######## block 1 ########
Fig. 1: block 1, signal metal coverage by tile
(4 px per um) The die is cut into 19 by 19 equal tiles; dark purple is low, yellow is high, scaled to the fullest tile. Values are wire area over tile area, all layers added.
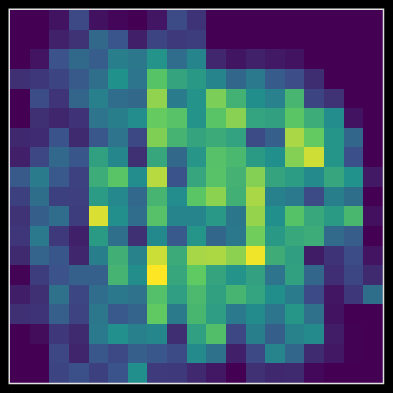

==> src/rtl/baud_frac_gen.sv <==
// baud_frac_gen
//   Fractional baud / oversample tick generator. A down-counter reloaded with
//   the integer part of the divisor produces the oversample strobe. A
//   fractional accumulator stretches some periods by one cycle, so the
//   long-run period is div_current / 2^FRAC_BITS clock cycles. Every
//   OVERSAMPLE-th oversample strobe is also a bit strobe.
//
// Ports
//   clk_in        system clock
//   rst_in        asynchronous active-high reset
//   enable        run (1) / hold (0)
//   div_wr        one-cycle strobe that stages div_data
//   div_data      new divisor: integer part in the upper bits, FRAC_BITS fraction
//   rx_sync       one-cycle strobe that restarts the bit phase
//   rx_tick       oversample strobe, one cycle wide
//   tx_tick       bit strobe, one cycle wide, coincident with rx_tick at phase 0
//   sample_phase  oversample index of the most recent rx_tick
//   div_busy      a staged divisor is waiting to be applied
//   div_current   divisor currently in use
module baud_frac_gen #(
  parameter int CLOCK_RATE   = 100000000,
  parameter int DEFAULT_BAUD = 9600,
  parameter int OVERSAMPLE   = 16,
  parameter int FRAC_BITS    = 4,
  parameter int DIV_WIDTH    = 16,
  localparam int PH_W        = $clog2(OVERSAMPLE)
) (
  input  logic                 clk_in,
  input  logic                 rst_in,
  input  logic                 enable,
  input  logic                 div_wr,
  input  logic [DIV_WIDTH-1:0] div_data,
  input  logic                 rx_sync,
  output logic                 rx_tick,
  output logic                 tx_tick,
  output logic [PH_W-1:0]      sample_phase,
  output logic                 div_busy,
  output logic [DIV_WIDTH-1:0] div_current
);

  localparam int INT_W = DIV_WIDTH - FRAC_BITS;

  // Reset divisor, rounded to nearest, computed in 64 bits to avoid overflow.
  localparam logic [63:0] DEF_NUM = 64'(CLOCK_RATE) * (64'd1 << FRAC_BITS)
                                  + (64'(DEFAULT_BAUD) * 64'(OVERSAMPLE)) / 64'd2;
  localparam logic [63:0] DEF_DEN = 64'(DEFAULT_BAUD) * 64'(OVERSAMPLE);
  localparam logic [63:0] DEF_Q   = DEF_NUM / DEF_DEN;
  localparam logic [DIV_WIDTH-1:0] DEFAULT_DIV = DEF_Q[DIV_WIDTH-1:0];
  localparam logic [INT_W-1:0]     DEF_INT     = DEFAULT_DIV[DIV_WIDTH-1:FRAC_BITS];

  // A period shorter than two cycles cannot be represented by the counter
  // scheme, so the integer part is forced up to 2; the fraction is kept.
  function automatic logic [DIV_WIDTH-1:0] clamp_div(input logic [DIV_WIDTH-1:0] d);
    logic [INT_W-1:0] ip;
    ip = d[DIV_WIDTH-1:FRAC_BITS];
    if (ip < INT_W'(2)) ip = INT_W'(2);
    return {ip, d[FRAC_BITS-1:0]};
  endfunction

  logic [INT_W-1:0]     cnt_q, cnt_d;
  logic [FRAC_BITS-1:0] acc_q, acc_d;
  logic [PH_W-1:0]      phase_q, phase_d;
  logic                 rx_tick_q, rx_tick_d;
  logic                 tx_tick_q, tx_tick_d;
  logic                 busy_q, busy_d;
  logic [DIV_WIDTH-1:0] cur_q, cur_d;
  logic [DIV_WIDTH-1:0] stage_q, stage_d;

  logic [INT_W-1:0]     cur_int;
  logic [INT_W-1:0]     stage_int;
  logic [FRAC_BITS-1:0] cur_frac;
  logic [FRAC_BITS:0]   acc_sum;
  logic [PH_W-1:0]      phase_inc;
  logic                 tick_ev;
  logic                 tx_ev;
  logic                 apply;

  assign cur_int   = cur_q[DIV_WIDTH-1:FRAC_BITS];
  assign cur_frac  = cur_q[FRAC_BITS-1:0];
  assign stage_int = stage_q[DIV_WIDTH-1:FRAC_BITS];
  assign acc_sum   = {1'b0, acc_q} + {1'b0, cur_frac};
  // OVERSAMPLE is a power of two, so the phase wraps naturally.
  assign phase_inc = phase_q + PH_W'(1);

  // A sync landing on a terminal count wins: the tick is suppressed.
  assign tick_ev = enable && (cnt_q == '0) && !rx_sync;
  assign tx_ev   = tick_ev && (phase_inc == '0);
  // Staged divisors take effect on a bit boundary, or at once while held.
  assign apply   = busy_q && (tx_ev || !enable);

  always_comb begin
    cnt_d     = cnt_q;
    acc_d     = acc_q;
    phase_d   = phase_q;
    rx_tick_d = 1'b0;
    tx_tick_d = 1'b0;
    busy_d    = busy_q;
    cur_d     = cur_q;
    stage_d   = stage_q;

    if (rx_sync) begin
      cnt_d   = cur_int - INT_W'(1);
      acc_d   = '0;
      phase_d = '0;
    end else if (enable) begin
      if (tick_ev) begin
        rx_tick_d = 1'b1;
        tx_tick_d = tx_ev;
        phase_d   = phase_inc;
        acc_d     = acc_sum[FRAC_BITS-1:0];
        // The accumulator carry stretches the next period by one cycle.
        cnt_d     = cur_int - INT_W'(1) + INT_W'(acc_sum[FRAC_BITS]);
      end else begin
        cnt_d = cnt_q - INT_W'(1);
      end
    end

    if (apply) begin
      cur_d = stage_q;
      acc_d = '0;
      // On a bit boundary the period that follows already uses the new rate;
      // while held, the remaining count is left untouched.
      if (tx_ev) cnt_d = stage_int - INT_W'(1);
    end

    // A write coinciding with an apply restages and keeps busy set.
    if (div_wr) begin
      stage_d = clamp_div(div_data);
      busy_d  = 1'b1;
    end else if (apply) begin
      busy_d = 1'b0;
    end
  end

  always_ff @(posedge clk_in or posedge rst_in) begin
    if (rst_in) begin
      cnt_q     <= DEF_INT - INT_W'(1);
      acc_q     <= '0;
      phase_q   <= '0;
      rx_tick_q <= 1'b0;
      tx_tick_q <= 1'b0;
      busy_q    <= 1'b0;
      cur_q     <= DEFAULT_DIV;
      stage_q   <= DEFAULT_DIV;
    end else begin
      cnt_q     <= cnt_d;
      acc_q     <= acc_d;
      phase_q   <= phase_d;
      rx_tick_q <= rx_tick_d;
      tx_tick_q <= tx_tick_d;
      busy_q    <= busy_d;
      cur_q     <= cur_d;
      stage_q   <= stage_d;
    end
  end

  assign rx_tick      = rx_tick_q;
  assign tx_tick      = tx_tick_q;
  assign sample_phase = phase_q;
  assign div_busy     = busy_q;
  assign div_current  = cur_q;

endmodule

==> config.mk <==
export PLATFORM = sky130hd
export DESIGN_NAME = baud_frac_gen
export DESIGN_NICKNAME = d
export VERILOG_FILES = /design/src/rtl/baud_frac_gen.sv
export SDC_FILE = /design/constraint.sdc
export NUM_CORES = 1
export LEC_CHECK = 0
export ABC_AREA = 1
export CAP_MARGIN = 20
export CORE_MARGIN = 2
export CORE_UTILIZATION = 45
export CTS_CLUSTER_SIZE = 24
export DETAILED_ROUTE_END_ITERATION = 10
export PLACE_DENSITY = 0.67
export REMOVE_ABC_BUFFERS = 1
export SYNTH_ARGS = -nofsm -noshare
export SYNTH_HDL_FRONTEND = slang
export SYNTH_SLANG_ARGS = --single-unit
==> constraint.sdc <==
create_clock -name clk_in -period 5.36 [get_ports clk_in]
set_input_delay 1.34 -clock clk_in [delete_from_list [all_inputs] [get_ports clk_in]]
set_output_delay 1.34 -clock clk_in [all_outputs]
set_load 0.05 [all_outputs]
######## block 2 ########
File: config.mk
export PLATFORM = sky130hd
export DESIGN_NAME = serial_receiver
export DESIGN_NICKNAME = d
export VERILOG_FILES = /design/src/rtl/receiver_pkg.sv /design/src/rtl/bit_sampler.sv /design/src/rtl/serial_receiver.sv
export SDC_FILE = /design/constraint.sdc
export NUM_CORES = 1
export LEC_CHECK = 0
export CORE_UTILIZATION = 35
export DETAILED_ROUTE_END_ITERATION = 7
export PLACE_DENSITY_LB_ADDON = 0.3
export SLEW_MARGIN = 25
export SYNTH_ARGS = -nofsm -noshare
export SYNTH_HDL_FRONTEND = slang
export SYNTH_HIERARCHICAL = 1
export SYNTH_SLANG_ARGS = --single-unit
File: constraint.sdc
create_clock -name clk -period 3 [get_ports clk]
set_clock_uncertainty 0.05 [all_clocks]
set_input_delay 0.6 -clock clk [delete_from_list [all_inputs] [get_ports clk]]
set_output_delay 0.6 -clock clk [all_outputs]
set_load 0.02 [all_outputs]
File: src/rtl/receiver_pkg.sv
// rtl/receiver_pkg.sv - shared state encodings and word/block defaults for the receive path
package receiver_pkg;

    localparam int WORD_BITS_DEF   = 16;
    localparam int BLOCK_WORDS_DEF = 16;

    localparam logic [2:0] ST_IDLE   = 3'd0;
    localparam logic [2:0] ST_START  = 3'd1;
    localparam logic [2:0] ST_DATA   = 3'd2;
    localparam logic [2:0] ST_PARITY = 3'd3;
    localparam logic [2:0] ST_STOP   = 3'd4;

    typedef enum logic [2:0] {
        IDLE   = ST_IDLE,
        START  = ST_START,
        DATA   = ST_DATA,
        PARITY = ST_PARITY,
        STOP   = ST_STOP
    } rx_state_t;

    // Next block index, wrapping at the block size rather than at a power of two.
    function automatic int next_word_index(input int idx, input int block_words);
        return (idx == block_words - 1) ? 0 : idx + 1;
    endfunction

endpackage

File: src/rtl/bit_sampler.sv
// rtl/bit_sampler.sv - line synchroniser, start-edge detect and mid-bit sample tick
module bit_sampler #(
    parameter int CLKS_PER_BIT = 16
) (
    input  logic clk,
    input  logic Reset,
    input  logic serial_in,
    input  logic restart,
    input  logic half_bit,
    output logic rx_s,
    output logic fall,
    output logic tick
);

    localparam int CW = (CLKS_PER_BIT > 2) ? $clog2(CLKS_PER_BIT) : 1;
    localparam logic [CW-1:0] FULL_T = CW'(CLKS_PER_BIT - 1);
    localparam logic [CW-1:0] HALF_T = CW'(CLKS_PER_BIT / 2 - 1);

    logic          sync1;
    logic          rx_prev;
    logic [CW-1:0] cnt;

    // Synchroniser and edge-history flops reset to the idle-line level so that
    // leaving reset never looks like a start edge.
    always_ff @(posedge clk or posedge Reset) begin
        if (Reset) begin
            sync1   <= 1'b1;
            rx_s    <= 1'b1;
            rx_prev <= 1'b1;
            cnt     <= '0;
        end else begin
            sync1   <= serial_in;
            rx_s    <= sync1;
            rx_prev <= rx_s;
            if (restart || tick) begin
                cnt <= '0;
            end else begin
                cnt <= cnt + 1'b1;
            end
        end
    end

    assign fall = rx_prev & ~rx_s;
    assign tick = !restart && (cnt == (half_bit ? HALF_T : FULL_T));

endmodule

File: src/rtl/serial_receiver.sv
// rtl/serial_receiver.sv - one-wire word deserialiser with parity, stop check and block marking
module serial_receiver
    import receiver_pkg::*;
#(
    parameter int CLKS_PER_BIT = 16,
    parameter int WORD_BITS    = WORD_BITS_DEF,
    parameter int BLOCK_WORDS  = BLOCK_WORDS_DEF,
    parameter int PARITY_EN    = 1
) (
    input  logic                 clk,
    input  logic                 Reset,
    input  logic                 SerialIn,
    output logic [WORD_BITS-1:0] rcvDataOut,
    output logic                 Ack,
    output logic                 Ready,
    output logic                 FrameError
);

    localparam int BW   = (WORD_BITS > 1) ? $clog2(WORD_BITS) : 1;
    localparam int WC_W = (BLOCK_WORDS > 1) ? $clog2(BLOCK_WORDS) : 1;
    localparam logic [BW-1:0]   LAST_BIT  = BW'(WORD_BITS - 1);
    localparam logic [WC_W-1:0] LAST_WORD = WC_W'(BLOCK_WORDS - 1);

    rx_state_t            state;
    logic [BW-1:0]        bit_idx;
    logic [WORD_BITS-1:0] shreg;
    logic                 parity_ok;
    logic [WC_W-1:0]      word_count;

    logic rx_s;
    logic fall;
    logic tick;
    logic restart;
    logic half_bit;
    logic stop_good;

    // The sample counter free-runs only while a frame is in progress; holding it
    // cleared in IDLE aligns the first half-bit count to the detected edge.
    assign restart  = (state == IDLE);
    assign half_bit = (state == START);

    bit_sampler #(
        .CLKS_PER_BIT(CLKS_PER_BIT)
    ) u_bit_sampler (
        .clk      (clk),
        .Reset    (Reset),
        .serial_in(SerialIn),
        .restart  (restart),
        .half_bit (half_bit),
        .rx_s     (rx_s),
        .fall     (fall),
        .tick     (tick)
    );

    assign stop_good = rx_s && (parity_ok || (PARITY_EN == 0));

    always_ff @(posedge clk or posedge Reset) begin
        if (Reset) begin
            state      <= IDLE;
            bit_idx    <= '0;
            shreg      <= '0;
            parity_ok  <= 1'b0;
            word_count <= '0;
            rcvDataOut <= '0;
            Ack        <= 1'b0;
            Ready      <= 1'b0;
            FrameError <= 1'b0;
        end else begin
            Ack        <= 1'b0;
            FrameError <= 1'b0;
            case (state)
                IDLE: begin
                    bit_idx <= '0;
                    if (fall) begin
                        state <= START;
                    end
                end
                START: begin
                    if (tick) begin
                        state <= rx_s ? IDLE : DATA;
                    end
                end
                DATA: begin
                    if (tick) begin
                        shreg[bit_idx] <= rx_s;
                        if (bit_idx == LAST_BIT) begin
                            bit_idx <= '0;
                            state   <= (PARITY_EN != 0) ? PARITY : STOP;
                        end else begin
                            bit_idx <= bit_idx + 1'b1;
                        end
                    end
                end
                PARITY: begin
                    if (tick) begin
                        parity_ok <= ~(^shreg ^ rx_s);
                        state     <= STOP;
                    end
                end
                STOP: begin
                    if (tick) begin
                        if (stop_good) begin
                            Ack        <= 1'b1;
                            rcvDataOut <= shreg;
                            Ready      <= (word_count == LAST_WORD);
                            word_count <= WC_W'(next_word_index(int'(word_count), BLOCK_WORDS));
                        end else begin
                            FrameError <= 1'b1;
                        end
                        state <= IDLE;
                    end
                end
                default: state <= IDLE;
            endcase
        end
    end

endmodule

######## block 3 ########
<file path="config.mk">
export PLATFORM = sky130hd
export DESIGN_NAME = corespi_txn_sequencer_flat
export DESIGN_NICKNAME = d
export VERILOG_FILES = /design/src/rtl/corespi_txn_sequencer_if.sv /design/src/rtl/corespi_txn_sequencer.sv /design/src/flat_wrapper.sv
export SDC_FILE = /design/constraint.sdc
export NUM_CORES = 1
export LEC_CHECK = 0
export CAP_MARGIN = 20
export CORE_MARGIN = 8
export CORE_UTILIZATION = 45
export CTS_BUF_LIST = sky130_fd_sc_hd__clkbuf_4 sky130_fd_sc_hd__clkbuf_8
export DETAILED_ROUTE_END_ITERATION = 6
export GPL_TIMING_DRIVEN = 0
export PLACE_DENSITY = 0.82
export SLEW_MARGIN = 20
export SYNTH_ARGS = -nofsm -noshare
export SYNTH_HDL_FRONTEND = slang
export SYNTH_SLANG_ARGS = --single-unit
export TNS_END_PERCENT = 10
</file>
<file path="constraint.sdc">
create_clock -name PCLK -period 2.3 [get_ports PCLK]
set_clock_uncertainty 0.2 [all_clocks]
set_input_delay 0.23 -clock PCLK [delete_from_list [all_inputs] [get_ports PCLK]]
set_output_delay 0.23 -clock PCLK [all_outputs]
set_load 0.05 [all_outputs]
</file>
<file path="src/rtl/corespi_txn_sequencer_if.sv">
// APB3 link between the SPI transaction sequencer (master) and CoreSPI (slave).
// Signals: m_paddr[6:0], m_psel, m_penable, m_pwrite, m_pwdata[7:0] / m_prdata[7:0], m_pready, m_pslverr.
interface corespi_txn_sequencer_if;
    logic [6:0] m_paddr;
    logic       m_psel;
    logic       m_penable;
    logic       m_pwrite;
    logic [7:0] m_pwdata;
    logic [7:0] m_prdata;
    logic       m_pready;
    logic       m_pslverr;

    modport master (
        output m_paddr, m_psel, m_penable, m_pwrite, m_pwdata,
        input  m_prdata, m_pready, m_pslverr
    );

    modport slave (
        input  m_paddr, m_psel, m_penable, m_pwrite, m_pwdata,
        output m_prdata, m_pready, m_pslverr
    );
endinterface

</file>
<file path="src/rtl/corespi_txn_sequencer.sv">
// APB3 master sharing one CoreSPI between two byte requesters, round-robin per burst.
// Ports: PCLK, PRESETN; bus (APB master); req_valid/data/last/ready; rsp_valid/data/err; busy.
module corespi_txn_sequencer (
    input  logic        PCLK,
    input  logic        PRESETN,
    corespi_txn_sequencer_if.master bus,
    input  logic [1:0]  req_valid,
    input  logic [15:0] req_data,
    input  logic [1:0]  req_last,
    output logic [1:0]  req_ready,
    output logic [1:0]  rsp_valid,
    output logic [7:0]  rsp_data,
    output logic        rsp_err,
    output logic        busy
);
    localparam logic [6:0] ADDR_CTRL1   = 7'h00;
    localparam logic [6:0] ADDR_RXDATA  = 7'h08;
    localparam logic [6:0] ADDR_TXDATA  = 7'h0C;
    localparam logic [6:0] ADDR_STAT    = 7'h20;
    localparam logic [6:0] ADDR_SSEL    = 7'h24;
    localparam logic [7:0] CTRL1_INIT   = 8'h03;
    localparam int         STAT_RXEMPTY = 2;
    localparam logic [7:0] SS_MASK0     = 8'h01;
    localparam logic [7:0] SS_MASK1     = 8'h02;
    localparam logic [7:0] POLL_MAX     = 8'd255;

    typedef enum logic [3:0] {
        S_INIT, S_IDLE, S_SEL, S_LOAD, S_TX, S_POLL, S_RX, S_RSP, S_DESEL
    } state_t;

    state_t     state;
    logic       gnt;
    logic       last_gnt;
    logic       err;
    logic       last_q;
    logic [7:0] poll_cnt;
    logic       pick;
    logic [7:0] gnt_byte;

    // Contended grant goes to whoever was not served last.
    always_comb begin
        pick = req_valid[1];
        if (req_valid == 2'b11)
            pick = ~last_gnt;
    end

    assign gnt_byte = gnt ? req_data[15:8] : req_data[7:0];
    assign busy     = (state != S_IDLE);

    always_ff @(posedge PCLK or negedge PRESETN) begin
        if (!PRESETN) begin
            state         <= S_INIT;
            gnt           <= 1'b0;
            last_gnt      <= 1'b1;
            err           <= 1'b0;
            last_q        <= 1'b0;
            poll_cnt      <= '0;
            bus.m_paddr   <= '0;
            bus.m_psel    <= 1'b0;
            bus.m_penable <= 1'b0;
            bus.m_pwrite  <= 1'b0;
            bus.m_pwdata  <= '0;
            req_ready     <= '0;
            rsp_valid     <= '0;
            rsp_data      <= '0;
            rsp_err       <= 1'b0;
        end else begin
            req_ready <= '0;
            rsp_valid <= '0;
            rsp_err   <= 1'b0;
            if (bus.m_psel && !bus.m_penable) begin
                bus.m_penable <= 1'b1;
            end else if (bus.m_psel && bus.m_pready) begin
                // Transfer done; the next access, if any, is launched on this edge.
                bus.m_psel    <= 1'b0;
                bus.m_penable <= 1'b0;
                unique case (state)
                    S_INIT: begin
                        if (bus.m_pslverr)
                            bus.m_psel <= 1'b1;
                        else
                            state <= S_IDLE;
                    end
                    S_DESEL: begin
                        err      <= 1'b0;
                        last_gnt <= gnt;
                        state    <= S_IDLE;
                    end
                    default: begin
                        if (bus.m_pslverr) begin
                            err       <= 1'b1;
                            rsp_valid <= gnt ? 2'b10 : 2'b01;
                            rsp_err   <= 1'b1;
                            state     <= S_RSP;
                        end else begin
                            case (state)
                                S_SEL: state <= S_LOAD;
                                S_TX: begin
                                    poll_cnt     <= '0;
                                    bus.m_psel   <= 1'b1;
                                    bus.m_pwrite <= 1'b0;
                                    bus.m_paddr  <= ADDR_STAT;
                                    state        <= S_POLL;
                                end
                                S_POLL: begin
                                    if (!bus.m_prdata[STAT_RXEMPTY]) begin
                                        bus.m_psel  <= 1'b1;
                                        bus.m_paddr <= ADDR_RXDATA;
                                        state       <= S_RX;
                                    end else if (poll_cnt == POLL_MAX - 8'd1) begin
                                        err       <= 1'b1;
                                        rsp_valid <= gnt ? 2'b10 : 2'b01;
                                        rsp_err   <= 1'b1;
                                        state     <= S_RSP;
                                    end else begin
                                        poll_cnt   <= poll_cnt + 8'd1;
                                        bus.m_psel <= 1'b1;
                                    end
                                end
                                S_RX: begin
                                    rsp_data  <= bus.m_prdata;
                                    rsp_valid <= gnt ? 2'b10 : 2'b01;
                                    rsp_err   <= err;
                                    state     <= S_RSP;
                                end
                                default: ;
                            endcase
                        end
                    end
                endcase
            end else if (!bus.m_psel) begin
                unique case (state)
                    S_INIT: begin
                        bus.m_psel   <= 1'b1;
                        bus.m_pwrite <= 1'b1;
                        bus.m_paddr  <= ADDR_CTRL1;
                        bus.m_pwdata <= CTRL1_INIT;
                    end
                    S_IDLE: begin
                        if (|req_valid) begin
                            gnt          <= pick;
                            bus.m_psel   <= 1'b1;
                            bus.m_pwrite <= 1'b1;
                            bus.m_paddr  <= ADDR_SSEL;
                            bus.m_pwdata <= pick ? SS_MASK1 : SS_MASK0;
                            state        <= S_SEL;
                        end
                    end
                    S_LOAD: begin
                        // req_ready is registered, so capture happens in the strobe cycle.
                        if (req_ready[gnt]) begin
                            last_q       <= req_last[gnt];
                            bus.m_psel   <= 1'b1;
                            bus.m_pwrite <= 1'b1;
                            bus.m_paddr  <= ADDR_TXDATA;
                            bus.m_pwdata <= gnt_byte;
                            state        <= S_TX;
                        end else if (req_valid[gnt]) begin
                            req_ready[gnt] <= 1'b1;
                        end
                    end
                    S_RSP: begin
                        if (err || last_q) begin
                            bus.m_psel   <= 1'b1;
                            bus.m_pwrite <= 1'b1;
                            bus.m_paddr  <= ADDR_SSEL;
                            bus.m_pwdata <= 8'h00;
                            state        <= S_DESEL;
                        end else begin
                            state <= S_LOAD;
                        end
                    end
                    default: ;
                endcase
            end
        end
    end
endmodule

</file>
<file path="src/flat_wrapper.sv">
// flat-port wrapper written by rule: the top's interface ports become plain ports
module corespi_txn_sequencer_flat 
  (PCLK, PRESETN, req_valid, req_data, req_last, req_ready, rsp_valid, rsp_data, rsp_err, busy, bus_m_paddr, bus_m_psel, bus_m_penable, bus_m_pwrite, bus_m_pwdata, bus_m_prdata, bus_m_pready, bus_m_pslverr);
  corespi_txn_sequencer_if bus_i ();
  input  logic PCLK;
  input  logic PRESETN;
  input  logic [1:0] req_valid;
  input  logic [15:0] req_data;
  input  logic [1:0] req_last;
  output logic [1:0] req_ready;
  output logic [1:0] rsp_valid;
  output logic [7:0] rsp_data;
  output logic rsp_err;
  output logic busy;
  output wire logic [$bits(bus_i.m_paddr)-1:0] bus_m_paddr;
  output wire logic [$bits(bus_i.m_psel)-1:0] bus_m_psel;
  output wire logic [$bits(bus_i.m_penable)-1:0] bus_m_penable;
  output wire logic [$bits(bus_i.m_pwrite)-1:0] bus_m_pwrite;
  output wire logic [$bits(bus_i.m_pwdata)-1:0] bus_m_pwdata;
  input wire logic [$bits(bus_i.m_prdata)-1:0] bus_m_prdata;
  input wire logic [$bits(bus_i.m_pready)-1:0] bus_m_pready;
  input wire logic [$bits(bus_i.m_pslverr)-1:0] bus_m_pslverr;
  assign bus_m_paddr = bus_i.m_paddr;
  assign bus_m_psel = bus_i.m_psel;
  assign bus_m_penable = bus_i.m_penable;
  assign bus_m_pwrite = bus_i.m_pwrite;
  assign bus_m_pwdata = bus_i.m_pwdata;
  assign bus_i.m_prdata = bus_m_prdata;
  assign bus_i.m_pready = bus_m_pready;
  assign bus_i.m_pslverr = bus_m_pslverr;
  corespi_txn_sequencer u_core (.PCLK(PCLK), .PRESETN(PRESETN), .bus(bus_i), .req_valid(req_valid), .req_data(req_data), .req_last(req_last), .req_ready(req_ready), .rsp_valid(rsp_valid), .rsp_data(rsp_data), .rsp_err(rsp_err), .busy(busy));
endmodule
</file>
######## block 4 ########
[src/rtl/barrel_shifter.sv]
// Registered rotate-right barrel shifter: y <= a rotated right by amt, built as a log2(WIDTH)-stage mux network.
// Latency: 1 clock from a/amt to y; one result per clock.
// Backpressure: none, the output register loads on every rising edge.
module barrel_shifter #(
    parameter int  WIDTH = 8,
    localparam int SHW   = $clog2(WIDTH)
) (
    input  logic             clk,
    input  logic             rst_n,
    input  logic [WIDTH-1:0] a,
    input  logic [SHW-1:0]   amt,
    output logic [WIDTH-1:0] y
);

    // stage[k] is the word entering mux level k; stage[SHW] feeds the register.
    logic [SHW:0][WIDTH-1:0] stage;

    assign stage[0] = a;

    for (genvar k = 0; k < SHW; k++) begin : g_stage
        localparam int S = 1 << k;
        logic [WIDTH-1:0] rot;

        // Rotate right by 2^k: the low S bits wrap around to the top.
        assign rot          = {stage[k][S-1:0], stage[k][WIDTH-1:S]};
        assign stage[k+1]   = amt[k] ? rot : stage[k];
    end

    always_ff @(posedge clk or negedge rst_n) begin
        if (!rst_n) begin
            y <= '0;
        end else begin
            y <= stage[SHW];
        end
    end

endmodule

[config.mk]
export PLATFORM = sky130hd
export DESIGN_NAME = barrel_shifter
export DESIGN_NICKNAME = d
export VERILOG_FILES = /design/src/rtl/barrel_shifter.sv
export SDC_FILE = /design/constraint.sdc
export NUM_CORES = 1
export LEC_CHECK = 0
export ABC_AREA = 1
export CAP_MARGIN = 10
export CELL_PAD_IN_SITES_DETAIL_PLACEMENT = 1
export CELL_PAD_IN_SITES_GLOBAL_PLACEMENT = 2
export CORE_ASPECT_RATIO = 0.9
export CORE_MARGIN = 2
export CORE_UTILIZATION = 24
export CTS_BUF_LIST = sky130_fd_sc_hd__clkbuf_16
export DETAILED_ROUTE_END_ITERATION = 10
export GPL_TIMING_DRIVEN = 0
export PLACE_DENSITY = 0.81
export RECOVER_POWER = 25
export SYNTH_ARGS = -nofsm -noshare
export SYNTH_HDL_FRONTEND = slang
export SYNTH_SLANG_ARGS = --single-unit
[constraint.sdc]
create_clock -name clk -period 0.9 [get_ports clk]
set_clock_uncertainty 0.1 [all_clocks]
set_input_delay 0.18 -clock clk [delete_from_list [all_inputs] [get_ports clk]]
set_output_delay 0.18 -clock clk [all_outputs]
set_load 0.01 [all_outputs]
Fig. 2: block 3, signal metal coverage by tile
(4 px per um) The die is cut into 18 by 18 equal tiles; dark purple is low, yellow is high, scaled to the fullest tile. Values are wire area over tile area, all layers added.
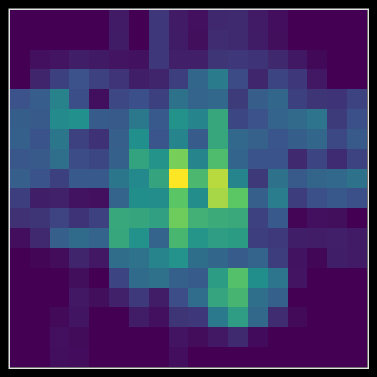
tiles over half the peak: 10%
densest ninth of the die: center
mean over tiles: 0.14
nearly empty tiles: 24%
Routed WL: 6800 um
routed len/inst: 17.0 um
gr usage total: 17.0%
via count: 2255

==> run notes, block 3 <==
fresh numbers from the pnr run: failing checks negative setup slack, endpoint type of the worst setup path flop, crit-path cells clkbuf_2, nand2_1, clkbuf_1, a22oi_2, nor3_4, mux2_2, Largest logic family simple AND/OR/NAND/NOR gates, status complete, but fails checks, Crit Path Class flop to flop, setup ws final -0.0877 ns, post-CTS sizing 13, later-pin clock latency in the skew report 0.29 ns, die footprint 7990 um^2, CP Depth 6, placed insts 387, Flop area 1080 um^2, Leading power group combinational logic, sw power 2.00 mW, Final Setup Violations 5, slowest CP cell dfrtp_2, Max Root-Sink Buffers 2, Top delay family on crit path buffers and inverters
[block 3: registers in the layout (all words and copies together), names as in the netlist]
name and count:
u_core.rsp_err 1, u_core.bus.m_psel 1, u_core.bus.m_pwdata 8, u_core.rsp_valid 2, u_core.last_gnt 1, u_core.poll_cnt 8, u_core.bus.m_pwrite 1, u_core.gnt 1
u_core.bus.m_paddr 3, u_core.bus.m_penable 1, u_core.rsp_data 8, u_core.state 4, u_core.req_ready 2, u_core.last_q 1, u_core.err 1
Fig. 3: block 1, cell placement
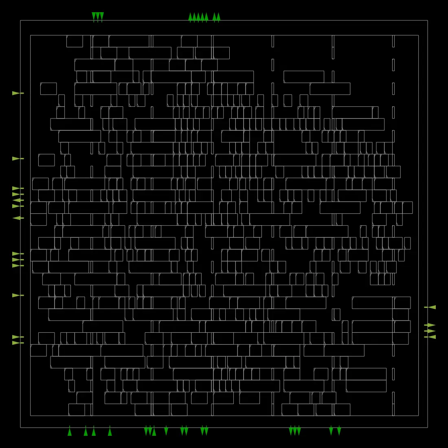
Rows: 32
tap cells: 102
flip-flop and latch count: 55

Notes on Fig. 1 above:
tiles over half the peak: 26%
densest ninth of the die: center
mean over tiles: 0.15
emptiest ninth of the die: north-east
fullest tile: 0.46

==> run notes, block 1 <==
fresh numbers from the pnr run: switching share of power 39.9%, and+or+nand+nor area frac 24.2%, Max VDD drop 0.125 mV, Area-dominant class multi-input combinational cells, Max Root-Sink Buffers 2, crit-path cells clkdlybuf4s50_1, inv_1, nand3_4, or2_4, a21oi_4, nor3_1, nand2_1, o31ai_1, status completed, sw power 477 uW, top-count cell post-synth nand2_1, flip-flops with a built-in enable 0, Worst slew margin 40.7%, Detailed Routing Iterations Pass 1 4, Leading power group sequential cells, met3 Use GR 2.50%, antenna-violating nets left 0, Gate Count Post-Synth 471, initial antenna violation count 0, post-layout util 54.1%
[block 1: worst max path at each step]
| stage | slack [ns] | end |
|---|---|---|
| finish | 1.53 | acc_q[2]$_DFFE_PP0P_ |
| global route | 1.24 | acc_q[1]$_DFFE_PP0P_ |
| CTS | 1.51 | acc_q[2]$_DFFE_PP0P_ |
| detailed placement | 1.18 | acc_q[1]$_DFFE_PP0P_ |
| global placement | 1.28 | acc_q[1]$_DFFE_PP0P_ |
| floorplan | 2.42 | acc_q[1]$_DFFE_PP0P_ |
Fig. 4: block 4, signal metal coverage by tile
(6 px per um) The die is cut into 11 by 10 equal tiles; dark purple is low, yellow is high, scaled to the fullest tile. Values are wire area over tile area, all layers added.
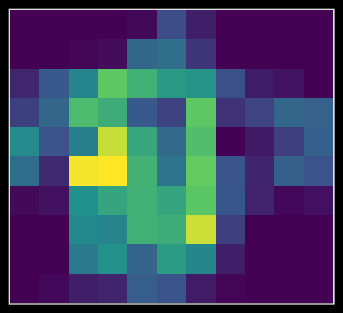
nearly empty tiles: 29%
mean over tiles: 0.097
tiles over half the peak: 21%
fullest tile: 0.38
densest ninth of the die: center
emptiest ninth of the die: south-east
Routed WL: 1590 um
via count: 583
gr usage total: 13.6%
routed len/inst: 13.6 um

==> run notes, block 4 <==
fresh numbers from the pnr run: status complete, but fails checks, failing checks negative setup slack, Critical Path RT 0.62 ns, dpl ws -0.334 ns, Worst slew margin 74.3%, sequential share of power 28.5%, leading cell types by count after synthesis 28 x nand3_1, 16 x nand2_1, 8 x dfrtp_1, 8 x nand2_2, 4 x nand3_2, Logic pwr share 21.3%, Final Max Tran Viols 0, Final Setup Violations 8, min cycle time layout 0.996 ns, total of max-cap violations 0, # Post-CTS Setup Buffers 0, Top-area cell share 37.3%, metal3 WL 103 um, Top delay family on crit path flip-flops, worst-path fanout max 1, Final Hold Viols 0, sw power 346 uW, Final nets 105, clock-net power 725 uW, setup_tns -0.689 ns, crit-path cells buf_2, met3 Use GR 5.21%, tap cells 27, DR top layer met4, combinational share of cell area 39.9%, initial DRC count 6, DRT met1 WL 680 um, Non-Filler Instances 117, Log Warnings 28, Final Cell Area 802 um^2, top flop regs y x8, Flop area 200 um^2, Slew @ Worst Pin 0.384 ns, Largest register FFs 8, H-tree depth 1, setup ws final -0.0961 ns, Non-CTS buffers 20, Top Usage Layer GRT met2, cell count in the Yosys report 70, number of fill cells 265
-- block 4: final timing paths --
kind / to / from / cells after the start / slack, ns
min in group asynchronous: y[2]$_DFF_PN0_ / rst_n / 1 / 0.21
hold / removal: y[5]$_DFF_PN0_ / amt[2] / 3 / 0.19
setup / recovery: y[0] / y[0]$_DFF_PN0_ / 1 / -0.1
max in group asynchronous: y[7]$_DFF_PN0_ / rst_n / 1 / 0.21
-- block 4: cells by family (layout without fill, tap and decap cells) --
| kind of cell | after synthesis | after routing |
|---|---|---|
| AND/OR/NAND/NOR | 56 | 56 |
| buffers and inverters | 6 | 26 |
| flip-flops | 8 | 8 |
Fig. 5: block 2, cell placement
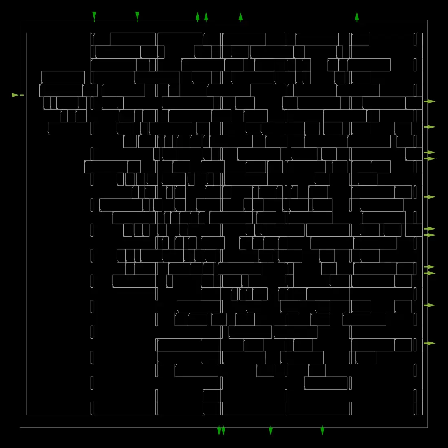
placeable core region: 6910 um^2
Non-Filler Instances: 333

==> run notes, block 2 <==
fresh numbers from the pnr run: post-synthesis chip area from yosys 2530 um^2, dpl ws 0.477 ns, Main synth FF type dfrtp_1, warnings from Yosys 6, Pleak 1.35 nW, syn_nets 223, metal3 WL 122 um, met3 Use GR 2.84%, status completed, Placer Congestion 0.695, Final Hold Viols 0, later-pin clock latency in the skew report 0.30 ns, met2 usage 20.3%, largest net degree at the start of global routing 31, min cycle time layout 2.50 ns, Cell Area, Placed 2820 um^2, routed len/inst 11.7 um, IO Pins 22, Setup crit start state[0]$_DFFE_PP0P_, post-layout util 42.4%, buffers plus inverters on the worst setup path 1, yosys aoi share 3.65%, die footprint 7590 um^2, R2R Path Start state[0]$_DFFE_PP0P_, Largest logic family multiplexers, # DRC 0, Avg Cell Area, Syn 11.8 um^2, r2r setup slk 0.50 ns, Worst slew margin 58.2%, Log Warnings 29, first-pass GRT wire length 7030 um, cell count in the Yosys report 214, H-tree depth 2
-- block 2: area by class of cell --
type / instances / area (um^2)
clock buffer: 6 / 72.6
clock inverter: 2 / 37.5
multi-input combinational: 143 / 1080
fill: 688 / 3980
tap: 96 / 120
inverter: 6 / 22.5
sequential: 54 / 1360
timing repair buffer: 26 / 248
-- block 2: power by group --
| group | internal [mW] | switching [mW] | total (mW) | leakage (nW) |
|---|---|---|---|---|
| Clock | 0.249 | 0.226 | 0.476 | 0.0514 |
| Sequential | 0.771 | 0.0405 | 0.811 | 0.735 |
| Combinational | 0.0784 | 0.105 | 0.183 | 0.568 |

==> layout pictures side by side <==
Supply network.
image #1
(10 px per um) Pins as bars on the die edge.
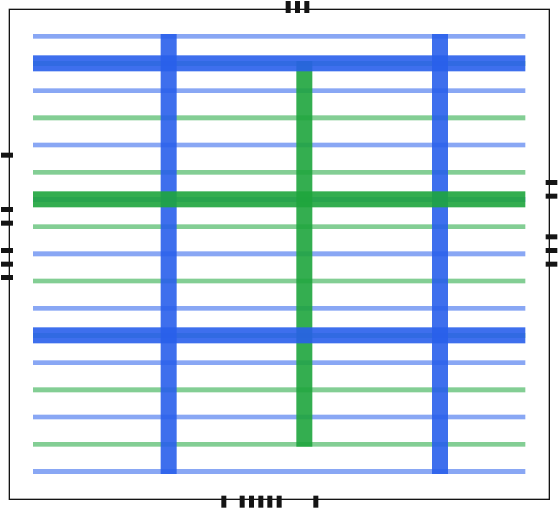
image #2
(4 px per um) Pins as bars on the die edge.
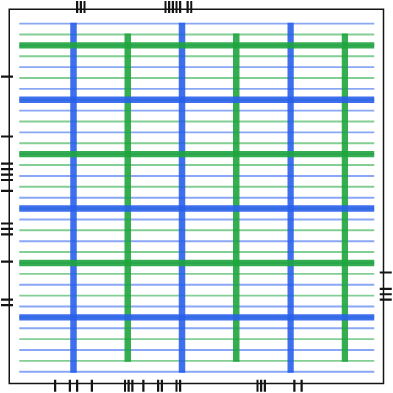
image #3
(6 px per um) Pins as bars on the die edge.
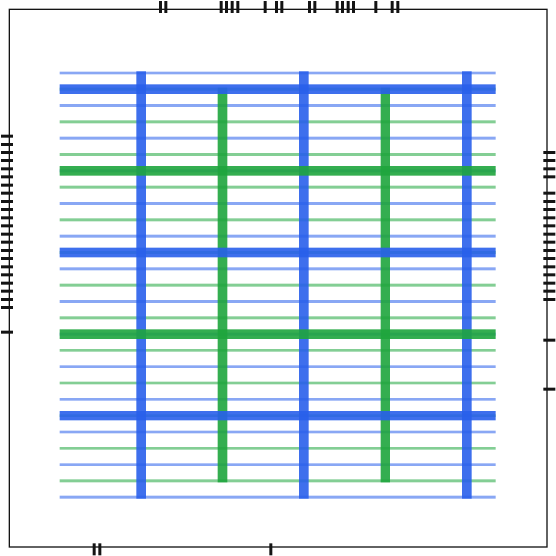
image #4
(6 px per um) Pins as bars on the die edge.
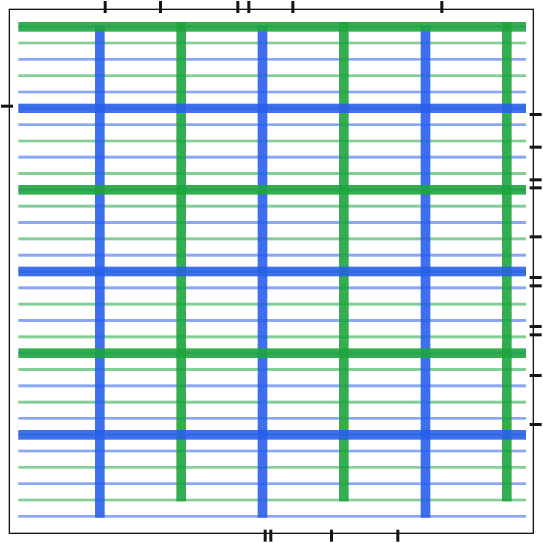
- image #2 = block 1
- image #1 = block 4
- image #3 = block 3
- image #4 = block 2
- most pins: image #3
- smallest die: image #1


######## block 5 ########
Fig. 6: block 5, cell placement
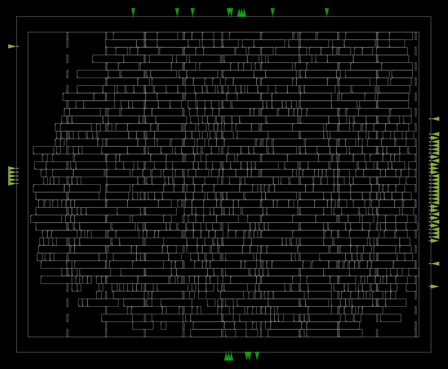

==> config.mk <==
export PLATFORM = sky130hd
export DESIGN_NAME = regfile_mp
export DESIGN_NICKNAME = d
export VERILOG_FILES = /design/src/rtl/regfile_mp.sv
export SDC_FILE = /design/constraint.sdc
export NUM_CORES = 1
export LEC_CHECK = 0
export CAP_MARGIN = 20
export CORE_ASPECT_RATIO = 0.8
export CORE_MARGIN = 4
export CORE_UTILIZATION = 54
export CTS_CLUSTER_DIAMETER = 30
export CTS_CLUSTER_SIZE = 28
export DETAILED_ROUTE_END_ITERATION = 12
export PLACE_DENSITY = 0.77
export SYNTH_ARGS = -nofsm -noshare
export SYNTH_HDL_FRONTEND = slang
export SYNTH_SLANG_ARGS = --single-unit
==> constraint.sdc <==
create_clock -name clk -period 2.7 [get_ports clk]
set_clock_uncertainty 0.15 [all_clocks]
set_input_delay 0.54 -clock clk [delete_from_list [all_inputs] [get_ports clk]]
set_output_delay 0.54 -clock clk [all_outputs]
set_load 0.02 [all_outputs]
==> src/rtl/regfile_mp.sv <==
// regfile_mp: register file with two write ports, NUM_READ combinational
// read ports, an optional hardwired-zero entry 0, optional write-to-read
// bypass and a built-in clear sequencer.
//
// Ports:
//   clk, rst        clock and synchronous active-high reset
//   clear_req       start a clear sequence (honoured only in IDLE)
//   we1/wa1/wd1     write port 1
//   we2/wa2/wd2     write port 2 (wins on same-address conflict)
//   ra / rd         packed read addresses / read data, lane k at k*WIDTH
//   busy            high while the clear sequencer is running
module regfile_mp #(
    parameter int ADDR_WIDTH = 4,
    parameter int DATA_WIDTH = 8,
    parameter int NUM_READ   = 2,
    parameter int ZERO_REG   = 1,
    parameter int BYPASS     = 1
) (
    input  logic                           clk,
    input  logic                           rst,
    input  logic                           clear_req,
    input  logic                           we1,
    input  logic [ADDR_WIDTH-1:0]          wa1,
    input  logic [DATA_WIDTH-1:0]          wd1,
    input  logic                           we2,
    input  logic [ADDR_WIDTH-1:0]          wa2,
    input  logic [DATA_WIDTH-1:0]          wd2,
    input  logic [NUM_READ*ADDR_WIDTH-1:0] ra,
    output logic [NUM_READ*DATA_WIDTH-1:0] rd,
    output logic                           busy
);

    localparam int DEPTH = 2 ** ADDR_WIDTH;

    typedef enum logic {
        ST_IDLE,
        ST_CLEAR
    } state_e;

    state_e                  state_q, state_d;
    logic [ADDR_WIDTH-1:0]   cnt_q, cnt_d;
    logic [DATA_WIDTH-1:0]   mem_q [DEPTH];

    logic wr_ok;
    logic we1_ok;
    logic we2_ok;

    assign busy  = (state_q == ST_CLEAR);
    assign wr_ok = !rst && (state_q == ST_IDLE);

    // Writes to entry 0 are dropped when it is hardwired to zero.
    assign we1_ok = wr_ok && we1 && !(ZERO_REG != 0 && wa1 == '0);
    assign we2_ok = wr_ok && we2 && !(ZERO_REG != 0 && wa2 == '0);

    always_comb begin
        state_d = state_q;
        cnt_d   = cnt_q;
        unique case (state_q)
            ST_IDLE: begin
                if (clear_req) begin
                    state_d = ST_CLEAR;
                    cnt_d   = '0;
                end
            end
            ST_CLEAR: begin
                // cnt wraps back to 0 on the last entry.
                cnt_d = cnt_q + 1'b1;
                if (cnt_q == '1) begin
                    state_d = ST_IDLE;
                end
            end
            default: begin
                state_d = ST_CLEAR;
                cnt_d   = '0;
            end
        endcase
    end

    always_ff @(posedge clk) begin
        if (rst) begin
            state_q <= ST_CLEAR;
            cnt_q   <= '0;
        end else begin
            state_q <= state_d;
            cnt_q   <= cnt_d;
        end
    end

    // Port 2 is assigned last so it overrides port 1 on equal addresses.
    always_ff @(posedge clk) begin
        if (!rst) begin
            if (state_q == ST_CLEAR) begin
                mem_q[cnt_q] <= '0;
            end else begin
                if (we1_ok) begin
                    mem_q[wa1] <= wd1;
                end
                if (we2_ok) begin
                    mem_q[wa2] <= wd2;
                end
            end
        end
    end

    for (genvar k = 0; k < NUM_READ; k++) begin : g_rd
        logic [ADDR_WIDTH-1:0] addr;
        logic [DATA_WIDTH-1:0] data;

        assign addr = ra[k*ADDR_WIDTH +: ADDR_WIDTH];

        always_comb begin
            data = mem_q[addr];
            if (busy) begin
                data = '0;
            end else if (ZERO_REG != 0 && addr == '0) begin
                data = '0;
            end else if (BYPASS != 0 && wr_ok && we2 && wa2 == addr) begin
                data = wd2;
            end else if (BYPASS != 0 && wr_ok && we1 && wa1 == addr) begin
                data = wd1;
            end
        end

        assign rd[k*DATA_WIDTH +: DATA_WIDTH] = data;
    end

endmodule

######## block 6 ########
`config.mk`:
```
export PLATFORM = sky130hd
export DESIGN_NAME = hash_byte_feeder
export DESIGN_NICKNAME = d
export VERILOG_FILES = /design/src/rtl/hash_byte_feeder.sv
export SDC_FILE = /design/constraint.sdc
export NUM_CORES = 1
export LEC_CHECK = 0
export ABC_CLOCK_PERIOD_IN_PS = 3700
export CORE_MARGIN = 8
export CORE_UTILIZATION = 60
export CTS_BUF_LIST = sky130_fd_sc_hd__clkbuf_2 sky130_fd_sc_hd__clkbuf_4 sky130_fd_sc_hd__clkbuf_8
export DETAILED_ROUTE_END_ITERATION = 8
export PLACE_DENSITY = 0.79
export SYNTH_ARGS = -nofsm -noshare
export SYNTH_HDL_FRONTEND = slang
export SYNTH_SLANG_ARGS = --single-unit
```
`constraint.sdc`:
```
create_clock -name clk -period 3.7 [get_ports clk]
set_clock_uncertainty 0.1 [all_clocks]
set_input_delay 0.37 -clock clk [delete_from_list [all_inputs] [get_ports clk]]
set_output_delay 0.37 -clock clk [all_outputs]
set_load 0.01 [all_outputs]
```
`src/rtl/hash_byte_feeder.sv`:
```
// hash_byte_feeder: buffers a host-written message, starts the hash core, streams
//    the bytes over the F_dr/F_rtr handshake with End_of_File on the last byte,
//    then waits for H_ready and captures the 32-bit digest.
//    Host side : wr_en/wr_data fill the buffer, go starts a transfer; busy, done,
//                overflow, err_empty, timeout and digest_out report status.
//    Hash side : start, Byte, F_dr, End_of_File out; F_rtr, H_ready, R_h in.
//    Build option FEEDER_TIMEOUT_EN: abandon WAIT_H after TIMEOUT_CYCLES cycles
//    without H_ready and raise the sticky timeout flag; otherwise timeout is 0.
module hash_byte_feeder #(
   parameter int DEPTH          = 64,
   parameter int AW             = 6,
   parameter int TIMEOUT_CYCLES = 1024
) (
   input  logic        clk,
   input  logic        rst_n,
   input  logic        wr_en,
   input  logic [7:0]  wr_data,
   input  logic        go,
   output logic        busy,
   output logic        done,
   output logic        overflow,
   output logic        err_empty,
   output logic        timeout,
   output logic [31:0] digest_out,
   output logic        start,
   output logic [7:0]  Byte,
   output logic        F_dr,
   output logic        End_of_File,
   input  logic        F_rtr,
   input  logic        H_ready,
   input  logic [31:0] R_h
);
   localparam logic [2:0] S_IDLE  = 3'd0;
   localparam logic [2:0] S_START = 3'd1;
   localparam logic [2:0] S_SEND  = 3'd2;
   localparam logic [2:0] S_WAIT  = 3'd3;
   localparam logic [2:0] S_DONE  = 3'd4;
   localparam logic [AW:0] FULL   = (AW+1)'(DEPTH);
   logic [2:0]    state_q, state_d;
   logic [AW:0]   count_q, count_d;
   logic [AW-1:0] rd_ptr_q, rd_ptr_d;
   logic          ovf_q, ovf_d, err_q, err_d;
   logic [31:0]   dig_q, dig_d;
   logic [7:0]    mem [DEPTH];
   logic          last, wr_ok;
`ifdef FEEDER_TIMEOUT_EN
   localparam logic [15:0] TLAST = 16'(TIMEOUT_CYCLES - 1);
   logic [15:0] tcnt_q, tcnt_d;
   logic        tmo_q, tmo_d;
`else
   logic unused_tmo;
   assign unused_tmo = TIMEOUT_CYCLES != 0;
`endif
   assign last  = {1'b0, rd_ptr_q} == count_q - 1'b1;
   // a go in the same cycle as a write wins; the write is dropped
   assign wr_ok = state_q == S_IDLE && wr_en && !go && count_q != FULL;
   always_ff @(posedge clk)
      if (wr_ok) mem[count_q[AW-1:0]] <= wr_data;
   always_comb begin
      state_d  = state_q;
      count_d  = count_q;
      rd_ptr_d = rd_ptr_q;
      ovf_d    = ovf_q;
      err_d    = 1'b0;
      dig_d    = dig_q;
`ifdef FEEDER_TIMEOUT_EN
      tmo_d    = tmo_q;
      tcnt_d   = state_q == S_WAIT ? tcnt_q + 16'd1 : '0;
`endif
      case (state_q)
         S_IDLE:
            if (go) begin
               err_d = count_q == '0;
               if (count_q != '0) begin
                  state_d  = S_START;
                  rd_ptr_d = '0;
                  ovf_d    = 1'b0;
`ifdef FEEDER_TIMEOUT_EN
                  tmo_d    = 1'b0;
`endif
               end
            end else if (wr_en) begin
               ovf_d   = ovf_q | (count_q == FULL);
               count_d = wr_ok ? count_q + 1'b1 : count_q;
            end
         S_START: state_d = S_SEND;
         S_SEND:
            if (F_rtr) begin
               rd_ptr_d = rd_ptr_q + 1'b1;
               state_d  = last ? S_WAIT : S_SEND;
            end
         S_WAIT:
            if (H_ready) begin
               dig_d   = R_h;
               state_d = S_DONE;
            end
`ifdef FEEDER_TIMEOUT_EN
            else if (tcnt_q == TLAST) begin
               tmo_d   = 1'b1;
               count_d = '0;
               state_d = S_IDLE;
            end
`endif
         S_DONE: begin
            count_d = '0;
            state_d = S_IDLE;
         end
         default: state_d = S_IDLE;
      endcase
   end
   always_ff @(posedge clk or negedge rst_n) begin
      if (!rst_n) begin
         state_q  <= S_IDLE;
         count_q  <= '0;
         rd_ptr_q <= '0;
         ovf_q    <= 1'b0;
         err_q    <= 1'b0;
         dig_q    <= '0;
`ifdef FEEDER_TIMEOUT_EN
         tmo_q    <= 1'b0;
         tcnt_q   <= '0;
`endif
      end else begin
         state_q  <= state_d;
         count_q  <= count_d;
         rd_ptr_q <= rd_ptr_d;
         ovf_q    <= ovf_d;
         err_q    <= err_d;
         dig_q    <= dig_d;
`ifdef FEEDER_TIMEOUT_EN
         tmo_q    <= tmo_d;
         tcnt_q   <= tcnt_d;
`endif
      end
   end
   // handshake outputs decode straight from state so reset drops them at once
   assign busy        = state_q != S_IDLE;
   assign start       = state_q == S_START;
   assign F_dr        = state_q == S_SEND;
   assign End_of_File = F_dr && last;
   assign Byte        = F_dr ? mem[rd_ptr_q] : 8'h00;
   assign done        = state_q == S_DONE;
   assign overflow    = ovf_q;
   assign err_empty   = err_q;
   assign digest_out  = dig_q;
`ifdef FEEDER_TIMEOUT_EN
   assign timeout     = tmo_q;
`else
   assign timeout     = 1'b0;
`endif
endmodule

```
######## block 7 ########
$ cat src/rtl/rom_loader_pkg.sv
// Shared definitions for the boot-time ROM loader: FSM state encodings,
// error codes and the frame length width.
package rom_loader_pkg;

    // Frame length field is a 16-bit big-endian word count.
    localparam int LEN_W = 16;

    typedef enum logic [2:0] {
        LDR_IDLE   = 3'd0,
        LDR_LEN_HI = 3'd1,
        LDR_LEN_LO = 3'd2,
        LDR_BYTE   = 3'd3,
        LDR_WRITE  = 3'd4,
        LDR_CHK    = 3'd5,
        LDR_DONE   = 3'd6,
        LDR_ERR    = 3'd7
    } ldr_state_t;

    localparam logic [1:0] LDR_ERR_NONE    = 2'd0;
    localparam logic [1:0] LDR_ERR_LEN     = 2'd1;
    localparam logic [1:0] LDR_ERR_TIMEOUT = 2'd2;
    localparam logic [1:0] LDR_ERR_CSUM    = 2'd3;

endpackage

$ cat src/rtl/rom_loader_timeout.sv
// Idle-cycle watchdog for the loader. Counts consecutive enabled cycles
// without a byte transfer; expire_o flags the cycle on which the count
// reaches TIMEOUT_CYC. Leaving the enabled states or a transfer clears it.
module rom_loader_timeout #(
    parameter int TIMEOUT_CYC = 100000
) (
    input  logic clk_i,
    input  logic rst_i,
    input  logic en_i,
    input  logic clr_i,
    output logic expire_o
);

    localparam int CNT_W = $clog2(TIMEOUT_CYC + 1);
    localparam logic [CNT_W-1:0] LAST = CNT_W'(TIMEOUT_CYC - 1);

    logic [CNT_W-1:0] cnt;

    // Count idle cycles while enabled; any transfer or disable restarts from zero.
    always_ff @(posedge clk_i) begin
        if (rst_i || clr_i || !en_i) begin
            cnt <= '0;
        end else begin
            cnt <= cnt + CNT_W'(1);
        end
    end

    // This idle cycle is the TIMEOUT_CYC-th in a row.
    assign expire_o = en_i && !clr_i && (cnt == LAST);

endmodule

$ cat src/rtl/rom_loader.sv
// Boot-time instruction ROM loader. Receives a framed byte stream
// (LEN_HI, LEN_LO, then N big-endian 32-bit words), issues one-cycle ROM
// write strobes, and stalls the CPU until the image is loaded.
// Optional trailing XOR checksum byte: define ROM_LOADER_CHECKSUM_EN.
//
// Byte handshake: rx_ready_o is registered and high only in LEN_HI,
// LEN_LO, BYTE and CHK; a byte transfers on a clk_i edge where
// rx_valid_i && rx_ready_o, and the host may hold rx_valid_i high.
module rom_loader
    import rom_loader_pkg::*;
#(
    parameter int ADDR_W      = 16,
    parameter int MAX_WORDS   = 1024,
    parameter int TIMEOUT_CYC = 100000
) (
    input  logic              clk_i,
    input  logic              rst_i,
    input  logic              start_i,
    input  logic [7:0]        rx_data_i,
    input  logic              rx_valid_i,
    output logic              rx_ready_o,
    output logic [31:0]       w_rom_data,
    output logic [ADDR_W-1:0] w_rom_addr,
    output logic              en_w_rom,
    output logic              cpu_hold_o,
    output logic              load_done_o,
    output logic              load_err_o,
    output logic [1:0]        err_code_o,
    output ldr_state_t        dbg_state_o
);

    localparam logic [LEN_W:0] MAX_LEN = (LEN_W + 1)'(MAX_WORDS);

    ldr_state_t       state;
    logic [7:0]       len_hi;
    logic [LEN_W-1:0] len;
    logic [LEN_W-1:0] word_idx;
    logic [1:0]       byte_cnt;
    logic [23:0]      asm_q;
`ifdef ROM_LOADER_CHECKSUM_EN
    logic [7:0]       csum;
`endif

    logic             xfer;
    logic             tmo_expire;
    logic [LEN_W-1:0] idx_nxt;
    logic [LEN_W-1:0] full_len;

    assign xfer        = rx_valid_i && rx_ready_o;
    assign idx_nxt     = word_idx + LEN_W'(1);
    assign full_len    = {len_hi, rx_data_i};
    assign dbg_state_o = state;

    rom_loader_timeout #(
        .TIMEOUT_CYC(TIMEOUT_CYC)
    ) u_timeout (
        .clk_i    (clk_i),
        .rst_i    (rst_i),
        .en_i     (rx_ready_o),
        .clr_i    (xfer),
        .expire_o (tmo_expire)
    );

    // Loader FSM with registered handshake, write-port and status outputs.
    always_ff @(posedge clk_i) begin
        if (rst_i) begin
            state       <= LDR_IDLE;
            rx_ready_o  <= 1'b0;
            en_w_rom    <= 1'b0;
            w_rom_data  <= '0;
            w_rom_addr  <= '0;
            cpu_hold_o  <= 1'b0;
            load_done_o <= 1'b0;
            load_err_o  <= 1'b0;
            err_code_o  <= LDR_ERR_NONE;
            len_hi      <= '0;
            len         <= '0;
            word_idx    <= '0;
            byte_cnt    <= '0;
            asm_q       <= '0;
`ifdef ROM_LOADER_CHECKSUM_EN
            csum        <= '0;
`endif
        end else begin
            en_w_rom <= 1'b0;
            case (state)
                LDR_IDLE: begin
                    rx_ready_o <= 1'b0;
                    if (start_i) begin
                        state       <= LDR_LEN_HI;
                        rx_ready_o  <= 1'b1;
                        cpu_hold_o  <= 1'b1;
                        load_done_o <= 1'b0;
                        load_err_o  <= 1'b0;
                        err_code_o  <= LDR_ERR_NONE;
                        word_idx    <= '0;
                        byte_cnt    <= '0;
`ifdef ROM_LOADER_CHECKSUM_EN
                        csum        <= '0;
`endif
                    end
                end
                LDR_LEN_HI: begin
                    if (xfer) begin
                        len_hi <= rx_data_i;
                        state  <= LDR_LEN_LO;
`ifdef ROM_LOADER_CHECKSUM_EN
                        csum   <= csum ^ rx_data_i;
`endif
                    end else if (tmo_expire) begin
                        state      <= LDR_ERR;
                        rx_ready_o <= 1'b0;
                        load_err_o <= 1'b1;
                        err_code_o <= LDR_ERR_TIMEOUT;
                    end
                end
                LDR_LEN_LO: begin
                    if (xfer) begin
                        len <= full_len;
`ifdef ROM_LOADER_CHECKSUM_EN
                        csum <= csum ^ rx_data_i;
`endif
                        if (full_len == '0) begin
`ifdef ROM_LOADER_CHECKSUM_EN
                            state <= LDR_CHK;
`else
                            state       <= LDR_DONE;
                            rx_ready_o  <= 1'b0;
                            cpu_hold_o  <= 1'b0;
                            load_done_o <= 1'b1;
`endif
                        end else if ({1'b0, full_len} > MAX_LEN) begin
                            state      <= LDR_ERR;
                            rx_ready_o <= 1'b0;
                            load_err_o <= 1'b1;
                            err_code_o <= LDR_ERR_LEN;
                        end else begin
                            state    <= LDR_BYTE;
                            byte_cnt <= '0;
                        end
                    end else if (tmo_expire) begin
                        state      <= LDR_ERR;
                        rx_ready_o <= 1'b0;
                        load_err_o <= 1'b1;
                        err_code_o <= LDR_ERR_TIMEOUT;
                    end
                end
                LDR_BYTE: begin
                    if (xfer) begin
                        asm_q    <= {asm_q[15:0], rx_data_i};
                        byte_cnt <= byte_cnt + 2'd1;
`ifdef ROM_LOADER_CHECKSUM_EN
                        csum     <= csum ^ rx_data_i;
`endif
                        // Fourth byte: strobe the word out next cycle.
                        if (byte_cnt == 2'd3) begin
                            state      <= LDR_WRITE;
                            rx_ready_o <= 1'b0;
                            en_w_rom   <= 1'b1;
                            w_rom_data <= {asm_q, rx_data_i};
                            w_rom_addr <= ADDR_W'(word_idx);
                        end
                    end else if (tmo_expire) begin
                        state      <= LDR_ERR;
                        rx_ready_o <= 1'b0;
                        load_err_o <= 1'b1;
                        err_code_o <= LDR_ERR_TIMEOUT;
                    end
                end
                LDR_WRITE: begin
                    word_idx <= idx_nxt;
                    if (idx_nxt == len) begin
`ifdef ROM_LOADER_CHECKSUM_EN
                        state      <= LDR_CHK;
                        rx_ready_o <= 1'b1;
`else
                        state       <= LDR_DONE;
                        cpu_hold_o  <= 1'b0;
                        load_done_o <= 1'b1;
`endif
                    end else begin
                        state      <= LDR_BYTE;
                        rx_ready_o <= 1'b1;
                        byte_cnt   <= '0;
                    end
                end
                LDR_CHK: begin
`ifdef ROM_LOADER_CHECKSUM_EN
                    if (xfer) begin
                        rx_ready_o <= 1'b0;
                        if ((csum ^ rx_data_i) == 8'h00) begin
                            state       <= LDR_DONE;
                            cpu_hold_o  <= 1'b0;
                            load_done_o <= 1'b1;
                        end else begin
                            state      <= LDR_ERR;
                            load_err_o <= 1'b1;
                            err_code_o <= LDR_ERR_CSUM;
                        end
                    end else if (tmo_expire) begin
                        state      <= LDR_ERR;
                        rx_ready_o <= 1'b0;
                        load_err_o <= 1'b1;
                        err_code_o <= LDR_ERR_TIMEOUT;
                    end
`else
                    state      <= LDR_IDLE;
                    rx_ready_o <= 1'b0;
`endif
                end
                LDR_DONE: begin
                    state <= LDR_IDLE;
                end
                LDR_ERR: begin
                    state <= LDR_IDLE;
                end
                default: begin
                    state      <= LDR_IDLE;
                    rx_ready_o <= 1'b0;
                end
            endcase
        end
    end

endmodule

$ cat config.mk
export PLATFORM = sky130hd
export DESIGN_NAME = rom_loader
export DESIGN_NICKNAME = d
export VERILOG_FILES = /design/src/rtl/rom_loader_pkg.sv /design/src/rtl/rom_loader_timeout.sv /design/src/rtl/rom_loader.sv
export SDC_FILE = /design/constraint.sdc
export NUM_CORES = 1
export LEC_CHECK = 0
export CAP_MARGIN = 0
export CORE_ASPECT_RATIO = 1.25
export CORE_UTILIZATION = 41
export CTS_CLUSTER_SIZE = 12
export DETAILED_ROUTE_END_ITERATION = 8
export GPL_TIMING_DRIVEN = 0
export HOLD_SLACK_MARGIN = 0.03
export PLACE_DENSITY = 0.71
export SLEW_MARGIN = 20
export SYNTH_ARGS = -nofsm -noshare
export SYNTH_HDL_FRONTEND = slang
export SYNTH_HIERARCHICAL = 1
export SYNTH_SLANG_ARGS = --single-unit
$ cat constraint.sdc
create_clock -name clk_i -period 4 [get_ports clk_i]
set_input_delay 0.8 -clock clk_i [delete_from_list [all_inputs] [get_ports clk_i]]
set_output_delay 0.8 -clock clk_i [all_outputs]
set_load 0.02 [all_outputs]
######## block 8 ########
### src/rtl/pu_pkg.sv
// Shared types and defaults for the PU front-end sequencer and its result FIFO.
package pu_pkg;
  localparam int FP_W       = 32;
  localparam int PU_LAT_DEF = 3;

  typedef logic [FP_W-1:0]        fp32_t;
  typedef logic [3:0][FP_W-1:0]   vec4_t;

  typedef enum logic [1:0] {RUN, DRAIN, LOAD} drv_state_t;
endpackage

### src/rtl/pu_res_fifo.sv
// Synchronous result FIFO; head is presented combinationally and reads as zero when empty.
module pu_res_fifo
  import pu_pkg::*;
#(
  parameter int FIFO_DEPTH = 4
) (
  input  logic                              clk,
  input  logic                              rst_n,
  input  logic                              wr_en,
  input  fp32_t                             wr_data,
  input  logic                              rd_en,
  output fp32_t                             rd_data,
  output logic [$clog2(FIFO_DEPTH+1)-1:0]   count,
  output logic                              empty,
  output logic                              full
);
  localparam int PTR_W = $clog2(FIFO_DEPTH);
  localparam int CNT_W = $clog2(FIFO_DEPTH+1);

  fp32_t            mem [FIFO_DEPTH];
  logic [PTR_W-1:0] wr_ptr;
  logic [PTR_W-1:0] rd_ptr;
  logic             do_wr;
  logic             do_rd;

  assign do_wr = wr_en && !full;
  assign do_rd = rd_en && !empty;
  assign empty = (count == '0);
  assign full  = (count == CNT_W'(FIFO_DEPTH));
  assign rd_data = empty ? '0 : mem[rd_ptr];

  // Pointers wrap naturally because the depth is a power of two.
  always_ff @(posedge clk) begin
    if (!rst_n) begin
      wr_ptr <= '0;
      rd_ptr <= '0;
      count  <= '0;
    end else begin
      if (do_wr) wr_ptr <= wr_ptr + PTR_W'(1);
      if (do_rd) rd_ptr <= rd_ptr + PTR_W'(1);
      case ({do_wr, do_rd})
        2'b10:   count <= count + CNT_W'(1);
        2'b01:   count <= count - CNT_W'(1);
        default: count <= count;
      endcase
    end
  end

  always_ff @(posedge clk) begin
    if (do_wr) mem[wr_ptr] <= wr_data;
  end
endmodule

### src/rtl/pu_driver.sv
// PU front-end: credit-gated operand issue, latency tracker, weight-update sequencing, result FIFO.
// Optional PU_DRIVER_STATS_EN adds a 16-bit consumed-result counter port res_count.
module pu_driver
  import pu_pkg::*;
#(
  parameter int PU_LAT     = PU_LAT_DEF,
  parameter int FIFO_DEPTH = 4
) (
  input  logic   clk,
  input  logic   rst_n,
  input  logic   in_valid,
  output logic   in_ready,
  input  vec4_t  in_a,
  input  logic   w_valid,
  output logic   w_ready,
  input  vec4_t  w_data,
  output fp32_t  pu_a1,
  output fp32_t  pu_a2,
  output fp32_t  pu_a3,
  output fp32_t  pu_a4,
  output vec4_t  pu_w,
  input  fp32_t  pu_out,
  output logic   res_valid,
  input  logic   res_ready,
  output fp32_t  res_data
`ifdef PU_DRIVER_STATS_EN
  ,
  output logic [15:0] res_count
`endif
);
  localparam int INF_W = $clog2(PU_LAT+1);
  localparam int CNT_W = $clog2(FIFO_DEPTH+1);
  localparam int SUM_W = ((INF_W > CNT_W) ? INF_W : CNT_W) + 1;

  drv_state_t        state;
  logic [PU_LAT-1:0] trk_p;
  logic [INF_W-1:0]  inflight;
  logic [CNT_W-1:0]  fifo_count;
  logic [SUM_W-1:0]  occupancy;
  logic              fifo_empty;
  logic              fifo_full;
  logic              credit;
  logic              idle_pipe;
  logic              vld_p0;
  logic              cap;
  logic              rd_take;

  // Every accepted vector owns a FIFO slot from issue until its result is read out.
  assign occupancy = SUM_W'(fifo_count) + SUM_W'(inflight);
  assign credit    = occupancy < SUM_W'(FIFO_DEPTH);
  assign idle_pipe = (inflight == '0);

  assign w_ready   = rst_n && (state == RUN) && w_valid && idle_pipe;
  assign in_ready  = rst_n && (state == RUN) && !(w_valid && idle_pipe) && credit;
  assign vld_p0    = in_valid && in_ready;
  assign cap       = trk_p[PU_LAT-1];
  assign res_valid = rst_n && !fifo_empty;
  assign rd_take   = res_valid && res_ready;

  always_ff @(posedge clk) begin
    if (!rst_n) begin
      state    <= RUN;
      trk_p    <= '0;
      inflight <= '0;
      pu_a1    <= '0;
      pu_a2    <= '0;
      pu_a3    <= '0;
      pu_a4    <= '0;
      pu_w     <= '0;
    end else begin
      trk_p <= (trk_p << 1) | PU_LAT'(vld_p0);
      case ({vld_p0, cap})
        2'b10:   inflight <= inflight + INF_W'(1);
        2'b01:   inflight <= inflight - INF_W'(1);
        default: inflight <= inflight;
      endcase
      if (vld_p0) begin
        pu_a1 <= in_a[0];
        pu_a2 <= in_a[1];
        pu_a3 <= in_a[2];
        pu_a4 <= in_a[3];
      end
      if (w_ready) pu_w <= w_data;
      // Weights only change with the pipeline empty, so no operation sees a mix.
      case (state)
        RUN:     if (w_valid) state <= idle_pipe ? LOAD : DRAIN;
        DRAIN:   if (idle_pipe) state <= RUN;
        LOAD:    state <= RUN;
        default: state <= RUN;
      endcase
    end
  end

  pu_res_fifo #(.FIFO_DEPTH(FIFO_DEPTH)) u_fifo (
    .clk     (clk),
    .rst_n   (rst_n),
    .wr_en   (cap),
    .wr_data (pu_out),
    .rd_en   (rd_take),
    .rd_data (res_data),
    .count   (fifo_count),
    .empty   (fifo_empty),
    .full    (fifo_full)
  );

  assert property (@(posedge clk) disable iff (!rst_n) !(cap && fifo_full));

`ifdef PU_DRIVER_STATS_EN
  always_ff @(posedge clk) begin
    if (!rst_n) res_count <= '0;
    else if (rd_take) res_count <= res_count + 16'd1;
  end
`endif
endmodule

### config.mk
export PLATFORM = sky130hd
export DESIGN_NAME = pu_driver
export DESIGN_NICKNAME = d
export VERILOG_FILES = /design/src/rtl/pu_pkg.sv /design/src/rtl/pu_res_fifo.sv /design/src/rtl/pu_driver.sv
export SDC_FILE = /design/constraint.sdc
export NUM_CORES = 1
export LEC_CHECK = 0
export CORE_AREA = 5 5 224 226
export DETAILED_ROUTE_END_ITERATION = 10
export DIE_AREA = 0 0 229 231
export GPL_TIMING_DRIVEN = 1
export PLACE_DENSITY_LB_ADDON = 0.15
export SLEW_MARGIN = 20
export SYNTH_ARGS = -nofsm -noshare
export SYNTH_HDL_FRONTEND = slang
export SYNTH_SLANG_ARGS = --single-unit
### constraint.sdc
create_clock -name clk -period 3.37 [get_ports clk]
set_clock_uncertainty 0.2 [all_clocks]
set_input_delay 0.674 -clock clk [delete_from_list [all_inputs] [get_ports clk]]
set_output_delay 0.674 -clock clk [all_outputs]
set_load 0.02 [all_outputs]

## Gallery

Close-up of the layout.
shot_01.png
Window x 31 to 81, y 73 to 123 um. Cells in gray, sequential cells in the stronger gray; small squares are vias.
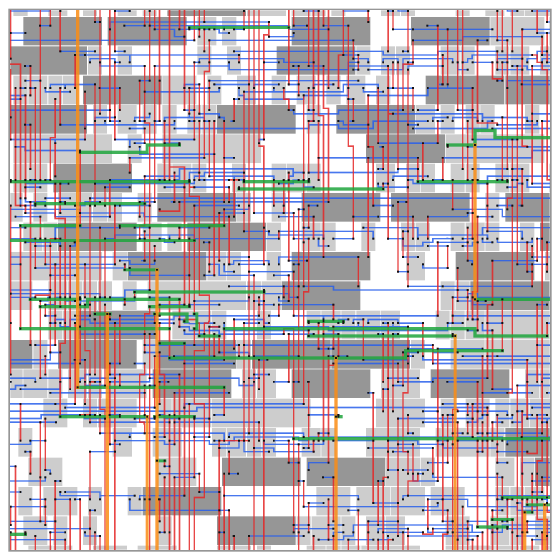
shot_02.png
Window x 80 to 130, y 121 to 171 um. Cells in gray, sequential cells in the stronger gray; small squares are vias.
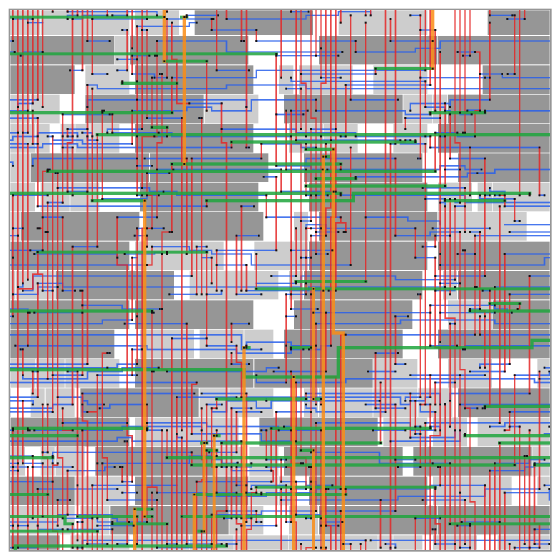
shot_03.png
Window x 90 to 140, y 137 to 187 um. Cells in gray, sequential cells in the stronger gray; small squares are vias.
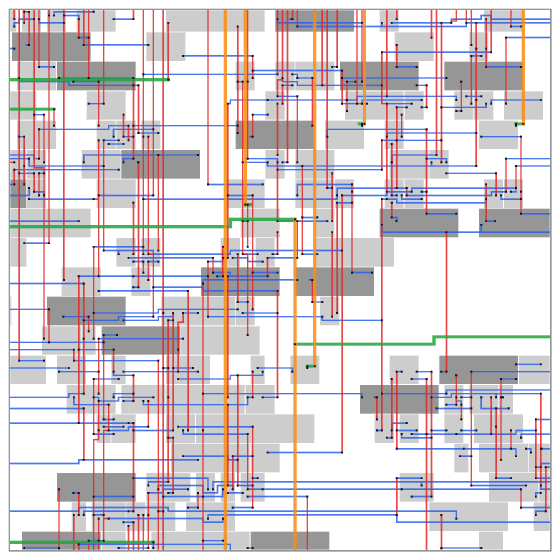
shot_04.png
Window x 49 to 99, y 59 to 109 um. Cells in gray, sequential cells in the stronger gray; small squares are vias.
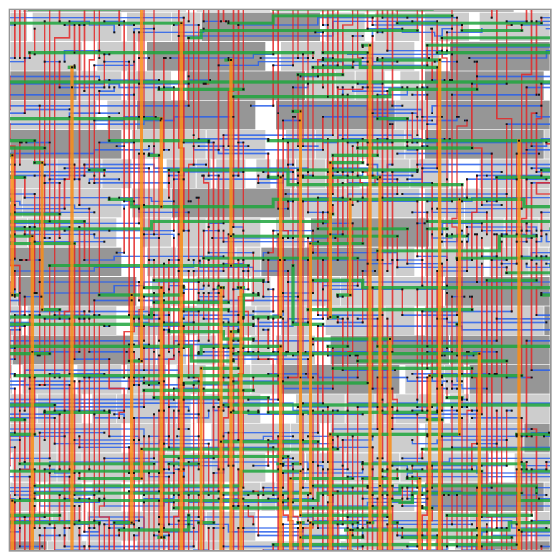
- block 7 = shot_01.png
- block 8 = shot_03.png
- block 5 = shot_04.png
- block 6 = shot_02.png

Key to shot_02.png:
legend:
  green:
    layer: metal 3
  orange:
    layer: metal 4
  blue:
    layer: metal 1
  red:
    layer: metal 2
cells with their middle in the window: 133
netlist names of flops here include: mem (49), rd_ptr_q (1)
sequential cells in the window: 50
most frequent: edfxtp_1 (49), buf_4 (19), mux2_2 (12)

Fig. 7: block 8, supply network
(2 px per um) Pins as bars on the die edge.
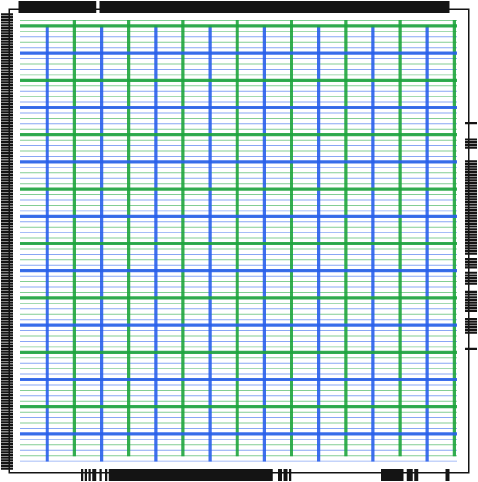
legend:
  blue:
    net: VSS
  green:
    net: VDD
met4 straps: 16
met1 rails: 82

==> run notes, block 8 <==
fresh numbers from the pnr run: Final Cell Area 23400 um^2, status completed, placed insts 2528, combinational gates 801, hold path depth 1, Avg Cell Area, Syn 10.9 um^2, Top delay family on crit path buffers and inverters, fmax 0.306 GHz, CP startpoint kind flop, Non-Filler Instances 2614, CP Depth 4, cell count in the Yosys report 1417, ClkCell Share 6.95%, Worst slew margin 33.5%, sequential share of power 42.9%, antenna-violating nets left 0
block 8: logic make-up after synthesis:
logic type | share of synthesized area, %
muxes | 13.0
buffers and inverters | 6.41
adders and majority gates | 0.697
and+or+nand+nor | 10.7
xor gates and xnor gates | 0.340
AOI/OAI and AO/OA | 8.72
DFF | 60.1
block 8: registers in the layout, indices dropped and copies added (netlist names), named ones only:
register and flops:
pu_a4 32, pu_a2 32, u_fifo.mem 128, state 2, pu_a3 32, pu_w 128
u_fifo.wr_ptr 2, pu_a1 32, inflight 2, u_fifo.count 3, trk_p 3, u_fifo.rd_ptr 2
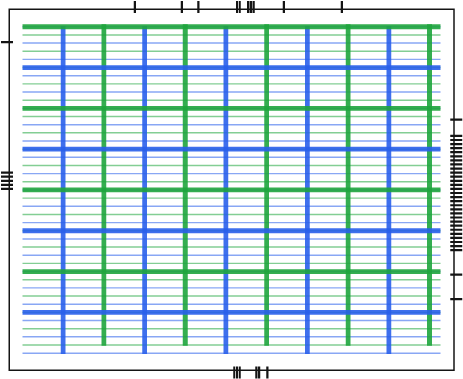
Fig. 8. Supply network (block 5).
(3 px per um) Pins as bars on the die edge.
legend:
  green:
    net: VDD
  blue:
    net: VSS
met1 rails: 41
rows: 40

Notes on Fig. 6 above:
post-layout util: 77.7%
flip-flop and latch count: 133
Rows: 40
Non-Filler Instances: 1146
Seq area share: 33.5%

==> run notes, block 5 <==
fresh numbers from the pnr run: Log Warnings 30, die height 120 um, number of fill cells 849, IO Pins 54, cycle use final 109%, Hold Path Class primary input to flop, via count 8028, DRT met1 WL 10900 um, antenna-violating nets left 0, setup ws final -0.255 ns, placeable core region 15200 um^2, Top Usage Layer GRT met2, Cell area leaders edfxtp_1 46%, mux4_2 13%, mux2_2 6.1%, o21ai_0 6.0%, nand2_1 5.5%, min cycle time layout 2.95 ns, GR Util met1 46.3%, post-synthesis chip area from yosys 8440 um^2, status complete, but fails checks, Area-dominant class multi-input combinational cells, met2 usage 54.1%, DR top layer met4, # Post-CTS Setup Buffers 22, Final Setup Violations 16, Top delay family on crit path buffers and inverters, r2r setup slk 0.29 ns, PwrDens 457 nW/um^2, hold wc startpoint rst, H-tree depth 4, Crit Path Class primary input to output pin, failing checks negative setup slack, HPWL Detailed 21000 um, Max Root-Sink Buffers 2, clock sink count 133, tap cells 210, WHS Endpoint cnt_q[2]$_SDFFE_PP0P_, CP startpoint kind primary input, total of max-cap violations 0
## block 5: cells by family after synthesis
kind of cell               after synthesis  share of synthesized area (%)
DFF                                    133                           46.7
adders and majority gates                1                          0.148
and+or+nand+nor                        211                           11.5
muxes                                  122                           22.3
AOI/OAI and AO/OA                      180                           12.8
xor gates and xnor gates                16                           1.66
buffers and inverters                   87                           4.91
## block 5: metrics by stage
step | power, mW | setup slack (ns)
floorplan | 2.65 | -0.0261
global placement | 2.89 | -1.16
detailed placement | 2.90 | -1.28
CTS | 5.29 | -0.249
global route | 5.49 | -0.261
finish | 5.38 | -0.255
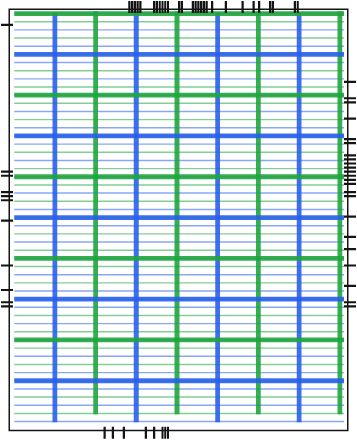
Fig. 9. Supply network (block 7).
(3 px per um) Pins as bars on the die edge.
legend:
  green:
    net: VDD
  blue:
    net: VSS
rows: 50
met4 straps: 8
signal pins: 70

Fig. 10: block 7, drive-strength map
(2 px per um)
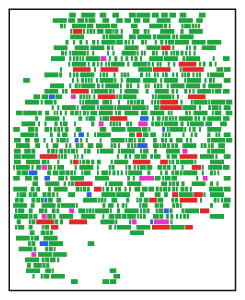
legend:
  magenta:
    size: _3 and _4 cells
    cells: 13
    share: 1.5%
  blue:
    size: _2 cells
    cells: 13
    share: 1.5%
    most_used: buf_2
  green:
    size: _0 and _1 cells
    cells: 836
    share: 94%
    most_used: nand2_1
  red:
    size: _6 and larger
    cells: 32
    share: 3.6%
    most_used: clkbuf_16
setup ws final: 0.708 ns
Non-CTS buffers: 126
Final Cell Area: 7770 um^2
area delta synth->final: 24.5%

==> run notes, block 7 <==
fresh numbers from the pnr run: status complete, but fails checks, failing checks design-rule violations, total of max-cap violations 0, clock buffers 19, Synth async-reset ratio 0%, setup_tns 0 ns, met2 wire len 8180 um, Top-area cell share 45.2%, Clock transition at path regs 0.06 ns, r2r setup slk 0.84 ns, Gate Count Post-Synth 793, Leading power group clock, Top delay family on crit path buffers and inverters, clock sink count 141, Cell area leaders dfxtp_1 45%, nand2_1 13%, a21oi_1 9.5%, nor2_1 3.1%, clkbuf_1 2.4%, H-tree depth 4, combinational gates 589, # DRC 7, CP Capture Point w_rom_data[17]$_SDFFE_PP0P_, Final Hold Viols 0, Slew @ Worst Pin 1.02 ns, combinational share of cell area 40.0%, dpl ws 0.315 ns, min cycle time layout 3.29 ns, Max Root-Sink Buffers 2, top-count cell post-synth nand2_1, PwrDens 410 nW/um^2, total CTS buffers 17, IO Pins 70, Critical Path RT 4.36 ns
[block 7: cells by family (layout without fill, tap and decap cells)]
group                    Yosys count  count (layout)  synth area share, %
AND-OR/OR-AND                    179             179                 16.5
multiplexers                      15              15                 2.41
adder cells (fa/ha/maj)            3               3                0.602
XOR/XNOR                          24              24                 3.37
AND/OR/NAND/NOR                  368             368                 26.9
flip-flops                       141             141                 45.2
buffers and inverters             63             164                 4.93
Fig. 11: block 6, cell placement
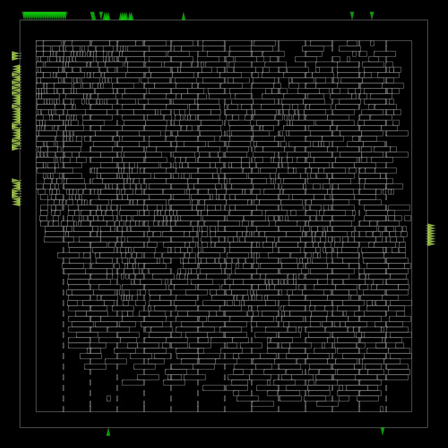
tap cells: 468
post-layout util: 72.9%
number of fill cells: 2127

==> run notes, block 6 <==
fresh numbers from the pnr run: Non-CTS buffers 243, Cell Area, Placed 24500 um^2, hold path depth 3, Gate Count Post-Synth 1263, Yosys reg bits 562, Worst slew margin 13.4%, clock buffers 118, antenna-violating nets left 0, flip-flops with a built-in enable 512, PwrDens 642 nW/um^2, yosys adder share 0.224%, combinational gates 614, status completed, H-tree depth 3, yosys aoi share 4.12%, Comb power 4.62 mW, DRT met1 WL 21100 um, placed insts 1866, combinational share of cell area 20.9%, placeable core region 36700 um^2, Main synth FF type edfxtp_1, Max VDD drop 0.479 mV, sw power 5.03 mW, endpoint type of the worst setup path output pin, die height 209 um, IO Pins 94, logic area 5590 um^2, routed len/inst 27.4 um, Final Cell Area 26700 um^2, cycle use final 98.3%, Rows 70, Die Wd 209 um, MUX area fraction 13.5%, met3 Use GR 6.88%, met2 usage 39.9%, clock sink count 562, CP max stage delay 0.52 ns
## block 6: sequential cells by signal, indices dropped and copies added, names as in the netlist
register    count
mem           512
digest_out     32
count_q         7
rd_ptr_q        6
state_q         3
err_empty       1
overflow        1
## block 6: what timing repair did
action | 4_1_cts | 5_1_grt
endpoints found under the setup margin | 9 | 5
pin swaps | 5 | 2
hold buffers | 1 | 0
gates cloned | 2 | 0
gates resized | 49 | 16
hold endpoints to repair | 35 | 0
buffers inserted | 14 | 12


==> layout pictures side by side <==
Close-up of the layout.
panel A
Window x 22 to 72, y 40 to 90 um. Cells in gray, sequential cells in the stronger gray; small squares are vias.
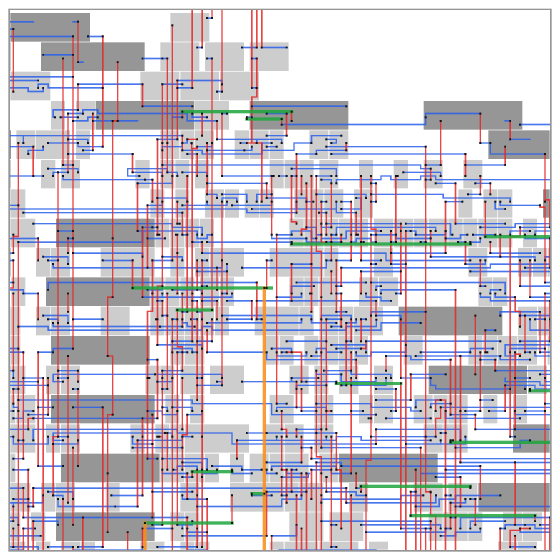
panel B
Window x 19 to 69, y 36 to 86 um. Cells in gray, sequential cells in the stronger gray; small squares are vias.
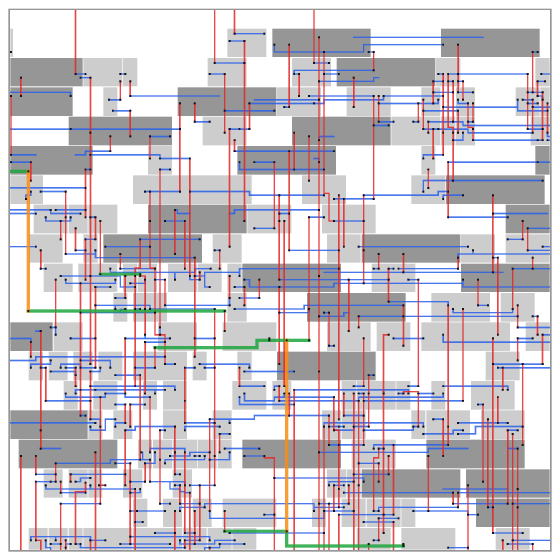
panel C
Window x 20 to 70, y 38 to 88 um. Cells in gray, sequential cells in the stronger gray; small squares are vias.
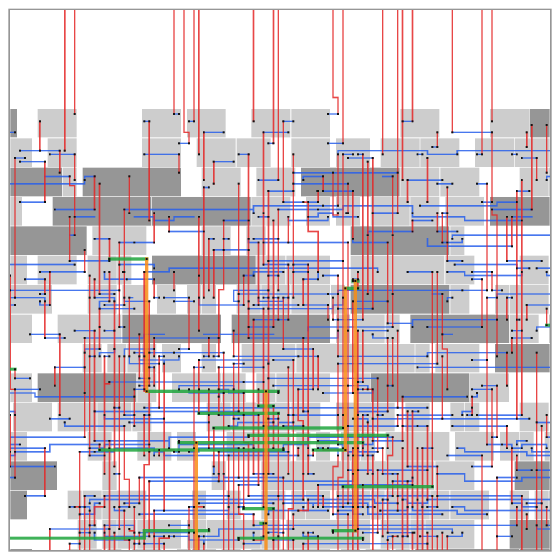
Block 1 is panel A.
Block 3 is panel C.
Block 2 is panel B.


==> gallery <==
Cell placement.
Plate I
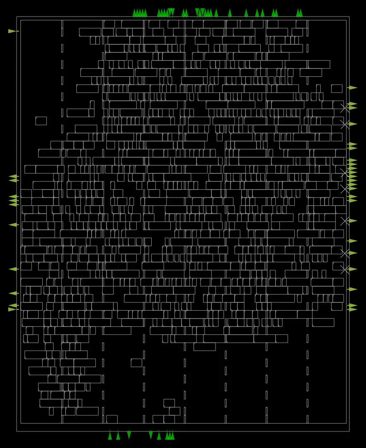
Plate II
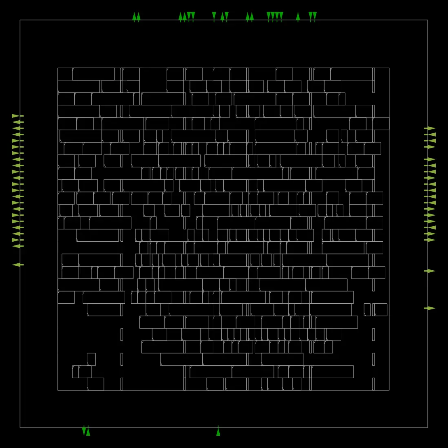
Plate III
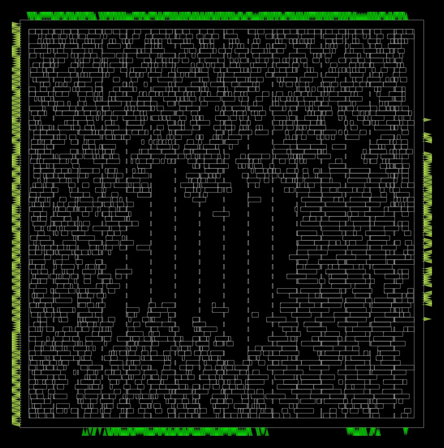
Plate IV
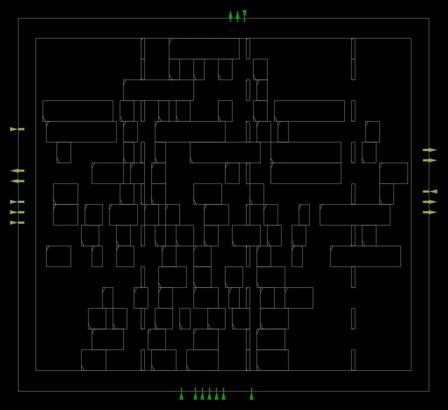
Plate II is block 3.
Plate IV is block 4.
Plate I is block 7.
Plate III is block 8.

Power is estimated from default activity; no workload was simulated.
